# block 1

===== src/rtl/apb_master_arbiter.sv =====
`default_nettype none
// ============================================================================
//  Module   : apb_master_arbiter
//  Brief    : Round-robin arbiter sharing one APB master port among NUM_REQ
//             requesters, with slave decode and pready timeout.
//  Revision : 1.0
// ============================================================================
module apb_master_arbiter #(
  parameter int NUM_REQ        = 2,
  parameter int ADDR_WIDTH     = 32,
  parameter int DATA_WIDTH     = 32,
  parameter int NUM_SLAVES     = 4,
  parameter int SLV_IDX_LSB    = 12,
  parameter int TIMEOUT_CYCLES = 16
) (
  input  logic                            pclk,
  input  logic                            preset,
  input  logic [NUM_REQ-1:0]              req_valid,
  output logic [NUM_REQ-1:0]              req_ready,
  input  logic [NUM_REQ-1:0]              req_write,
  input  logic [NUM_REQ*ADDR_WIDTH-1:0]   req_addr,
  input  logic [NUM_REQ*DATA_WIDTH-1:0]   req_wdata,
  output logic [NUM_REQ-1:0]              rsp_valid,
  output logic [DATA_WIDTH-1:0]           rsp_rdata,
  output logic                            rsp_err,
  output logic [NUM_SLAVES-1:0]           psel,
  output logic                            penable,
  output logic                            pwrite,
  output logic [ADDR_WIDTH-1:0]           paddr,
  output logic [DATA_WIDTH-1:0]           pwdata,
  input  logic [DATA_WIDTH-1:0]           prdata,
  input  logic                            pready,
  input  logic                            pslverr
);

  localparam int c_PTR_W  = (NUM_REQ > 1) ? $clog2(NUM_REQ) : 1;
  localparam int c_SUM_W  = c_PTR_W + 1;
  localparam int c_SIDX_W = (NUM_SLAVES > 1) ? $clog2(NUM_SLAVES) : 1;
  localparam int c_CNT_W  = (TIMEOUT_CYCLES > 0) ? $clog2(TIMEOUT_CYCLES + 1) : 1;

  typedef enum logic [1:0] {
    S_IDLE   = 2'd0,
    S_SETUP  = 2'd1,
    S_ACCESS = 2'd2,
    S_DECERR = 2'd3
  } state_t;

  state_t                 r_state;
  logic [c_PTR_W-1:0]     r_ptr;
  logic [c_PTR_W-1:0]     r_owner;
  logic [c_CNT_W-1:0]     r_cnt;

  logic [NUM_REQ-1:0]     w_rot;
  logic                   w_found;
  logic [c_SUM_W-1:0]     w_sum;
  logic [c_PTR_W-1:0]     w_gnt;
  logic                   w_grant;
  logic [ADDR_WIDTH-1:0]  w_addr;
  logic [DATA_WIDTH-1:0]  w_wdata;
  logic                   w_write;
  logic [ADDR_WIDTH-1:0]  w_idx_full;
  logic                   w_dec_ok;
  logic [NUM_SLAVES-1:0]  w_psel_oh;
  logic                   w_timeout;

  // Rotate so bit 0 is the requester at the round-robin pointer.
  always_comb begin
    w_rot   = NUM_REQ'({req_valid, req_valid} >> r_ptr);
    w_found = 1'b0;
    w_sum   = '0;
    w_gnt   = '0;
    for (int k = 0; k < NUM_REQ; k++) begin
      if (!w_found && w_rot[k]) begin
        w_found = 1'b1;
        w_sum   = {1'b0, r_ptr} + c_SUM_W'(k);
        if (w_sum >= c_SUM_W'(NUM_REQ)) begin
          w_sum = w_sum - c_SUM_W'(NUM_REQ);
        end
        w_gnt = w_sum[c_PTR_W-1:0];
      end
    end
  end

  assign w_addr  = req_addr[w_gnt*ADDR_WIDTH +: ADDR_WIDTH];
  assign w_wdata = req_wdata[w_gnt*DATA_WIDTH +: DATA_WIDTH];
  assign w_write = req_write[w_gnt];

  // All address bits above the index LSB take part, so any address beyond
  // the last slave window is a decode error rather than an alias.
  assign w_idx_full = w_addr >> SLV_IDX_LSB;
  assign w_dec_ok   = (w_idx_full < ADDR_WIDTH'(NUM_SLAVES));
  assign w_psel_oh  = w_dec_ok ? (NUM_SLAVES'(1) << w_addr[SLV_IDX_LSB +: c_SIDX_W])
                               : '0;

  // The IDLE cycle carrying a response never grants, giving a gap cycle.
  assign w_grant   = (r_state == S_IDLE) && (rsp_valid == '0) && w_found && !preset;
  assign req_ready = w_grant ? (NUM_REQ'(1) << w_gnt) : '0;

  assign w_timeout = (TIMEOUT_CYCLES != 0) && (r_cnt == c_CNT_W'(TIMEOUT_CYCLES));

  always_ff @(posedge pclk) begin
    if (preset) begin
      r_state   <= S_IDLE;
      r_ptr     <= '0;
      r_owner   <= '0;
      r_cnt     <= '0;
      rsp_valid <= '0;
      rsp_rdata <= '0;
      rsp_err   <= 1'b0;
      psel      <= '0;
      penable   <= 1'b0;
      pwrite    <= 1'b0;
      paddr     <= '0;
      pwdata    <= '0;
    end else begin
      rsp_valid <= '0;
      case (r_state)
        S_IDLE: begin
          if (w_grant) begin
            paddr   <= w_addr;
            pwrite  <= w_write;
            pwdata  <= w_wdata;
            r_owner <= w_gnt;
            r_ptr   <= (w_gnt == c_PTR_W'(NUM_REQ - 1)) ? '0 : w_gnt + c_PTR_W'(1);
            if (w_dec_ok) begin
              psel    <= w_psel_oh;
              r_state <= S_SETUP;
            end else begin
              r_state <= S_DECERR;
            end
          end
        end
        S_SETUP: begin
          penable <= 1'b1;
          r_cnt   <= c_CNT_W'(1);
          r_state <= S_ACCESS;
        end
        S_ACCESS: begin
          if (pready) begin
            psel      <= '0;
            penable   <= 1'b0;
            rsp_valid <= NUM_REQ'(1) << r_owner;
            rsp_rdata <= (pwrite || pslverr) ? '0 : prdata;
            rsp_err   <= pslverr;
            r_state   <= S_IDLE;
          end else if (w_timeout) begin
            psel      <= '0;
            penable   <= 1'b0;
            rsp_valid <= NUM_REQ'(1) << r_owner;
            rsp_rdata <= '0;
            rsp_err   <= 1'b1;
            r_state   <= S_IDLE;
          end else begin
            r_cnt <= r_cnt + c_CNT_W'(1);
          end
        end
        S_DECERR: begin
          rsp_valid <= NUM_REQ'(1) << r_owner;
          rsp_rdata <= '0;
          rsp_err   <= 1'b1;
          r_state   <= S_IDLE;
        end
        default: r_state <= S_IDLE;
      endcase
    end
  end

endmodule
`default_nettype wire


===== config.mk =====
export PLATFORM = sky130hd
export DESIGN_NAME = apb_master_arbiter
export DESIGN_NICKNAME = d
export VERILOG_FILES = /design/src/rtl/apb_master_arbiter.sv
export SDC_FILE = /design/constraint.sdc
export NUM_CORES = 1
export LEC_CHECK = 0
export ABC_AREA = 1
export CORE_MARGIN = 2
export CORE_UTILIZATION = 40
export CTS_CLUSTER_DIAMETER = 200
export DETAILED_ROUTE_END_ITERATION = 8
export PLACE_DENSITY = 0.9
export SETUP_SLACK_MARGIN = 0.4
export SLEW_MARGIN = 20
export SYNTH_ARGS = -nofsm -noshare
export SYNTH_HDL_FRONTEND = slang
export SYNTH_SLANG_ARGS = --single-unit

===== constraint.sdc =====
create_clock -name pclk -period 3.07 [get_ports pclk]
set_clock_uncertainty 0.2 [all_clocks]
set_input_delay 0.4605 -clock pclk [delete_from_list [all_inputs] [get_ports pclk]]
set_output_delay 0.4605 -clock pclk [all_outputs]
set_load 0.1 [all_outputs]

# block 2

--- config.mk ---
export PLATFORM = sky130hd
export DESIGN_NAME = mem_arbiter
export DESIGN_NICKNAME = d
export VERILOG_FILES = /design/src/rtl/riscv_pkg.sv /design/src/rtl/arb_pick.sv /design/src/rtl/mem_arbiter.sv
export SDC_FILE = /design/constraint.sdc
export NUM_CORES = 1
export LEC_CHECK = 0
export CORE_UTILIZATION = 45
export DETAILED_ROUTE_END_ITERATION = 10
export PLACE_DENSITY = 0.85
export SLEW_MARGIN = 10
export SYNTH_ARGS = -nofsm -noshare
export SYNTH_HDL_FRONTEND = slang
export SYNTH_SLANG_ARGS = --single-unit
export TNS_END_PERCENT = 20
--- constraint.sdc ---
create_clock -name clk -period 4.3 [get_ports clk]
set_input_delay 0.86 -clock clk [delete_from_list [all_inputs] [get_ports clk]]
set_output_delay 0.86 -clock clk [all_outputs]
set_load 0.01 [all_outputs]
--- src/rtl/riscv_pkg.sv ---
// Shared definitions for the unified-memory arbiter and the data memory:
// arbiter state/port encodings and the funct3 access-width codes.
package riscv_pkg;

    typedef enum logic {
        IDLE = 1'b0,
        BUSY = 1'b1
    } arb_state_t;

    typedef enum logic {
        PORT_I = 1'b0,
        PORT_D = 1'b1
    } arb_port_t;

    localparam logic [2:0] W_BYTE = 3'b000;
    localparam logic [2:0] W_HALF = 3'b001;
    localparam logic [2:0] W_WORD = 3'b010;
    localparam logic [2:0] W_BU   = 3'b100;
    localparam logic [2:0] W_HU   = 3'b101;

endpackage

--- src/rtl/arb_pick.sv ---
// Two-way requester pick. A lone requester always wins; on a tie the
// winner is D when FIXED_PRIO is set, otherwise whichever port did not
// own the memory last (round-robin).
module arb_pick
    import riscv_pkg::*;
#(
    parameter int FIXED_PRIO = 0
) (
    input  logic i_req_i,
    input  logic d_req_i,
    input  logic last_owner_i,
    output logic owner_o,
    output logic valid_o
);

    // Select the owner for the next transaction from the current requests.
    always_comb begin
        valid_o = i_req_i | d_req_i;
        owner_o = PORT_I;
        if (i_req_i && d_req_i) begin
            if (FIXED_PRIO != 0) begin
                owner_o = PORT_D;
            end else if (last_owner_i == PORT_I) begin
                owner_o = PORT_D;
            end else begin
                owner_o = PORT_I;
            end
        end else if (d_req_i) begin
            owner_o = PORT_D;
        end else begin
            owner_o = PORT_I;
        end
    end

endmodule

--- src/rtl/mem_arbiter.sv ---
// Shares one single-ported memory between instruction fetch (port I) and
// load/store (port D). One transaction is outstanding at a time; a
// watchdog aborts a transaction the memory never completes.
module mem_arbiter
    import riscv_pkg::*;
#(
    parameter int ADDR_W     = 32,
    parameter int DATA_W     = 32,
    parameter int FIXED_PRIO = 0,
    parameter int TIMEOUT    = 64
) (
    input  logic              clk,
    input  logic              reset,
    // fetch port (read-only, word accesses)
    input  logic              i_req,
    input  logic [ADDR_W-1:0] i_addr,
    output logic              i_gnt,
    output logic              i_rvalid,
    output logic [DATA_W-1:0] i_rdata,
    output logic              i_err,
    // load/store port
    input  logic              d_req,
    input  logic              d_we,
    input  logic [2:0]        d_width,
    input  logic [ADDR_W-1:0] d_addr,
    input  logic [DATA_W-1:0] d_wdata,
    output logic              d_gnt,
    output logic              d_rvalid,
    output logic [DATA_W-1:0] d_rdata,
    output logic              d_err,
    // memory side
    output logic              mem_req,
    output logic              mem_we,
    output logic [2:0]        mem_width,
    output logic [ADDR_W-1:0] mem_addr,
    output logic [DATA_W-1:0] mem_wdata,
    input  logic              mem_ready,
    input  logic [DATA_W-1:0] mem_rdata
);

    // A zero TIMEOUT disables the watchdog; keep the counter at least 1 bit.
    localparam int              CNT_W   = (TIMEOUT > 0) ? $clog2(TIMEOUT + 1) : 1;
    localparam logic [CNT_W-1:0] WD_LAST = (TIMEOUT > 0) ? CNT_W'(TIMEOUT - 1) : '0;
    localparam bit              WD_EN   = (TIMEOUT > 0);

    arb_state_t        state_q;
    arb_port_t         owner_q;
    arb_port_t         last_owner_q;
    logic [CNT_W-1:0]  wd_q;

    logic              i_gnt_q, d_gnt_q;
    logic              i_rvalid_q, d_rvalid_q;
    logic              i_err_q, d_err_q;
    logic [DATA_W-1:0] i_rdata_q, d_rdata_q;
    logic              mem_req_q, mem_we_q;
    logic [2:0]        mem_width_q;
    logic [ADDR_W-1:0] mem_addr_q;
    logic [DATA_W-1:0] mem_wdata_q;

    logic              pick_owner_s;
    logic              pick_valid_s;
    logic              done_s;
    logic              fail_s;
    logic [DATA_W-1:0] cpl_rdata_s;

    arb_pick #(
        .FIXED_PRIO (FIXED_PRIO)
    ) u_pick (
        .i_req_i      (i_req),
        .d_req_i      (d_req),
        .last_owner_i (last_owner_q),
        .owner_o      (pick_owner_s),
        .valid_o      (pick_valid_s)
    );

    // Decide whether the BUSY transaction ends this cycle and with what data;
    // a memory response wins over a watchdog expiry in the same cycle.
    always_comb begin
        done_s      = 1'b0;
        fail_s      = 1'b0;
        cpl_rdata_s = '0;
        if (state_q == BUSY) begin
            if (mem_ready) begin
                done_s = 1'b1;
            end else if (WD_EN && (wd_q == WD_LAST)) begin
                done_s = 1'b1;
                fail_s = 1'b1;
            end else begin
                done_s = 1'b0;
            end
        end else begin
            done_s = 1'b0;
        end
        if (fail_s || mem_we_q) begin
            cpl_rdata_s = '0;
        end else begin
            cpl_rdata_s = mem_rdata;
        end
    end

    // Arbitration FSM: grant in IDLE, hold the memory request in BUSY,
    // complete on mem_ready or watchdog expiry.
    always_ff @(posedge clk) begin
        if (reset) begin
            state_q      <= IDLE;
            owner_q      <= PORT_I;
            last_owner_q <= PORT_D;
            wd_q         <= '0;
            i_gnt_q      <= 1'b0;
            d_gnt_q      <= 1'b0;
            i_rvalid_q   <= 1'b0;
            d_rvalid_q   <= 1'b0;
            i_err_q      <= 1'b0;
            d_err_q      <= 1'b0;
            i_rdata_q    <= '0;
            d_rdata_q    <= '0;
            mem_req_q    <= 1'b0;
            mem_we_q     <= 1'b0;
            mem_width_q  <= 3'b000;
            mem_addr_q   <= '0;
            mem_wdata_q  <= '0;
        end else begin
            // grant/complete indications are single-cycle pulses
            i_gnt_q    <= 1'b0;
            d_gnt_q    <= 1'b0;
            i_rvalid_q <= 1'b0;
            d_rvalid_q <= 1'b0;
            i_err_q    <= 1'b0;
            d_err_q    <= 1'b0;
            case (state_q)
                IDLE: begin
                    if (pick_valid_s) begin
                        owner_q   <= arb_port_t'(pick_owner_s);
                        mem_req_q <= 1'b1;
                        wd_q      <= '0;
                        state_q   <= BUSY;
                        if (pick_owner_s == PORT_D) begin
                            d_gnt_q     <= 1'b1;
                            mem_we_q    <= d_we;
                            mem_width_q <= d_width;
                            mem_addr_q  <= d_addr;
                            mem_wdata_q <= d_wdata;
                        end else begin
                            i_gnt_q     <= 1'b1;
                            mem_we_q    <= 1'b0;
                            mem_width_q <= W_WORD;
                            mem_addr_q  <= i_addr;
                            mem_wdata_q <= '0;
                        end
                    end else begin
                        state_q <= IDLE;
                    end
                end
                BUSY: begin
                    if (done_s) begin
                        mem_req_q    <= 1'b0;
                        last_owner_q <= owner_q;
                        wd_q         <= '0;
                        state_q      <= IDLE;
                        if (owner_q == PORT_D) begin
                            d_rvalid_q <= 1'b1;
                            d_err_q    <= fail_s;
                            d_rdata_q  <= cpl_rdata_s;
                        end else begin
                            i_rvalid_q <= 1'b1;
                            i_err_q    <= fail_s;
                            i_rdata_q  <= cpl_rdata_s;
                        end
                    end else if (WD_EN) begin
                        wd_q <= wd_q + CNT_W'(1);
                    end else begin
                        wd_q <= wd_q;
                    end
                end
                default: begin
                    state_q   <= IDLE;
                    mem_req_q <= 1'b0;
                end
            endcase
        end
    end

    assign i_gnt     = i_gnt_q;
    assign i_rvalid  = i_rvalid_q;
    assign i_rdata   = i_rdata_q;
    assign i_err     = i_err_q;
    assign d_gnt     = d_gnt_q;
    assign d_rvalid  = d_rvalid_q;
    assign d_rdata   = d_rdata_q;
    assign d_err     = d_err_q;
    assign mem_req   = mem_req_q;
    assign mem_we    = mem_we_q;
    assign mem_width = mem_width_q;
    assign mem_addr  = mem_addr_q;
    assign mem_wdata = mem_wdata_q;

endmodule

# block 3

**src/rtl/bids_nway_if.sv**
```systemverilog
// bids_nway_if -- bidder/control/result signal bundle for bids_nway.
//
// Parameters: NBID (bidders), AMT_W (bid amount width), BAL_W (balance width).
// master: drives bid, bidAmt, retract, C_start, C_op, C_data;
//         observes ack, bidErr, win, balance, maxBid, ready, roundOver, err.
// slave : the auction block (bids_nway), opposite directions.
interface bids_nway_if #(
  parameter int NBID  = 3,
  parameter int AMT_W = 16,
  parameter int BAL_W = 32
) ();
  logic [NBID-1:0]       bid;
  logic [NBID*AMT_W-1:0] bidAmt;
  logic [NBID-1:0]       retract;
  logic                  C_start;
  logic [3:0]            C_op;
  logic [31:0]           C_data;

  logic [NBID-1:0]       ack;
  logic [2*NBID-1:0]     bidErr;
  logic [NBID-1:0]       win;
  logic [NBID*BAL_W-1:0] balance;
  logic [AMT_W-1:0]      maxBid;
  logic                  ready;
  logic                  roundOver;
  logic [2:0]            err;

  modport master (
    output bid, bidAmt, retract, C_start, C_op, C_data,
    input  ack, bidErr, win, balance, maxBid, ready, roundOver, err
  );

  modport slave (
    input  bid, bidAmt, retract, C_start, C_op, C_data,
    output ack, bidErr, win, balance, maxBid, ready, roundOver, err
  );
endinterface

```
**src/rtl/bids_nway.sv**
```systemverilog
// bids_nway -- N-bidder sealed auction controller with key lock.
//
// Ports: clk (only clock), reset_n (async active-low), bus (bids_nway_if.slave):
//   bid/bidAmt/retract per-bidder strobes and amounts, C_start round level,
//   C_op/C_data control opcode and operand; ack/bidErr per-bidder pulses,
//   win/maxBid held result, balance current balances, ready/roundOver/err.
// Build option: define BIDS_LOCKOUT_EN to enable the bad-key LOCKOUT timer.
//
// state    | meaning
// UNLOCKED | configuration ops accepted
// LOCKED   | keyed; waiting for round start or unlock
// ROUND    | bids collected while C_start stays high
// RESULT   | one cycle after the round closed, winner already posted
// LOCKOUT  | bad key penalty, counting down the timer
module bids_nway #(
  parameter int NBID  = 3,
  parameter int AMT_W = 16,
  parameter int BAL_W = 32
) (
  input logic       clk,
  input logic       reset_n,
  bids_nway_if.slave bus
);

  typedef enum logic [2:0] {
    S_UNLOCKED, S_LOCKED, S_ROUND, S_RESULT, S_LOCKOUT
  } state_e;

  localparam logic [3:0] NBID_L  = 4'(NBID);
  localparam logic [2:0] E_NONE  = 3'b000;
  localparam logic [2:0] E_KEY   = 3'b001;
  localparam logic [2:0] E_UNLK  = 3'b010;
  localparam logic [2:0] E_START = 3'b011;
  localparam logic [2:0] E_OP    = 3'b100;
  localparam logic [2:0] E_TIE   = 3'b101;
  localparam logic [1:0] B_INACT = 2'b01;
  localparam logic [1:0] B_FUNDS = 2'b10;
  localparam logic [1:0] B_MASK  = 2'b11;

  state_e                     state_q;
  logic [NBID-1:0][BAL_W-1:0] bal_q;
  logic [NBID-1:0][AMT_W-1:0] held_q;
  logic [NBID-1:0][1:0]       bid_err_q;
  logic [NBID-1:0]            mask_q;
  logic [NBID-1:0]            ack_q;
  logic [NBID-1:0]            win_q;
  logic [AMT_W-1:0]           max_bid_q;
  logic [BAL_W-1:0]           cost_q;
  logic [31:0]                key_q;
  logic [2:0]                 idx_q;
  logic                       ready_q;
  logic                       round_over_q;
  logic [2:0]                 err_q;
`ifdef BIDS_LOCKOUT_EN
  logic [31:0]                timer_q;
  logic [31:0]                lock_cnt_q;
`endif

  // Highest nonzero held bid and how many bidders share it.
  logic [AMT_W-1:0] res_max;
  logic [3:0]       res_cnt;
  logic [2:0]       res_idx;

  always_comb begin
    res_max = '0;
    res_cnt = '0;
    res_idx = '0;
    for (int i = 0; i < NBID; i++) begin
      if (held_q[i] > res_max) begin
        res_max = held_q[i];
        res_cnt = 4'd1;
        res_idx = 3'(i);
      end else if (held_q[i] == res_max && held_q[i] != '0) begin
        res_cnt = res_cnt + 4'd1;
      end
    end
  end

  // Funds check widened by one bit so amount+cost cannot wrap.
  logic [NBID-1:0] short_funds;
  logic [BAL_W:0]  need;

  always_comb begin
    short_funds = '0;
    need        = '0;
    for (int i = 0; i < NBID; i++) begin
      need = (BAL_W+1)'(bus.bidAmt[i*AMT_W +: AMT_W]) + (BAL_W+1)'(cost_q);
      short_funds[i] = {1'b0, bal_q[i]} < need;
    end
  end

  always_ff @(posedge clk or negedge reset_n) begin
    if (!reset_n) begin
      state_q      <= S_UNLOCKED;
      bal_q        <= '0;
      held_q       <= '0;
      bid_err_q    <= '0;
      mask_q       <= '1;
      ack_q        <= '0;
      win_q        <= '0;
      max_bid_q    <= '0;
      cost_q       <= BAL_W'(1);
      key_q        <= '0;
      idx_q        <= '0;
      ready_q      <= 1'b0;
      round_over_q <= 1'b0;
      err_q        <= E_NONE;
`ifdef BIDS_LOCKOUT_EN
      timer_q      <= 32'hF;
      lock_cnt_q   <= '0;
`endif
    end else begin
      ack_q        <= '0;
      bid_err_q    <= '0;
      err_q        <= E_NONE;
      round_over_q <= 1'b0;
      ready_q      <= 1'b1;

      // The round only accepts bids while C_start is still high; the closing
      // cycle counts as inactive.
      for (int i = 0; i < NBID; i++) begin
        if ((bus.bid[i] || bus.retract[i]) && !(state_q == S_ROUND && bus.C_start))
          bid_err_q[i] <= B_INACT;
      end

      case (state_q)
        S_UNLOCKED: begin
          if (bus.C_start) begin
            err_q <= E_START;
          end else begin
            case (bus.C_op)
              4'd0: begin end
              4'd1: err_q <= E_UNLK;
              4'd2: begin
                key_q   <= bus.C_data;
                state_q <= S_LOCKED;
              end
              4'd3: begin
                if ({1'b0, bus.C_data[2:0]} < NBID_L) idx_q <= bus.C_data[2:0];
                else                                  err_q <= E_OP;
              end
              4'd4: begin
                for (int i = 0; i < NBID; i++)
                  if (idx_q == 3'(i)) bal_q[i] <= BAL_W'(bus.C_data);
              end
              4'd5: mask_q <= bus.C_data[NBID-1:0];
`ifdef BIDS_LOCKOUT_EN
              4'd6: timer_q <= bus.C_data;
`else
              4'd6: err_q <= E_OP;
`endif
              4'd7: cost_q <= BAL_W'(bus.C_data);
              default: err_q <= E_OP;
            endcase
          end
        end

        S_LOCKED: begin
          if (bus.C_start) begin
            state_q   <= S_ROUND;
            held_q    <= '0;
            win_q     <= '0;
            max_bid_q <= '0;
          end else if (bus.C_op == 4'd1) begin
            if (bus.C_data == key_q) begin
              state_q <= S_UNLOCKED;
            end else begin
              err_q <= E_KEY;
`ifdef BIDS_LOCKOUT_EN
              lock_cnt_q <= timer_q;
              state_q    <= S_LOCKOUT;
              ready_q    <= 1'b0;
`endif
            end
          end else if (bus.C_op != 4'd0) begin
            err_q <= E_OP;
          end
        end

        S_ROUND: begin
          if (!bus.C_start) begin
            state_q      <= S_RESULT;
            round_over_q <= 1'b1;
            if (res_cnt > 4'd1) begin
              err_q <= E_TIE;
            end else if (res_cnt == 4'd1) begin
              max_bid_q <= res_max;
              for (int i = 0; i < NBID; i++) begin
                if (res_idx == 3'(i)) begin
                  win_q[i] <= 1'b1;
                  bal_q[i] <= bal_q[i] - BAL_W'(res_max);
                end
              end
            end
          end else begin
            for (int i = 0; i < NBID; i++) begin
              if (bus.bid[i]) begin
                if (!mask_q[i]) begin
                  bid_err_q[i] <= B_MASK;
                end else if (short_funds[i]) begin
                  bid_err_q[i] <= B_FUNDS;
                  bal_q[i]     <= (bal_q[i] > cost_q) ? bal_q[i] - cost_q : '0;
                end else begin
                  ack_q[i]  <= 1'b1;
                  bal_q[i]  <= bal_q[i] - cost_q;
                  held_q[i] <= bus.bidAmt[i*AMT_W +: AMT_W];
                end
              end else if (bus.retract[i]) begin
                held_q[i] <= '0;
              end
            end
          end
        end

        S_RESULT: state_q <= S_LOCKED;

`ifdef BIDS_LOCKOUT_EN
        S_LOCKOUT: begin
          // Terminal count at 1 so a timer of N keeps ready low for N cycles.
          if (lock_cnt_q <= 32'd1) begin
            state_q <= S_LOCKED;
          end else begin
            lock_cnt_q <= lock_cnt_q - 32'd1;
            ready_q    <= 1'b0;
          end
        end
`endif

        default: state_q <= S_UNLOCKED;
      endcase
    end
  end

  assign bus.ack       = ack_q;
  assign bus.bidErr    = bid_err_q;
  assign bus.win       = win_q;
  assign bus.balance   = bal_q;
  assign bus.maxBid    = max_bid_q;
  assign bus.ready     = ready_q;
  assign bus.roundOver = round_over_q;
  assign bus.err       = err_q;

endmodule

```
**src/flat_wrapper.sv**
```systemverilog
// flat-port wrapper written by rule: the top's interface ports become plain ports
module bids_nway_flat 
#(
  parameter int NBID  = 3,
  parameter int AMT_W = 16,
  parameter int BAL_W = 32
)
  (clk, reset_n, bus_bid, bus_bidAmt, bus_retract, bus_C_start, bus_C_op, bus_C_data, bus_ack, bus_bidErr, bus_win, bus_balance, bus_maxBid, bus_ready, bus_roundOver, bus_err);
  bids_nway_if #(.NBID(NBID), .AMT_W(AMT_W), .BAL_W(BAL_W)) bus_i ();
  input logic clk;
  input logic reset_n;
  input wire logic [$bits(bus_i.bid)-1:0] bus_bid;
  input wire logic [$bits(bus_i.bidAmt)-1:0] bus_bidAmt;
  input wire logic [$bits(bus_i.retract)-1:0] bus_retract;
  input wire logic [$bits(bus_i.C_start)-1:0] bus_C_start;
  input wire logic [$bits(bus_i.C_op)-1:0] bus_C_op;
  input wire logic [$bits(bus_i.C_data)-1:0] bus_C_data;
  output wire logic [$bits(bus_i.ack)-1:0] bus_ack;
  output wire logic [$bits(bus_i.bidErr)-1:0] bus_bidErr;
  output wire logic [$bits(bus_i.win)-1:0] bus_win;
  output wire logic [$bits(bus_i.balance)-1:0] bus_balance;
  output wire logic [$bits(bus_i.maxBid)-1:0] bus_maxBid;
  output wire logic [$bits(bus_i.ready)-1:0] bus_ready;
  output wire logic [$bits(bus_i.roundOver)-1:0] bus_roundOver;
  output wire logic [$bits(bus_i.err)-1:0] bus_err;
  assign bus_i.bid = bus_bid;
  assign bus_i.bidAmt = bus_bidAmt;
  assign bus_i.retract = bus_retract;
  assign bus_i.C_start = bus_C_start;
  assign bus_i.C_op = bus_C_op;
  assign bus_i.C_data = bus_C_data;
  assign bus_ack = bus_i.ack;
  assign bus_bidErr = bus_i.bidErr;
  assign bus_win = bus_i.win;
  assign bus_balance = bus_i.balance;
  assign bus_maxBid = bus_i.maxBid;
  assign bus_ready = bus_i.ready;
  assign bus_roundOver = bus_i.roundOver;
  assign bus_err = bus_i.err;
  bids_nway #(.NBID(NBID), .AMT_W(AMT_W), .BAL_W(BAL_W)) u_core (.clk(clk), .reset_n(reset_n), .bus(bus_i));
endmodule
```
**config.mk**
```make
export PLATFORM = sky130hd
export DESIGN_NAME = bids_nway_flat
export DESIGN_NICKNAME = d
export VERILOG_FILES = /design/src/rtl/bids_nway_if.sv /design/src/rtl/bids_nway.sv /design/src/flat_wrapper.sv
export SDC_FILE = /design/constraint.sdc
export NUM_CORES = 1
export LEC_CHECK = 0
export CAP_MARGIN = 20
export CORE_UTILIZATION = 25
export DETAILED_ROUTE_END_ITERATION = 10
export GPL_ROUTABILITY_DRIVEN = 1
export PLACE_DENSITY = 0.45
export SLEW_MARGIN = 5
export SYNTH_ARGS = -nofsm -noshare
export SYNTH_HDL_FRONTEND = slang
export SYNTH_SLANG_ARGS = --single-unit
```
**constraint.sdc**
```tcl
create_clock -name clk -period 9.4 [get_ports clk]
set_input_delay 1.41 -clock clk [delete_from_list [all_inputs] [get_ports clk]]
set_output_delay 1.41 -clock clk [all_outputs]
set_load 0.02 [all_outputs]
```
block_2/drive_strength.png
Scale bar: 20 um.
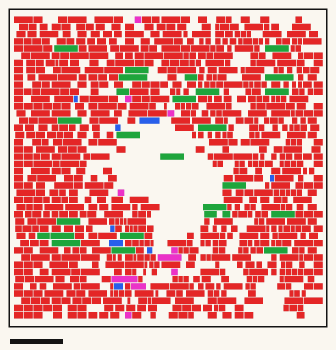
| colour | size | cells | most used |
|---|---|---|---|
| red | drive 1 or less | 833 | clkdlybuf4s50_1 |
| green | drive 6 and up | 26 | clkbuf_16 |
| blue | drive 2 | 8 | clkinv_2 |
| magenta | drive 3 to 4 | 10 | buf_4 |

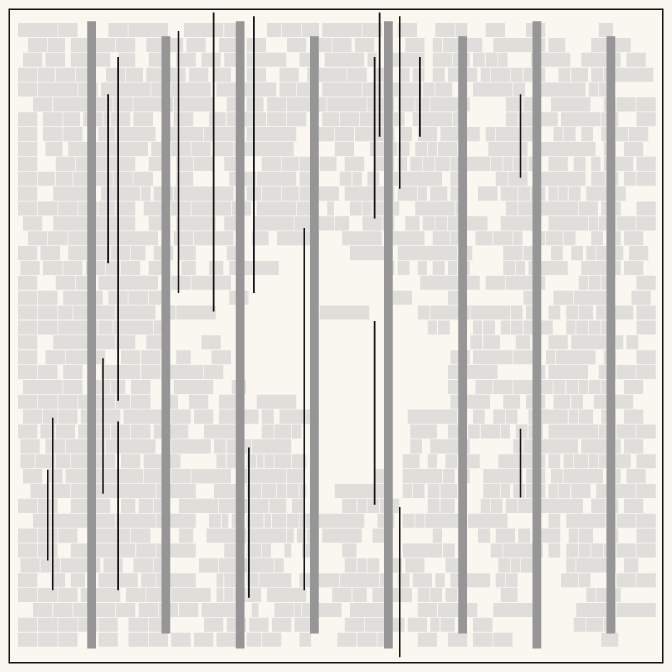
block_2/met4.png
Supply wires on this layer in grey. Cells faint in the background.
share of all routed wire: 3.2%
main direction: vertical

==> notes.md, block 2 <==
Quick summary of the implementation run below.

The routing usage on met2 came out at 0.461. The number of cells in Yosys stat is 631. A synthesized cell averages 9.81 um2. The die width came out at 119 um. The count of inserted tapcells came out at 176. The run finished with clean final reports. The pin count of the biggest net entering global routing is 141. The routed length on met1 is 7630 um. The total congestion overflow after global routing came out at 0. Per the placement report, the placed cell count is 1021. The final design area excluding fillers came out at 9580 um2. The non-clock buffer share of cell area came out at 0.292. The highest achievable clock rate is 390 MHz.

The buffering stage count on the worst path with inverters included is 1. The clock-cell share of area is 0.0664. Per the TritonCTS log, the buffer count is 17.

The final antenna diode count came out at 0. The residual antenna-violating net count after detailed routing is 0. Yosys reports that the most numerous cell types are sky130_fd_sc_hd__dfxtp_1, sky130_fd_sc_hd__nand2b_1, sky130_fd_sc_hd__o21ai_0. Of all cell types, the one taking the most synthesized area is sky130_fd_sc_hd__dfxtp_1.
block 2: state kept, by name, summed over array words and instances, names as in the netlist:
register / cells
d_rdata: 32
i_rdata: 32
mem_addr: 32
mem_wdata: 32
wd_q: 7
mem_width: 3
d_err: 1
d_gnt: 1
d_rvalid: 1
i_err: 1
i_gnt: 1
i_rvalid: 1
last_owner_q: 1
mem_req: 1
mem_we: 1
owner_q: 1
state_q: 1
block 2: logic make-up after synthesis:
| logic type | synth area share |
|---|---|
| AND-OR/OR-AND | 0.248 |
| adder cells (fa/ha/maj) | 0.00202 |
| XOR/XNOR | 0.00142 |
| flip-flops | 0.482 |
| multiplexers | 0.00162 |
| buffers and inverters | 0.0475 |
| AND/OR/NAND/NOR | 0.217 |
block 2: path summary, 6_finish.rpt:
| path | end | depth (start not counted) | slack, ns |
|---|---|---|---|
| setup / recovery | mem_addr[21] | 4 | 1.73 |
| hold / removal | mem_wdata[0] | 1 | 0.48 |
| setup reg to reg | d_rdata[15] | 5 | 2.18 |
| hold reg to reg | mem_wdata[0] | 1 | 0.48 |
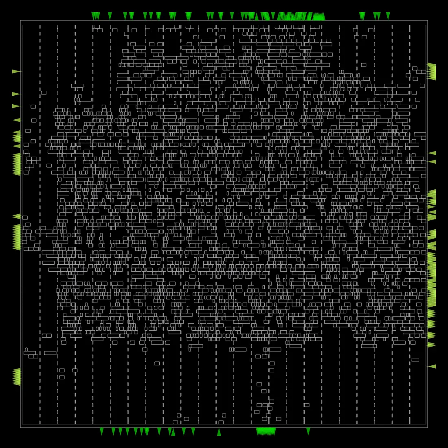
block_3/final_placement.png
Flop Count: 249
fraction of the core area covered by cells at the end of the flow: 0.305
number of core rows: 115
filler-free cell count of the finished design: 4494
fill cell instance count of the final layout: 10600

==> notes.md, block 3 <==
Quick summary of the implementation run below.

The flow ran to the end, and the final reports show no timing, DRC or antenna violations. The pin count of the biggest net entering global routing came out at 74. The total of max-cap violations is 0.

The number of violations reported at the end of detailed-routing iteration 0 is 2142. The count of multi-input gates came out at 2505. The buffering stage count on the worst path with inverters included came out at 0.

The number of buffers created by CTS is 35. The library cell occupying the most area in the post-synthesis netlist is sky130_fd_sc_hd__dfrtp_1. The residual antenna-violating net count after detailed routing came out at 0. The clock tree from TritonCTS is built. The post-detailed-placement half-perimeter wirelength is 93400 um.

The sequential cell area is 6240 um2. The sink of the worst hold path is u_core.bus.maxBid[5]. The number of clock buffer instances in the layout is 44. Sorting the synthesized cells by area gives the leading types as sky130_fd_sc_hd__dfrtp_1, sky130_fd_sc_hd__ha_1, sky130_fd_sc_hd__xnor2_1. The relative max-transition margin came out at 0.132. The overall routing resource usage is 0.225. The tally of OpenROAD warnings came out at 30. In the final report, the number of endpoints failing setup comes to 0. Max-slew check failures listed in the final report amount to 0. The non-clock buffer share of cell area is 0.0849.
-- block 3: logic make-up after synthesis --
group / count (synthesis) / share of synthesized area
mux: 85 / 0.0372
simple gates: 859 / 0.165
compound gates: 976 / 0.258
buf+inv: 228 / 0.0358
other cells: 1 / 0.000149
flops: 249 / 0.248
fa+ha+maj: 333 / 0.168
xor+xnor: 251 / 0.0874
-- block 3: sequential cells by signal, indices dropped and copies added, names as in the netlist --
register and flops:
u_core.bus.bidErr 6, u_core.idx_q 3, u_core.held_q 48, u_core.state_q 2, u_core.bus.balance 96, u_core.bus.ready 1
u_core.mask_q 3, u_core.bus.roundOver 1, u_core.bus.err 3, u_core.key_q 32, u_core.bus.ack 3, u_core.cost_q 32
u_core.bus.win 3, u_core.bus.maxBid 16
-- block 3: per-layer routing --
metal,up-vias,wire [um],GRT usage,share of wire
met1,12000,52800,0.303,0.45
met5,-,0,0,0
met4,0,5570,0.0968,0.047
met2,909,52400,0.355,0.45
li1,11500,-,-,-
met3,203,6910,0.0336,0.059
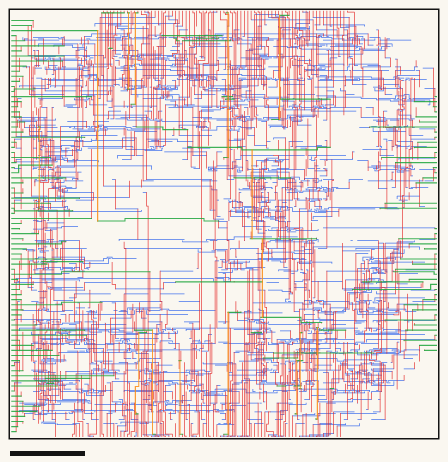
block_1/metal_stack.png
Scale bar: 20 um.
| colour | layer | wire length |
|---|---|---|
| red | met2 | 7910 um |
| orange | met4 | 386 um |
| blue | met1 | 6530 um |
| green | met3 | 1190 um |

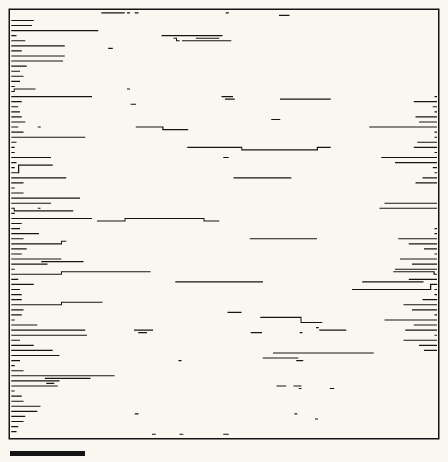
block_1/met3.png
Scale bar: 20 um.
wire length on this layer: 1190 um
share of all routed wire: 7.4%
longest straight run: 27.4 um
nets with wire on the layer: 157
main direction: horizontal

==> notes.md, block 1 <==
Quick summary of the implementation run below.

The main area contributors are sky130_fd_sc_hd__dfxtp_1, sky130_fd_sc_hd__nand2_1, sky130_fd_sc_hd__a31oi_1. In the synthesized netlist the async set-or-reset flop fraction comes to 0. The flow ran to the end, and the final reports show no timing, DRC or antenna violations. The final antenna diode count came out at 1. The total number of vias is 5503.

Dividing the detail-routed wire length by the instance count gives 14.9 um. The non-clock buffer share of cell area is 0.323. The count of inserted tapcells is 147. The summed standard-cell area reported by yosys is 4900 um2. The worst hold path class is register to register. The tally of non-filler cells in the final layout is 1078. The portion of synthesized cell area occupied by the leading cell type is 0.466. The layout report gives the register share of total cell area as 0.281. The category of the worst setup path capture point is a primary output.
-- block 1: registers in the layout, indices dropped and copies added, names as in the netlist --
name / flops
pwrite: 1
r_cnt: 5
paddr: 32
rsp_rdata: 32
r_state: 2
pwdata: 32
r_ptr: 1
penable: 1
psel: 4
r_owner: 1
rsp_err: 1
rsp_valid: 2
-- block 1: path summary, 6_finish.rpt --
| check | from | to | slack, ns | cells after the start |
|---|---|---|---|---|
| worst min register to register | r_owner | rsp_valid[1] | 0.27 | 2 |
| worst min-delay path | r_owner | rsp_valid[1] | 0.27 | 2 |
| worst max register to register | r_state[0] | rsp_rdata[9] | 0.71 | 9 |
| worst max-delay path | req_valid[0] | req_ready[0] | 0.50 | 7 |

# block 4

`config.mk`:
```
export PLATFORM = sky130hd
export DESIGN_NAME = vend_sequencer
export DESIGN_NICKNAME = d
export VERILOG_FILES = /design/src/rtl/vend_pkg.sv /design/src/rtl/vend_timeout_ctr.sv /design/src/rtl/vend_sequencer.sv
export SDC_FILE = /design/constraint.sdc
export NUM_CORES = 1
export LEC_CHECK = 0
export ABC_CLOCK_PERIOD_IN_PS = 4300
export CAP_MARGIN = 20
export CORE_MARGIN = 2
export CORE_UTILIZATION = 55
export DETAILED_ROUTE_END_ITERATION = 6
export PLACE_DENSITY = 0.77
export SLEW_MARGIN = 20
export SYNTH_ARGS = -nofsm -noshare
export SYNTH_HDL_FRONTEND = slang
export SYNTH_SLANG_ARGS = --single-unit
```
`constraint.sdc`:
```
create_clock -name clk -period 4.3 [get_ports clk]
set_input_delay 0.86 -clock clk [delete_from_list [all_inputs] [get_ports clk]]
set_output_delay 0.86 -clock clk [all_outputs]
set_load 0.03 [all_outputs]
```
`src/rtl/vend_pkg.sv`:
```
// Shared types and constants for the vending sequencer.
package vend_pkg;

    typedef enum logic [1:0] {
        IDLE    = 2'd0,
        COLLECT = 2'd1,
        VEND    = 2'd2,
        CHANGE  = 2'd3
    } vend_state_t;

    localparam int CREDIT_W = 7;

    localparam logic [CREDIT_W-1:0] COIN_5  = 7'd5;
    localparam logic [CREDIT_W-1:0] COIN_10 = 7'd10;

endpackage

```
`src/rtl/vend_timeout_ctr.sv`:
```
// Idle-cycle down-counter: reloads on activity, flags expiry after TIMEOUT
// consecutive enabled cycles without a load.
module vend_timeout_ctr #(
    parameter int TIMEOUT = 1000
) (
    input  logic clk,
    input  logic reset,
    input  logic load,
    input  logic en,
    output logic expire
);

    localparam int CW = (TIMEOUT > 1) ? $clog2(TIMEOUT) : 1;
    localparam logic [CW-1:0] LOAD_V = CW'(TIMEOUT - 1);

    logic [CW-1:0] cnt;

    always_ff @(posedge clk or negedge reset) begin
        if (!reset)
            cnt <= LOAD_V;
        else if (load)
            cnt <= LOAD_V;
        else if (en && cnt != '0)
            cnt <= cnt - CW'(1);
    end

    // A load in the same cycle means activity, so it wins over expiry.
    assign expire = en && !load && (cnt == '0);

endmodule

```
`src/rtl/vend_sequencer.sv`:
```
// Vending controller: coin credit register, dispense handshake, change
// pay-out in 5-unit pulses, and idle-timeout refund.
module vend_sequencer
    import vend_pkg::*;
#(
    parameter int PRICE      = 15,
    parameter int MAX_CREDIT = 75,
    parameter int TIMEOUT    = 1000
) (
    input  logic                clk,
    input  logic                reset,
    input  logic                coin_valid,
    input  logic                coin_type,
    input  logic                buy,
    input  logic                cancel,
    input  logic                disp_ack,
    input  logic                chg_ready,
    output logic [CREDIT_W-1:0] credit,
    output logic                disp_req,
    output logic                chg_pulse,
    output logic                coin_reject,
    output logic [2:0]          items_vended,
    output logic                busy
);

    localparam logic [CREDIT_W-1:0] PRICE_C = CREDIT_W'(PRICE);
    localparam logic [CREDIT_W-1:0] MAX_C   = CREDIT_W'(MAX_CREDIT);

    vend_state_t         state, state_d;
    logic [CREDIT_W-1:0] credit_d, coin_val;
    logic [CREDIT_W:0]   sum_w;
    logic                coin_ok, buy_ok, tmo_load, tmo_expire;
    logic                disp_req_d, chg_pulse_d, coin_reject_d, busy_d;
    logic [2:0]          items_d;

    vend_timeout_ctr #(.TIMEOUT(TIMEOUT)) u_tmo (
        .clk    (clk),
        .reset  (reset),
        .load   (tmo_load),
        .en     (state == COLLECT),
        .expire (tmo_expire)
    );

    always_comb begin
        coin_val = coin_type ? COIN_10 : COIN_5;
        sum_w    = {1'b0, credit} + {1'b0, coin_val};
        coin_ok  = coin_valid && (state == IDLE || state == COLLECT)
                   && (sum_w <= {1'b0, MAX_C});
        // buy is judged on the pre-coin credit
        buy_ok   = buy && (credit >= PRICE_C);
        tmo_load = (state != COLLECT) || coin_ok || buy || cancel;

        state_d       = state;
        credit_d      = coin_ok ? sum_w[CREDIT_W-1:0] : credit;
        disp_req_d    = disp_req;
        chg_pulse_d   = 1'b0;
        coin_reject_d = coin_valid && !coin_ok;
        items_d       = items_vended;

        case (state)
            IDLE: begin
                if (coin_ok)
                    state_d = COLLECT;
            end
            COLLECT: begin
                if (cancel) begin
                    state_d = CHANGE;
                end else if (buy_ok) begin
                    state_d    = VEND;
                    credit_d   = credit_d - PRICE_C;
                    disp_req_d = 1'b1;
                end else if (tmo_expire) begin
                    state_d = CHANGE;
                end
            end
            VEND: begin
                if (disp_ack) begin
                    disp_req_d = 1'b0;
                    items_d    = (items_vended == 3'd7) ? 3'd7 : items_vended + 3'd1;
                    state_d    = (credit != '0) ? COLLECT : IDLE;
                end
            end
            CHANGE: begin
                if (credit == '0) begin
                    state_d = IDLE;
                end else if (chg_ready && credit >= COIN_5) begin
                    chg_pulse_d = 1'b1;
                    credit_d    = credit - COIN_5;
                    if (credit_d == '0)
                        state_d = IDLE;
                end
            end
            default: state_d = IDLE;
        endcase

        busy_d = (state_d == VEND) || (state_d == CHANGE);
    end

    always_ff @(posedge clk or negedge reset) begin
        if (!reset) begin
            state        <= IDLE;
            credit       <= '0;
            disp_req     <= 1'b0;
            chg_pulse    <= 1'b0;
            coin_reject  <= 1'b0;
            items_vended <= '0;
            busy         <= 1'b0;
        end else begin
            state        <= state_d;
            credit       <= credit_d;
            disp_req     <= disp_req_d;
            chg_pulse    <= chg_pulse_d;
            coin_reject  <= coin_reject_d;
            items_vended <= items_d;
            busy         <= busy_d;
        end
    end

    // Underflow would wrap far above the ceiling, so one bound covers both.
    always_ff @(posedge clk) begin
        if (reset)
            assert (credit <= MAX_C);
    end

endmodule

```
# block 5

[config.mk]
export PLATFORM = sky130hd
export DESIGN_NAME = instr_fetch_unit
export DESIGN_NICKNAME = d
export VERILOG_FILES = /design/src/rtl/instr_fetch_unit.sv
export SDC_FILE = /design/constraint.sdc
export NUM_CORES = 1
export LEC_CHECK = 0
export CAP_MARGIN = 10
export CORE_MARGIN = 2
export CORE_UTILIZATION = 30
export DETAILED_ROUTE_END_ITERATION = 8
export GPL_TIMING_DRIVEN = 0
export PLACE_DENSITY_LB_ADDON = 0.05
export REMOVE_ABC_BUFFERS = 1
export SYNTH_ARGS = -nofsm -noshare
export SYNTH_HDL_FRONTEND = slang
export SYNTH_SLANG_ARGS = --single-unit
[constraint.sdc]
create_clock -name clk -period 7.55 [get_ports clk]
set_input_delay 1.51 -clock clk [delete_from_list [all_inputs] [get_ports clk]]
set_output_delay 1.51 -clock clk [all_outputs]
set_load 0.01 [all_outputs]
[src/rtl/instr_fetch_unit.sv]
// Fetch stage: PC, req/ack instruction-memory fetch, valid/ready hand-off to decode.
// Optional build macro FETCH_COUNT_EN compiles in the accepted-instruction counter.
module instr_fetch_unit #(
  parameter int unsigned        ADDRLEN   = 32,
  parameter int unsigned        INSTRLEN  = 32,
  parameter int unsigned        OPCODELEN = 7,
  parameter logic [ADDRLEN-1:0] RESET_PC  = '0
) (
  input  logic                 clk,
  input  logic                 rst_n,
  output logic                 imemReq,
  output logic [ADDRLEN-1:0]   imemAddr,
  input  logic                 imemAck,
  input  logic [INSTRLEN-1:0]  imemData,
  input  logic                 branchTaken,
  input  logic [ADDRLEN-1:0]   branchTarget,
  output logic                 instrValid,
  input  logic                 instrReady,
  output logic [INSTRLEN-1:0]  instr,
  output logic [OPCODELEN-1:0] opcode,
  output logic [ADDRLEN-1:0]   pcOut,
  output logic [31:0]          fetchCount
);

  localparam logic [1:0] ST_IDLE = 2'd0;
  localparam logic [1:0] ST_REQ  = 2'd1;
  localparam logic [1:0] ST_HOLD = 2'd2;
  localparam logic [ADDRLEN-1:0] PC_STEP = ADDRLEN'(3'd4);

  logic [1:0]          state_r, state_n;
  logic [ADDRLEN-1:0]  pc_r, pc_n;
  logic [ADDRLEN-1:0]  addr_r, addr_n;
  logic                flush_r, flush_n;
  logic                req_r, req_n;
  logic                valid_r, valid_n;
  logic [INSTRLEN-1:0] instr_r, instr_n;
  logic [ADDRLEN-1:0]  pcout_r, pcout_n;
  logic                accept_s;
  logic [ADDRLEN-1:0]  target_s;
  logic [ADDRLEN-1:0]  pc_inc_s;
  logic                unused_s;

  assign target_s = {branchTarget[ADDRLEN-1:2], 2'b00};
  assign pc_inc_s = pc_r + PC_STEP;

  // Next-state logic; a redirect outranks ack and accept in every state.
  always_comb begin
    state_n  = state_r;
    pc_n     = pc_r;
    addr_n   = addr_r;
    flush_n  = flush_r;
    req_n    = req_r;
    valid_n  = valid_r;
    instr_n  = instr_r;
    pcout_n  = pcout_r;
    accept_s = 1'b0;
    case (state_r)
      ST_IDLE: begin
        state_n = ST_REQ;
        req_n   = 1'b1;
        if (branchTaken) begin
          pc_n   = target_s;
          addr_n = target_s;
        end else begin
          addr_n = pc_r;
        end
      end
      ST_REQ: begin
        if (branchTaken && imemAck) begin
          pc_n    = target_s;
          addr_n  = target_s;
          flush_n = 1'b0;
        end else if (branchTaken) begin
          // keep the outstanding request at its old address until it is acked
          pc_n    = target_s;
          flush_n = 1'b1;
        end else if (imemAck && flush_r) begin
          flush_n = 1'b0;
          addr_n  = pc_r;
        end else if (imemAck) begin
          instr_n = imemData;
          pcout_n = addr_r;
          valid_n = 1'b1;
          req_n   = 1'b0;
          state_n = ST_HOLD;
        end else begin
          state_n = ST_REQ;
        end
      end
      ST_HOLD: begin
        if (branchTaken) begin
          pc_n    = target_s;
          addr_n  = target_s;
          valid_n = 1'b0;
          req_n   = 1'b1;
          state_n = ST_REQ;
        end else if (instrReady) begin
          accept_s = 1'b1;
          pc_n     = pc_inc_s;
          addr_n   = pc_inc_s;
          valid_n  = 1'b0;
          req_n    = 1'b1;
          state_n  = ST_REQ;
        end else begin
          state_n = ST_HOLD;
        end
      end
      default: begin
        state_n = ST_IDLE;
        req_n   = 1'b0;
        valid_n = 1'b0;
        flush_n = 1'b0;
      end
    endcase
  end

  // State and output registers.
  always_ff @(posedge clk or negedge rst_n) begin
    if (!rst_n) begin
      state_r <= ST_IDLE;
      pc_r    <= RESET_PC;
      addr_r  <= RESET_PC;
      flush_r <= 1'b0;
      req_r   <= 1'b0;
      valid_r <= 1'b0;
      instr_r <= '0;
      pcout_r <= '0;
    end else begin
      state_r <= state_n;
      pc_r    <= pc_n;
      addr_r  <= addr_n;
      flush_r <= flush_n;
      req_r   <= req_n;
      valid_r <= valid_n;
      instr_r <= instr_n;
      pcout_r <= pcout_n;
    end
  end

  assign imemReq    = req_r;
  assign imemAddr   = addr_r;
  assign instrValid = valid_r;
  assign instr      = instr_r;
  assign opcode     = instr_r[OPCODELEN-1:0];
  assign pcOut      = pcout_r;

`ifdef FETCH_COUNT_EN
  logic [31:0] count_r;

  // Accepted-instruction counter, wraps at 2^32.
  always_ff @(posedge clk or negedge rst_n) begin
    if (!rst_n) begin
      count_r <= 32'd0;
    end else if (accept_s) begin
      count_r <= count_r + 32'd1;
    end else begin
      count_r <= count_r;
    end
  end

  assign fetchCount = count_r;
  assign unused_s   = ^branchTarget[1:0];
`else
  assign fetchCount = 32'd0;
  assign unused_s   = ^{branchTarget[1:0], accept_s};
`endif

endmodule

# block 6

==> config.mk <==
export PLATFORM = sky130hd
export DESIGN_NAME = rice_residual_decoder
export DESIGN_NICKNAME = d
export VERILOG_FILES = /design/src/rtl/rice_residual_decoder.sv
export SDC_FILE = /design/constraint.sdc
export NUM_CORES = 1
export LEC_CHECK = 0
export ABC_AREA = 1
export CORE_MARGIN = 3
export CORE_UTILIZATION = 55
export CTS_BUF_LIST = sky130_fd_sc_hd__clkbuf_16
export DETAILED_ROUTE_END_ITERATION = 7
export GPL_ROUTABILITY_DRIVEN = 0
export MAX_ROUTING_LAYER = met4
export PLACE_DENSITY = 0.72
export SYNTH_ARGS = -nofsm -noshare
export SYNTH_HDL_FRONTEND = slang
export SYNTH_SLANG_ARGS = --single-unit
==> constraint.sdc <==
create_clock -name iClk -period 3.2 [get_ports iClk]
set_input_delay 0.48 -clock iClk [delete_from_list [all_inputs] [get_ports iClk]]
set_output_delay 0.48 -clock iClk [all_outputs]
set_load 0.02 [all_outputs]
==> src/rtl/rice_residual_decoder.sv <==
// Bit-serial FLAC Rice residual decoder for one partition.
// Decodes Rice codes and escape-coded raw residuals into signed samples.
module rice_residual_decoder #(
  parameter int unsigned DATA_W = 16,
  parameter int unsigned CNT_W  = 16,
  parameter int unsigned MAX_Q  = 4095
) (
  input  logic              iClk,
  input  logic              iRst_n,
  input  logic              iStart,
  input  logic [3:0]        iRiceParam,
  input  logic [CNT_W-1:0]  iCount,
  input  logic              iBit,
  input  logic              iBitValid,
  output logic              oBitReady,
  output logic [DATA_W-1:0] oResidual,
  output logic              oValid,
  output logic              oBusy,
  output logic              oDone,
  output logic              oError
);

  localparam int unsigned Q_W = $clog2(MAX_Q + 1);

  typedef enum logic [2:0] {IDLE, UNARY, REM, ESC_W, RAW, ZERO, DONE} state_t;

  state_t              r_state;
  state_t              w_next;
  logic [3:0]          r_k;
  logic [CNT_W-1:0]    r_cnt;
  logic [Q_W-1:0]      r_q;
  logic [30:0]         r_sh;
  logic [4:0]          r_nbits;
  logic [4:0]          r_width;
  logic [DATA_W-1:0]   r_residual;
  logic                r_valid;
  logic                r_busy;
  logic                r_done;
  logic                r_error;
  logic                r_bit_ready;

  logic                w_xfer;
  logic [31:0]         w_shift;
  logic [31:0]         w_q_inc;
  logic [31:0]         w_u;
  logic [31:0]         w_sext;
  logic [4:0]          w_msb;
  logic [4:0]          w_k_last;
  logic                w_emit;
  logic                w_use_raw;
  logic                w_overflow;
  logic                w_esc_end;
  logic                w_done_c;
  logic                w_ready_nxt;
  logic [DATA_W-1:0]   w_res;

  // State register
  always_ff @(posedge iClk or negedge iRst_n) begin
    if (!iRst_n) r_state <= IDLE;
    else         r_state <= w_next;
  end

  // Next-state, code assembly and residual value
  always_comb begin
    w_next      = r_state;
    w_emit      = 1'b0;
    w_use_raw   = 1'b0;
    w_overflow  = 1'b0;
    w_esc_end   = 1'b0;
    w_u         = 32'd0;
    w_xfer      = r_bit_ready & iBitValid;
    w_shift     = {r_sh, iBit};
    w_q_inc     = 32'(r_q) + 32'd1;
    w_msb       = r_width - 5'd1;
    w_k_last    = 5'(r_k) - 5'd1;
    w_sext      = w_shift[w_msb] ? (w_shift | (32'hFFFF_FFFF << r_width)) : w_shift;

    case (r_state)
      IDLE: begin
        if (iStart) begin
          if (iCount == CNT_W'(0))     w_next = DONE;
          else if (iRiceParam == 4'hF) w_next = ESC_W;
          else                         w_next = UNARY;
        end
      end
      UNARY: begin
        if (w_xfer) begin
          if (!iBit) begin
            if (w_q_inc > 32'(MAX_Q)) begin
              w_overflow = 1'b1;
              w_next     = DONE;
            end
          end else if (r_k != 4'd0) begin
            w_next = REM;
          end else begin
            w_emit = 1'b1;
            w_u    = 32'(r_q);
          end
        end
      end
      REM: begin
        if (w_xfer && (r_nbits == w_k_last)) begin
          w_emit = 1'b1;
          w_u    = (32'(r_q) << r_k) | w_shift;
        end
      end
      ESC_W: begin
        if (w_xfer && (r_nbits == 5'd4)) begin
          w_esc_end = 1'b1;
          w_next    = (w_shift[4:0] == 5'd0) ? ZERO : RAW;
        end
      end
      RAW: begin
        if (w_xfer && (r_nbits == w_msb)) begin
          w_emit    = 1'b1;
          w_use_raw = 1'b1;
        end
      end
      ZERO:    w_emit = 1'b1;
      DONE:    w_next = r_done ? IDLE : DONE;
      default: w_next = IDLE;
    endcase

    // The last residual of the partition always lands in DONE
    if (w_emit) begin
      if (r_cnt == CNT_W'(1))  w_next = DONE;
      else if (r_state == RAW) w_next = RAW;
      else if (r_state == ZERO) w_next = ZERO;
      else                     w_next = UNARY;
    end

    // Zigzag: even u -> u/2, odd u -> -(u/2)-1 == ~(u/2)
    if (w_use_raw)  w_res = DATA_W'(w_sext);
    else if (w_u[0]) w_res = DATA_W'(~(w_u >> 1));
    else             w_res = DATA_W'(w_u >> 1);

    // oDone pulses on DONE entry, or one cycle later when DONE follows a residual
    w_done_c    = ((w_next == DONE) && (r_state != DONE) && !w_emit) ||
                  ((r_state == DONE) && !r_done);
    w_ready_nxt = (w_next == UNARY) || (w_next == REM) ||
                  (w_next == ESC_W) || (w_next == RAW);
  end

  // Datapath and registered outputs
  always_ff @(posedge iClk or negedge iRst_n) begin
    if (!iRst_n) begin
      r_k         <= 4'd0;
      r_cnt       <= '0;
      r_q         <= '0;
      r_sh        <= '0;
      r_nbits     <= 5'd0;
      r_width     <= 5'd0;
      r_residual  <= '0;
      r_valid     <= 1'b0;
      r_busy      <= 1'b0;
      r_done      <= 1'b0;
      r_error     <= 1'b0;
      r_bit_ready <= 1'b0;
    end else begin
      r_valid     <= w_emit;
      r_done      <= w_done_c;
      r_busy      <= (w_next != IDLE);
      r_bit_ready <= w_ready_nxt;
      if (w_emit)     r_residual <= w_res;
      if (w_overflow) r_error    <= 1'b1;
      if ((r_state == IDLE) && iStart) begin
        r_k     <= iRiceParam;
        r_cnt   <= iCount;
        r_error <= 1'b0;
        r_q     <= '0;
        r_sh    <= '0;
        r_nbits <= 5'd0;
      end else begin
        if (w_emit) r_cnt <= r_cnt - CNT_W'(1);
        if (w_emit)
          r_q <= '0;
        else if (w_xfer && (r_state == UNARY) && !iBit)
          r_q <= Q_W'(w_q_inc);
        if (w_emit || w_esc_end) begin
          r_sh    <= '0;
          r_nbits <= 5'd0;
        end else if (w_xfer && (r_state != UNARY)) begin
          r_sh    <= w_shift[30:0];
          r_nbits <= r_nbits + 5'd1;
        end
        if (w_esc_end) r_width <= w_shift[4:0];
      end
    end
  end

  assign oBitReady = r_bit_ready;
  assign oResidual = r_residual;
  assign oValid    = r_valid;
  assign oBusy     = r_busy;
  assign oDone     = r_done;
  assign oError    = r_error;

endmodule

# block 7

**src/rtl/spi_master_pkg.sv**
```systemverilog
// Shared types and sizing for the SPI master: FSM state encoding, byte limits
// and the width of the per-transaction bit counter.
package spi_master_pkg;

  localparam int BYTE_W       = 8;
  localparam int TX_MAX_BYTES = 2;
  localparam int RX_MAX_BYTES = 3;
  localparam int TX_W         = BYTE_W * TX_MAX_BYTES;
  localparam int OUT_W        = 32;
  localparam int CNT_W        = $clog2(BYTE_W * (TX_MAX_BYTES + RX_MAX_BYTES) + 1);

  typedef enum logic [2:0] {
    IDLE,
    SETUP,
    TX,
    RX,
    DONE
  } state_e;

  // A transmit count of 3 is treated as the maximum of 2 bytes.
  function automatic logic [1:0] clamp_tx(input logic [1:0] n);
    return (n == 2'd3) ? 2'd2 : n;
  endfunction

  function automatic logic [CNT_W-1:0] bits_of(input logic [1:0] n);
    return CNT_W'({n, 3'b000});
  endfunction

endpackage

```
**src/rtl/spi_master_if.sv**
```systemverilog
// Sequencer handshake plus SPI pins for the temperature-sensor master.
// The master modport is the controller side; slave is the sequencer/sensor side.
interface spi_master_if;

  logic                              sck_out;
  logic                              mosi;
  logic                              miso;
  logic                              cs;
  logic [1:0]                        in_bytes_count;
  logic [1:0]                        out_bytes_count;
  logic [spi_master_pkg::TX_W-1:0]   in_bytes;
  logic [spi_master_pkg::OUT_W-1:0]  out_bytes;
  logic                              start_trans;
  logic                              trans_done;

  modport master (
    input  miso, in_bytes_count, out_bytes_count, in_bytes, start_trans,
    output sck_out, mosi, cs, out_bytes, trans_done
  );

  modport slave (
    output miso, in_bytes_count, out_bytes_count, in_bytes, start_trans,
    input  sck_out, mosi, cs, out_bytes, trans_done
  );

endinterface

```
**src/rtl/spi_sck_gen.sv**
```systemverilog
// SCK divider: SCK_DIV cycles per half period, idle low while disabled, with
// one-cycle strobes at the end of each low half (tick), on rise and on fall.
module spi_sck_gen #(
  parameter int SCK_DIV = 1
) (
  input  logic clk_i,
  input  logic rst_n_i,
  input  logic en_i,
  input  logic last_i,
  output logic sck_o,
  output logic rise_o,
  output logic fall_o,
  output logic tick_o
);

  localparam int            CW = (SCK_DIV > 1) ? $clog2(SCK_DIV) : 1;
  localparam logic [CW-1:0] TC = CW'(SCK_DIV - 1);

  logic [CW-1:0] cnt_q, cnt_d;
  logic          sck_q, sck_d;
  logic          tc;

  assign tc     = (cnt_q == TC);
  assign tick_o = en_i & tc & ~sck_q;
  // Once the final cell has been started, its low half ends without a new rise.
  assign rise_o = tick_o & ~last_i;
  assign fall_o = en_i & tc & sck_q;
  assign sck_o  = sck_q;

  always_comb begin
    cnt_d = cnt_q;
    sck_d = sck_q;
    if (!en_i) begin
      cnt_d = '0;
      sck_d = 1'b0;
    end else begin
      cnt_d = tc ? '0 : cnt_q + CW'(1);
      if (rise_o)      sck_d = 1'b1;
      else if (fall_o) sck_d = 1'b0;
    end
  end

  always_ff @(posedge clk_i or negedge rst_n_i) begin
    if (!rst_n_i) begin
      cnt_q <= '0;
      sck_q <= 1'b0;
    end else begin
      cnt_q <= cnt_d;
      sck_q <= sck_d;
    end
  end

endmodule

```
**src/rtl/spi_master.sv**
```systemverilog
// Mode-0 SPI master: up to 2 bytes out on MOSI, then up to 3 bytes in from MISO.
// Define SPI_LSB_FIRST_EN for LSB-first transfers in both directions.
module spi_master
  import spi_master_pkg::*;
#(
  parameter int SCK_DIV = 1
) (
  input  logic          sck_in,
  input  logic          rst_n,
  spi_master_if.master  bus
);

  state_e             state_q;
  logic               cs_q, mosi_q, done_q;
  logic [OUT_W-1:0]   out_q;
  logic [TX_W-1:0]    tx_sr_q;
  logic [CNT_W-1:0]   rem_q, rx_bits_q;

  logic               sck, rise, fall, tick, sck_en, last, tx_more, first_bit;
  logic [1:0]         tx_n;
  logic [CNT_W-1:0]   tx_bits_n, rx_bits_n;
  logic [TX_W-1:0]    tx_load, tx_shift;
  logic               tx_next_bit;
  logic [OUT_W-1:0]   rx_shift;

  assign tx_n      = clamp_tx(bus.out_bytes_count);
  assign tx_bits_n = bits_of(tx_n);
  assign rx_bits_n = bits_of(bus.in_bytes_count);
  assign sck_en    = (state_q == SETUP) || (state_q == TX) || (state_q == RX);
  assign last      = (rem_q == '0);
  // rem_q counts cells not yet started; anything beyond the RX cells is still TX.
  assign tx_more   = (rem_q > rx_bits_q);

`ifdef SPI_LSB_FIRST_EN
  assign tx_load     = (tx_n == 2'd1) ? {8'h00, bus.in_bytes[7:0]} : bus.in_bytes;
  assign first_bit   = (tx_n != 2'd0) & tx_load[0];
  assign tx_shift    = tx_sr_q >> 1;
  assign tx_next_bit = tx_sr_q[1];
  assign rx_shift    = (out_q >> 1) | (OUT_W'(bus.miso) << (rx_bits_q - CNT_W'(1)));
`else
  assign tx_load     = (tx_n == 2'd1) ? {bus.in_bytes[7:0], 8'h00} : bus.in_bytes;
  assign first_bit   = (tx_n != 2'd0) & tx_load[TX_W-1];
  assign tx_shift    = tx_sr_q << 1;
  assign tx_next_bit = tx_sr_q[TX_W-2];
  assign rx_shift    = {out_q[OUT_W-2:0], bus.miso};
`endif

  spi_sck_gen #(.SCK_DIV(SCK_DIV)) u_sck_gen (
    .clk_i   (sck_in),
    .rst_n_i (rst_n),
    .en_i    (sck_en),
    .last_i  (last),
    .sck_o   (sck),
    .rise_o  (rise),
    .fall_o  (fall),
    .tick_o  (tick)
  );

  always_ff @(posedge sck_in) begin
    if (state_q == IDLE && bus.start_trans) tx_sr_q <= tx_load;
    else if (fall && state_q == TX && tx_more) tx_sr_q <= tx_shift;
  end

  always_ff @(posedge sck_in or negedge rst_n) begin
    if (!rst_n) begin
      state_q   <= IDLE;
      cs_q      <= 1'b1;
      mosi_q    <= 1'b0;
      done_q    <= 1'b0;
      out_q     <= '0;
      rem_q     <= '0;
      rx_bits_q <= '0;
    end else begin
      unique case (state_q)
        IDLE: if (bus.start_trans) begin
          rem_q     <= tx_bits_n + rx_bits_n;
          rx_bits_q <= rx_bits_n;
          out_q     <= '0;
          if (tx_n == 2'd0 && bus.in_bytes_count == 2'd0) begin
            state_q <= DONE;
            done_q  <= 1'b1;
          end else begin
            state_q <= SETUP;
            cs_q    <= 1'b0;
            mosi_q  <= first_bit;
          end
        end
        SETUP, TX, RX: begin
          if (rise) begin
            rem_q <= rem_q - CNT_W'(1);
            if (tx_more) begin
              state_q <= TX;
            end else begin
              state_q <= RX;
              out_q   <= rx_shift;
            end
          end else if (tick) begin
            state_q <= DONE;
            cs_q    <= 1'b1;
            done_q  <= 1'b1;
            mosi_q  <= 1'b0;
          end else if (fall && state_q == TX) begin
            mosi_q <= tx_more ? tx_next_bit : 1'b0;
          end
        end
        DONE: if (!bus.start_trans) begin
          state_q <= IDLE;
          done_q  <= 1'b0;
        end
        default: state_q <= IDLE;
      endcase
    end
  end

  assign bus.sck_out    = sck;
  assign bus.mosi       = mosi_q;
  assign bus.cs         = cs_q;
  assign bus.out_bytes  = out_q;
  assign bus.trans_done = done_q;

endmodule

```
**src/flat_wrapper.sv**
```systemverilog
// flat-port wrapper written by rule: the top's interface ports become plain ports
module spi_master_flat import spi_master_pkg::*;
#(
  parameter int SCK_DIV = 1
)
  (sck_in, rst_n, bus_miso, bus_in_bytes_count, bus_out_bytes_count, bus_in_bytes, bus_start_trans, bus_sck_out, bus_mosi, bus_cs, bus_out_bytes, bus_trans_done);
  spi_master_if bus_i ();
  input  logic sck_in;
  input  logic rst_n;
  input wire logic [$bits(bus_i.miso)-1:0] bus_miso;
  input wire logic [$bits(bus_i.in_bytes_count)-1:0] bus_in_bytes_count;
  input wire logic [$bits(bus_i.out_bytes_count)-1:0] bus_out_bytes_count;
  input wire logic [$bits(bus_i.in_bytes)-1:0] bus_in_bytes;
  input wire logic [$bits(bus_i.start_trans)-1:0] bus_start_trans;
  output wire logic [$bits(bus_i.sck_out)-1:0] bus_sck_out;
  output wire logic [$bits(bus_i.mosi)-1:0] bus_mosi;
  output wire logic [$bits(bus_i.cs)-1:0] bus_cs;
  output wire logic [$bits(bus_i.out_bytes)-1:0] bus_out_bytes;
  output wire logic [$bits(bus_i.trans_done)-1:0] bus_trans_done;
  assign bus_i.miso = bus_miso;
  assign bus_i.in_bytes_count = bus_in_bytes_count;
  assign bus_i.out_bytes_count = bus_out_bytes_count;
  assign bus_i.in_bytes = bus_in_bytes;
  assign bus_i.start_trans = bus_start_trans;
  assign bus_sck_out = bus_i.sck_out;
  assign bus_mosi = bus_i.mosi;
  assign bus_cs = bus_i.cs;
  assign bus_out_bytes = bus_i.out_bytes;
  assign bus_trans_done = bus_i.trans_done;
  spi_master #(.SCK_DIV(SCK_DIV)) u_core (.sck_in(sck_in), .rst_n(rst_n), .bus(bus_i));
endmodule
```
**config.mk**
```make
export PLATFORM = sky130hd
export DESIGN_NAME = spi_master_flat
export DESIGN_NICKNAME = d
export VERILOG_FILES = /design/src/rtl/spi_master_pkg.sv /design/src/rtl/spi_master_if.sv /design/src/rtl/spi_sck_gen.sv /design/src/rtl/spi_master.sv /design/src/flat_wrapper.sv
export SDC_FILE = /design/constraint.sdc
export NUM_CORES = 1
export LEC_CHECK = 0
export ABC_AREA = 0
export ABC_CLOCK_PERIOD_IN_PS = 3500
export CAP_MARGIN = 20
export CELL_PAD_IN_SITES_DETAIL_PLACEMENT = 0
export CELL_PAD_IN_SITES_GLOBAL_PLACEMENT = 1
export CORE_MARGIN = 2
export CORE_UTILIZATION = 40
export CTS_CLUSTER_DIAMETER = 60
export DETAILED_ROUTE_END_ITERATION = 10
export PLACE_DENSITY = 0.78
export RECOVER_POWER = 25
export SETUP_SLACK_MARGIN = 0.2
export SLEW_MARGIN = 20
export SYNTH_ARGS = -nofsm -noshare
export SYNTH_HDL_FRONTEND = slang
export SYNTH_SLANG_ARGS = --single-unit
```
**constraint.sdc**
```tcl
create_clock -name sck_in -period 3.5 [get_ports sck_in]
set_input_delay 0.525 -clock sck_in [delete_from_list [all_inputs] [get_ports sck_in]]
set_output_delay 0.525 -clock sck_in [all_outputs]
set_load 0.02 [all_outputs]
```
block_4/met3.png
Scale bar: 20 um.
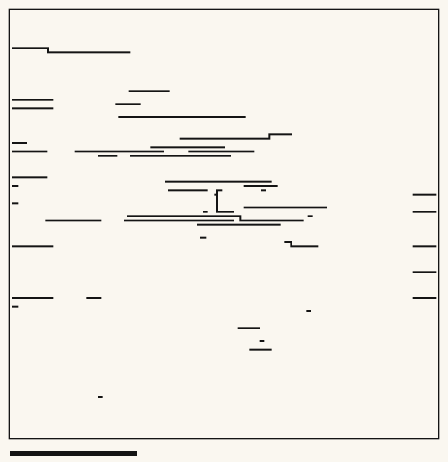
main direction: horizontal
wire length on this layer: 308 um
nets with wire on the layer: 34
longest straight run: 19.8 um
share of all routed wire: 5.8%

==> notes.md, block 4 <==
Quick summary of the implementation run below.

The run finished with clean final reports. The height of the die came out at 67.6 um. Of the combinational cells, the family taking the most area is AND-OR/OR-AND gates. The total power draw is 0.00207 W. The final antenna diode count is 0.

The registers reported with the highest flop counts are u_tmo.cnt: 10 flops, credit: 7 flops, items_vended: 3 flops. The post-route worst setup slack is 0.420 ns. Max fanout on the critical path was recorded as 4. The routed length on met2 came out at 2500 um. The pin slew with the least headroom to its limit is 0.868 ns. Counting flops with an async set or reset pin after synthesis yields a share of 1.00. The synthesized area came out at 2220 um2. The initial antenna violation count came out at 0.

The overall routing resource usage is 0.241. The share of cells above drive strength 1 came out at 0.220. Per the synthesis report, the simple-gate share of the synthesized area is 0.232.

The die area came out at 4560 um2. The instance count of the mapped netlist is 255. The clock share of power came out at 0.070. TritonRoute output was used to compute an average wire per cell of 15.4 um.

The clock-pin slew on the worst setup and hold paths is 0.09 ns. The highest achievable clock rate is 258 MHz.
[block 4: layout make-up]
| class | count | area (um2) | share of cell area |
|---|---|---|---|
| repair buffers | 47 | 403 | 0.153 |
| clock inverters | 1 | 7.51 | 0.00285 |
| well taps | 50 | 62.6 | 0.0238 |
| clock buffers | 3 | 41.3 | 0.0157 |
| inverters | 13 | 48.8 | 0.0186 |
| multi-input cells | 202 | 1430 | 0.544 |
| flip-flops and latches | 25 | 636 | 0.242 |
[block 4: power groups by stage]
stage               combinational, W  clock (W)  sequential, W
floorplan                   0.000970          0       0.000500
global placement             0.00141          0       0.000440
detailed placement           0.00143          0       0.000439
CTS                          0.00144   0.000148       0.000435
global route                 0.00162   0.000159       0.000449
finish                       0.00149   0.000144       0.000439
[block 4: through the flow]
stage | area (um2) | instances | utilization
2_1_floorplan | 2220 | 255 | -
3_3_place_gp | 2550 | 336 | 0.646
3_5_place_dp | 2550 | 336 | 0.646
4_1_cts | 2590 | 340 | 0.658
5_1_grt | 2630 | 341 | 0.667
6_report | 2630 | 341 | 0.667
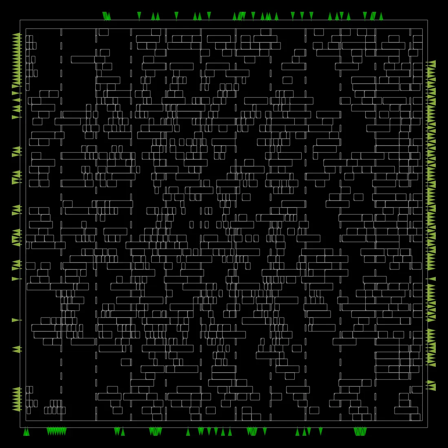
block_5/final_placement.png
fraction of the core area covered by cells at the end of the flow: 0.407
fill cell instance count of the final layout: 2395
Flop Count: 133
sequential share of cell area: 0.336

==> notes.md, block 5 <==
Quick summary of the implementation run below.

The pin slew with the least headroom to its limit came out at 1.00 ns. The timing report lists the critical path depth as 8 cells. In this design, the critical path's most frequently occurring cell is sky130_fd_sc_hd__nand2_1.

Along the critical path, the tally of buffer and inverter instances is 2. According to the floorplan report, the placeable core area is 24300 um2. The switching power as a share of total power is 0.395. The share of synthesized area in the top cell type comes to 0.449. The share of the core area taken by cells at floorplan is 0.305. The number of buffers created by CTS is 17.

The instance count of the mapped netlist came out at 797. The flow ran to the end, and the final reports show no timing, DRC or antenna violations. Non-clock buffers in the final layout number 182. Looking at the area split, the leading class of cells is combinational gates. For this run, the total global-route usage over all layers was measured as 0.177. The count of buffers inserted at the top-level ports is 171. The routability-driven placement congestion ratio came out at 0.861. The sink of the worst hold path is pc_r[0]. The number of H-tree branching levels is 4.

The top fanout value on the critical path is 92. The number of ports placed on the die boundary is 206. The compound-cell area share of the yosys netlist is 0.185. The simple-gate portion of the synthesized area came out at 0.137. The first-pass GRT wire length came out at 36400 um.
==> block 5: sequential cells by signal, indices dropped and copies added, names as in the netlist <==
register    count
pcOut          32
flush_r         1
imemReq         1
instr          32
instrValid      1
imemAddr       32
state_r         2
pc_r           32
==> block 5: logic make-up after synthesis <==
kind of cell / count (synthesis)
mux: 71
xor+xnor: 27
compound gates: 220
simple gates: 224
fa+ha+maj: 6
flops: 133
buf+inv: 115
other cells: 1
==> block 5: per-stage QoR <==
step	instances	worst slack (ns)	hold slack, ns
floorplan	724	0.864	0.454
global placement	1219	-4.84	0.470
detailed placement	1229	1.54	0.479
CTS	1260	1.97	0.492
global route	1261	2.14	0.507
finish	1261	2.43	0.488
==> block 5: power groups by stage <==
stage,logic (W),registers (W),clock network (W)
finish,0.00221,0.00136,0.000788
global route,0.00242,0.00142,0.000845
CTS,0.00221,0.00136,0.000810
detailed placement,0.00220,0.00138,0
global placement,0.00212,0.00135,0
floorplan,0.00105,0.00143,0
==> block 5: metal layers <==
metal / vias to the layer above / global-route usage / wire length (um)
met5: - / 0 / 0
met4: 0 / 0.0524 / 270
met3: 23 / 0.0408 / 1390
met2: 282 / 0.276 / 10300
met1: 3224 / 0.247 / 10900
li1: 3057 / - / -
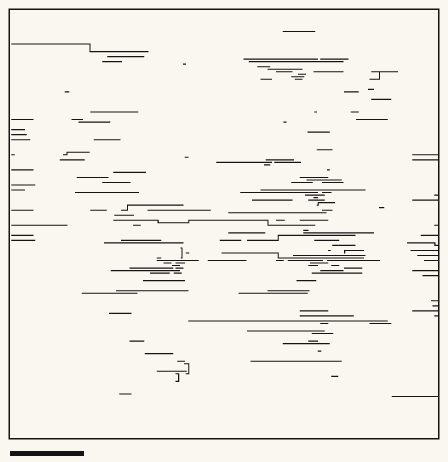
block_6/met3.png
Scale bar: 20 um.
main direction: horizontal
longest straight run: 53.6 um
share of all routed wire: 7.4%
nets with wire on the layer: 126
wire length on this layer: 1280 um

==> notes.md, block 6 <==
Quick summary of the implementation run below.

The post-route worst setup slack came out at 0.258 ns. Per report_power, the Clock row totals 0.00107 W. The number of synthesized register bits came out at 97. The switching power as a share of total power is 0.459. Entering global routing, the biggest net connects 54 pins. The reg-to-reg critical path startpoint is r_width[1]. Looking at the VDD voltage map, the peak drop is 0.000482 V. For this run, the register share of the synthesized area comes to 0.367. The final period utilization came out at 0.919. The final max-slew violation count came out at 0.

The instance count of the mapped netlist came out at 891. The clock share of power is 0.187. In the layout the commonest cells are sky130_fd_sc_hd__nand2_1, sky130_fd_sc_hd__nor2_1, sky130_fd_sc_hd__dfrtp_1. The number of cells in Yosys stat came out at 891. The maximum root-to-sink buffer count is 2. The hold buffer count at cts came out at 0.

The count of buffers inserted at the top-level ports is 45. The run finished with clean final reports. In this run the clock root is driven by a sky130_fd_sc_hd__clkbuf_16. TritonCTS built the clock tree.

The synthesized design spends more area on one cell type than any other, namely sky130_fd_sc_hd__dfrtp_1. The reg2reg setup slack came out at 0.26 ns. The power dissipated by switching net loads is 0.00262 W.

The floorplan has 39 rows.
-- block 6: critical path: stages (launching register included) --
cell and delay, ns:
sky130_fd_sc_hd__dfrtp_1 0.42, sky130_fd_sc_hd__inv_1 0.08, sky130_fd_sc_hd__ha_1 0.21, sky130_fd_sc_hd__ha_1 0.32
sky130_fd_sc_hd__xnor2_1 0.18, sky130_fd_sc_hd__nor4_2 0.26, sky130_fd_sc_hd__nand3_1 0.12, sky130_fd_sc_hd__nor2_2 0.26
sky130_fd_sc_hd__nor2_4 0.13, sky130_fd_sc_hd__inv_4 0.17, sky130_fd_sc_hd__nor2_8 0.08, sky130_fd_sc_hd__nand2_4 0.45
sky130_fd_sc_hd__a211oi_1 0.10
-- block 6: cell type report --
type | instances | area (um2)
inverters | 103 | 389
fillers | 1041 | 4090
clock inverters | 6 | 52.6
clock buffers | 9 | 225
well taps | 143 | 179
repair buffers | 64 | 603
multi-input cells | 657 | 3600
flip-flops and latches | 97 | 2430
-- block 6: cells by family after synthesis --
group / synth area share
simple gates: 0.280
compound gates: 0.186
buf+inv: 0.0905
flops: 0.367
xor+xnor: 0.0513
fa+ha+maj: 0.0227
mux: 0.00151
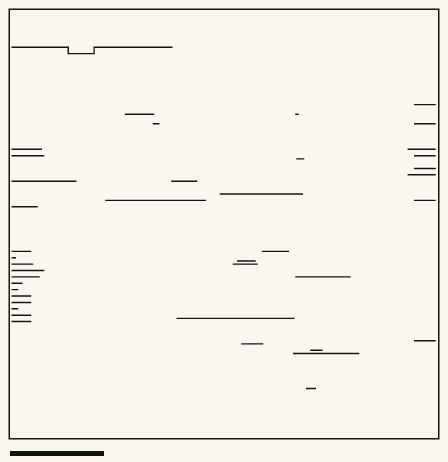
block_7/met3.png
Scale bar: 20 um.
share of all routed wire: 4.3%
main direction: horizontal
longest straight run: 24.8 um
wire length on this layer: 273 um
nets with wire on the layer: 32

==> notes.md, block 7 <==
Quick summary of the implementation run below.

The clock-pin slew on the worst setup and hold paths is 0.07 ns. The post-route minimum period came out at 2.59 ns. The fraction of cell area in multi-input combinational cells is reported as 0.318. The initial antenna violation count came to 0. The relative max-transition margin came out at -0.704. The flow ran to the end, but the final reports show violations. The remaining design rule violation count came out at 0. Switching power as a fraction of the total was reported as 0.393.

The final reports fail on capacitance limit, slew limit. The total of max-cap violations is 1. The adder and majority cell fraction of the synthesized area is 0.0271. The summed standard-cell area reported by yosys came out at 3040 um2. The type of the worst setup path is register to register. The minimum hold slack is 0.484 ns. The final max-slew violation count is 48.
## block 7: synth_stat cells, types with 2 or more instances
cell type	n
sky130_fd_sc_hd__a21o_1	2
sky130_fd_sc_hd__edfxtp_1	15
sky130_fd_sc_hd__a21oi_1	11
sky130_fd_sc_hd__o41ai_1	2
sky130_fd_sc_hd__nand3_1	10
sky130_fd_sc_hd__mux2_1	13
sky130_fd_sc_hd__buf_2	3
sky130_fd_sc_hd__clkbuf_1	12
sky130_fd_sc_hd__dfrtp_1	46
sky130_fd_sc_hd__nand2b_1	2
sky130_fd_sc_hd__o2bb2ai_1	2
sky130_fd_sc_hd__mux2i_1	25
sky130_fd_sc_hd__nor3_1	6
sky130_fd_sc_hd__a31oi_1	2
sky130_fd_sc_hd__buf_4	3
sky130_fd_sc_hd__nor2_1	28
sky130_fd_sc_hd__inv_1	25
sky130_fd_sc_hd__o21ai_0	5
sky130_fd_sc_hd__ha_1	5
sky130_fd_sc_hd__or3_1	2
sky130_fd_sc_hd__nor2b_1	2
sky130_fd_sc_hd__o22ai_1	4
sky130_fd_sc_hd__nand3b_1	2
sky130_fd_sc_hd__nand2_1	40
sky130_fd_sc_hd__mux2_2	3


==> notes/layouts.md <==
Pictures saved along the way, in no particular order.

Wiring by layer.
(a)
Scale bar: 20 um.
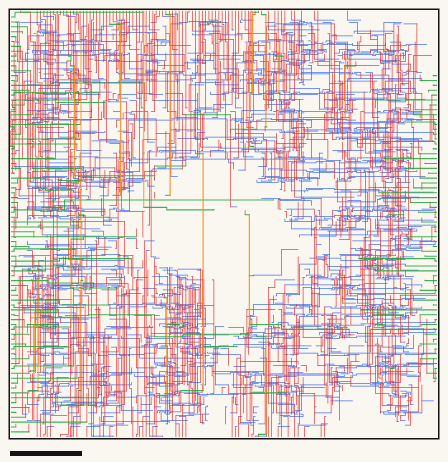
(b)
Scale bar: 20 um.
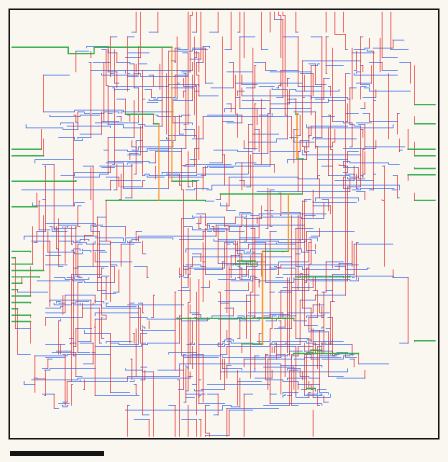
(c)
Scale bar: 20 um.
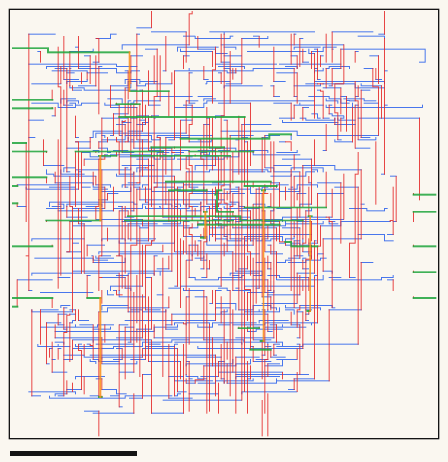
(d)
Scale bar: 50 um.
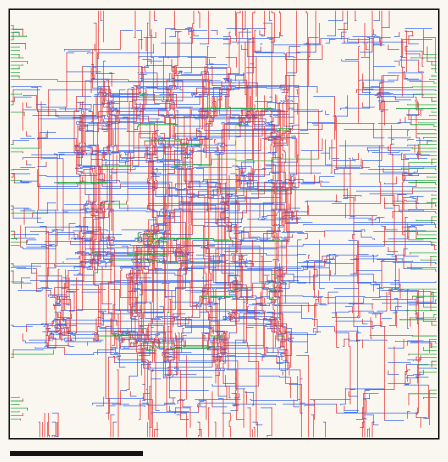
(e)
Scale bar: 20 um.
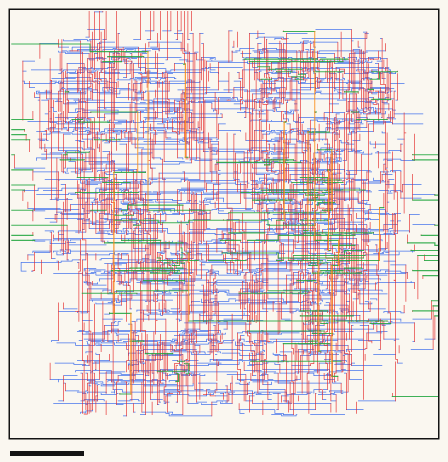
(f)
Scale bar: 100 um.
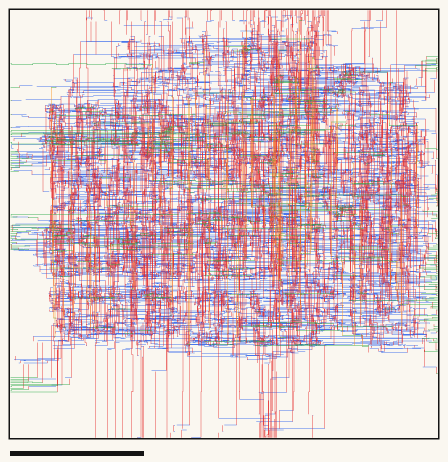
| picture | from |
|---|---|
| (e) | block 6 |
| (a) | block 2 |
| (f) | block 3 |
| (d) | block 5 |
| (b) | block 7 |
| (c) | block 4 |


==> gallery <==
The metal 3 layer.
Plate I
Scale bar: 50 um.
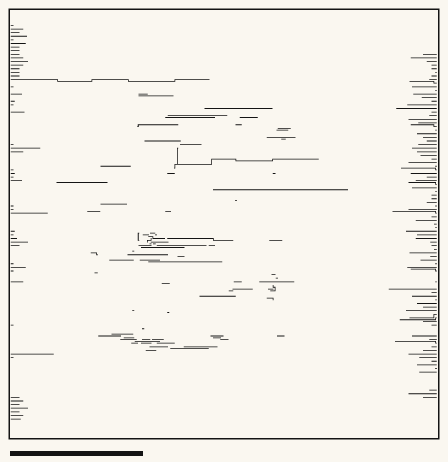
Plate II
Scale bar: 20 um.
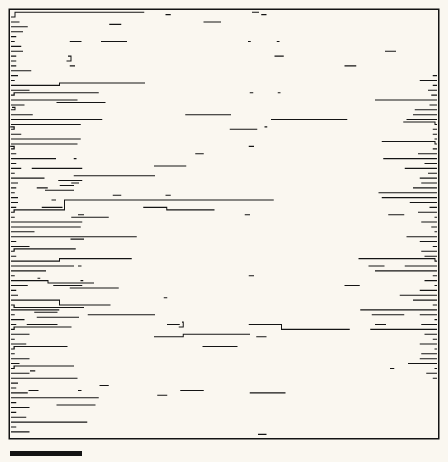
Plate III
Scale bar: 100 um.
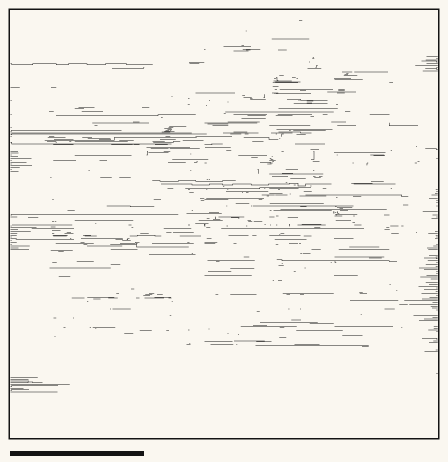
Plate I comes from block 5.
Plate II comes from block 2.
Plate III comes from block 3.
Of these, smallest die: Plate II
Of these, largest die: Plate III

Power figures rest on the tool's default switching activity, not on a simulated workload.
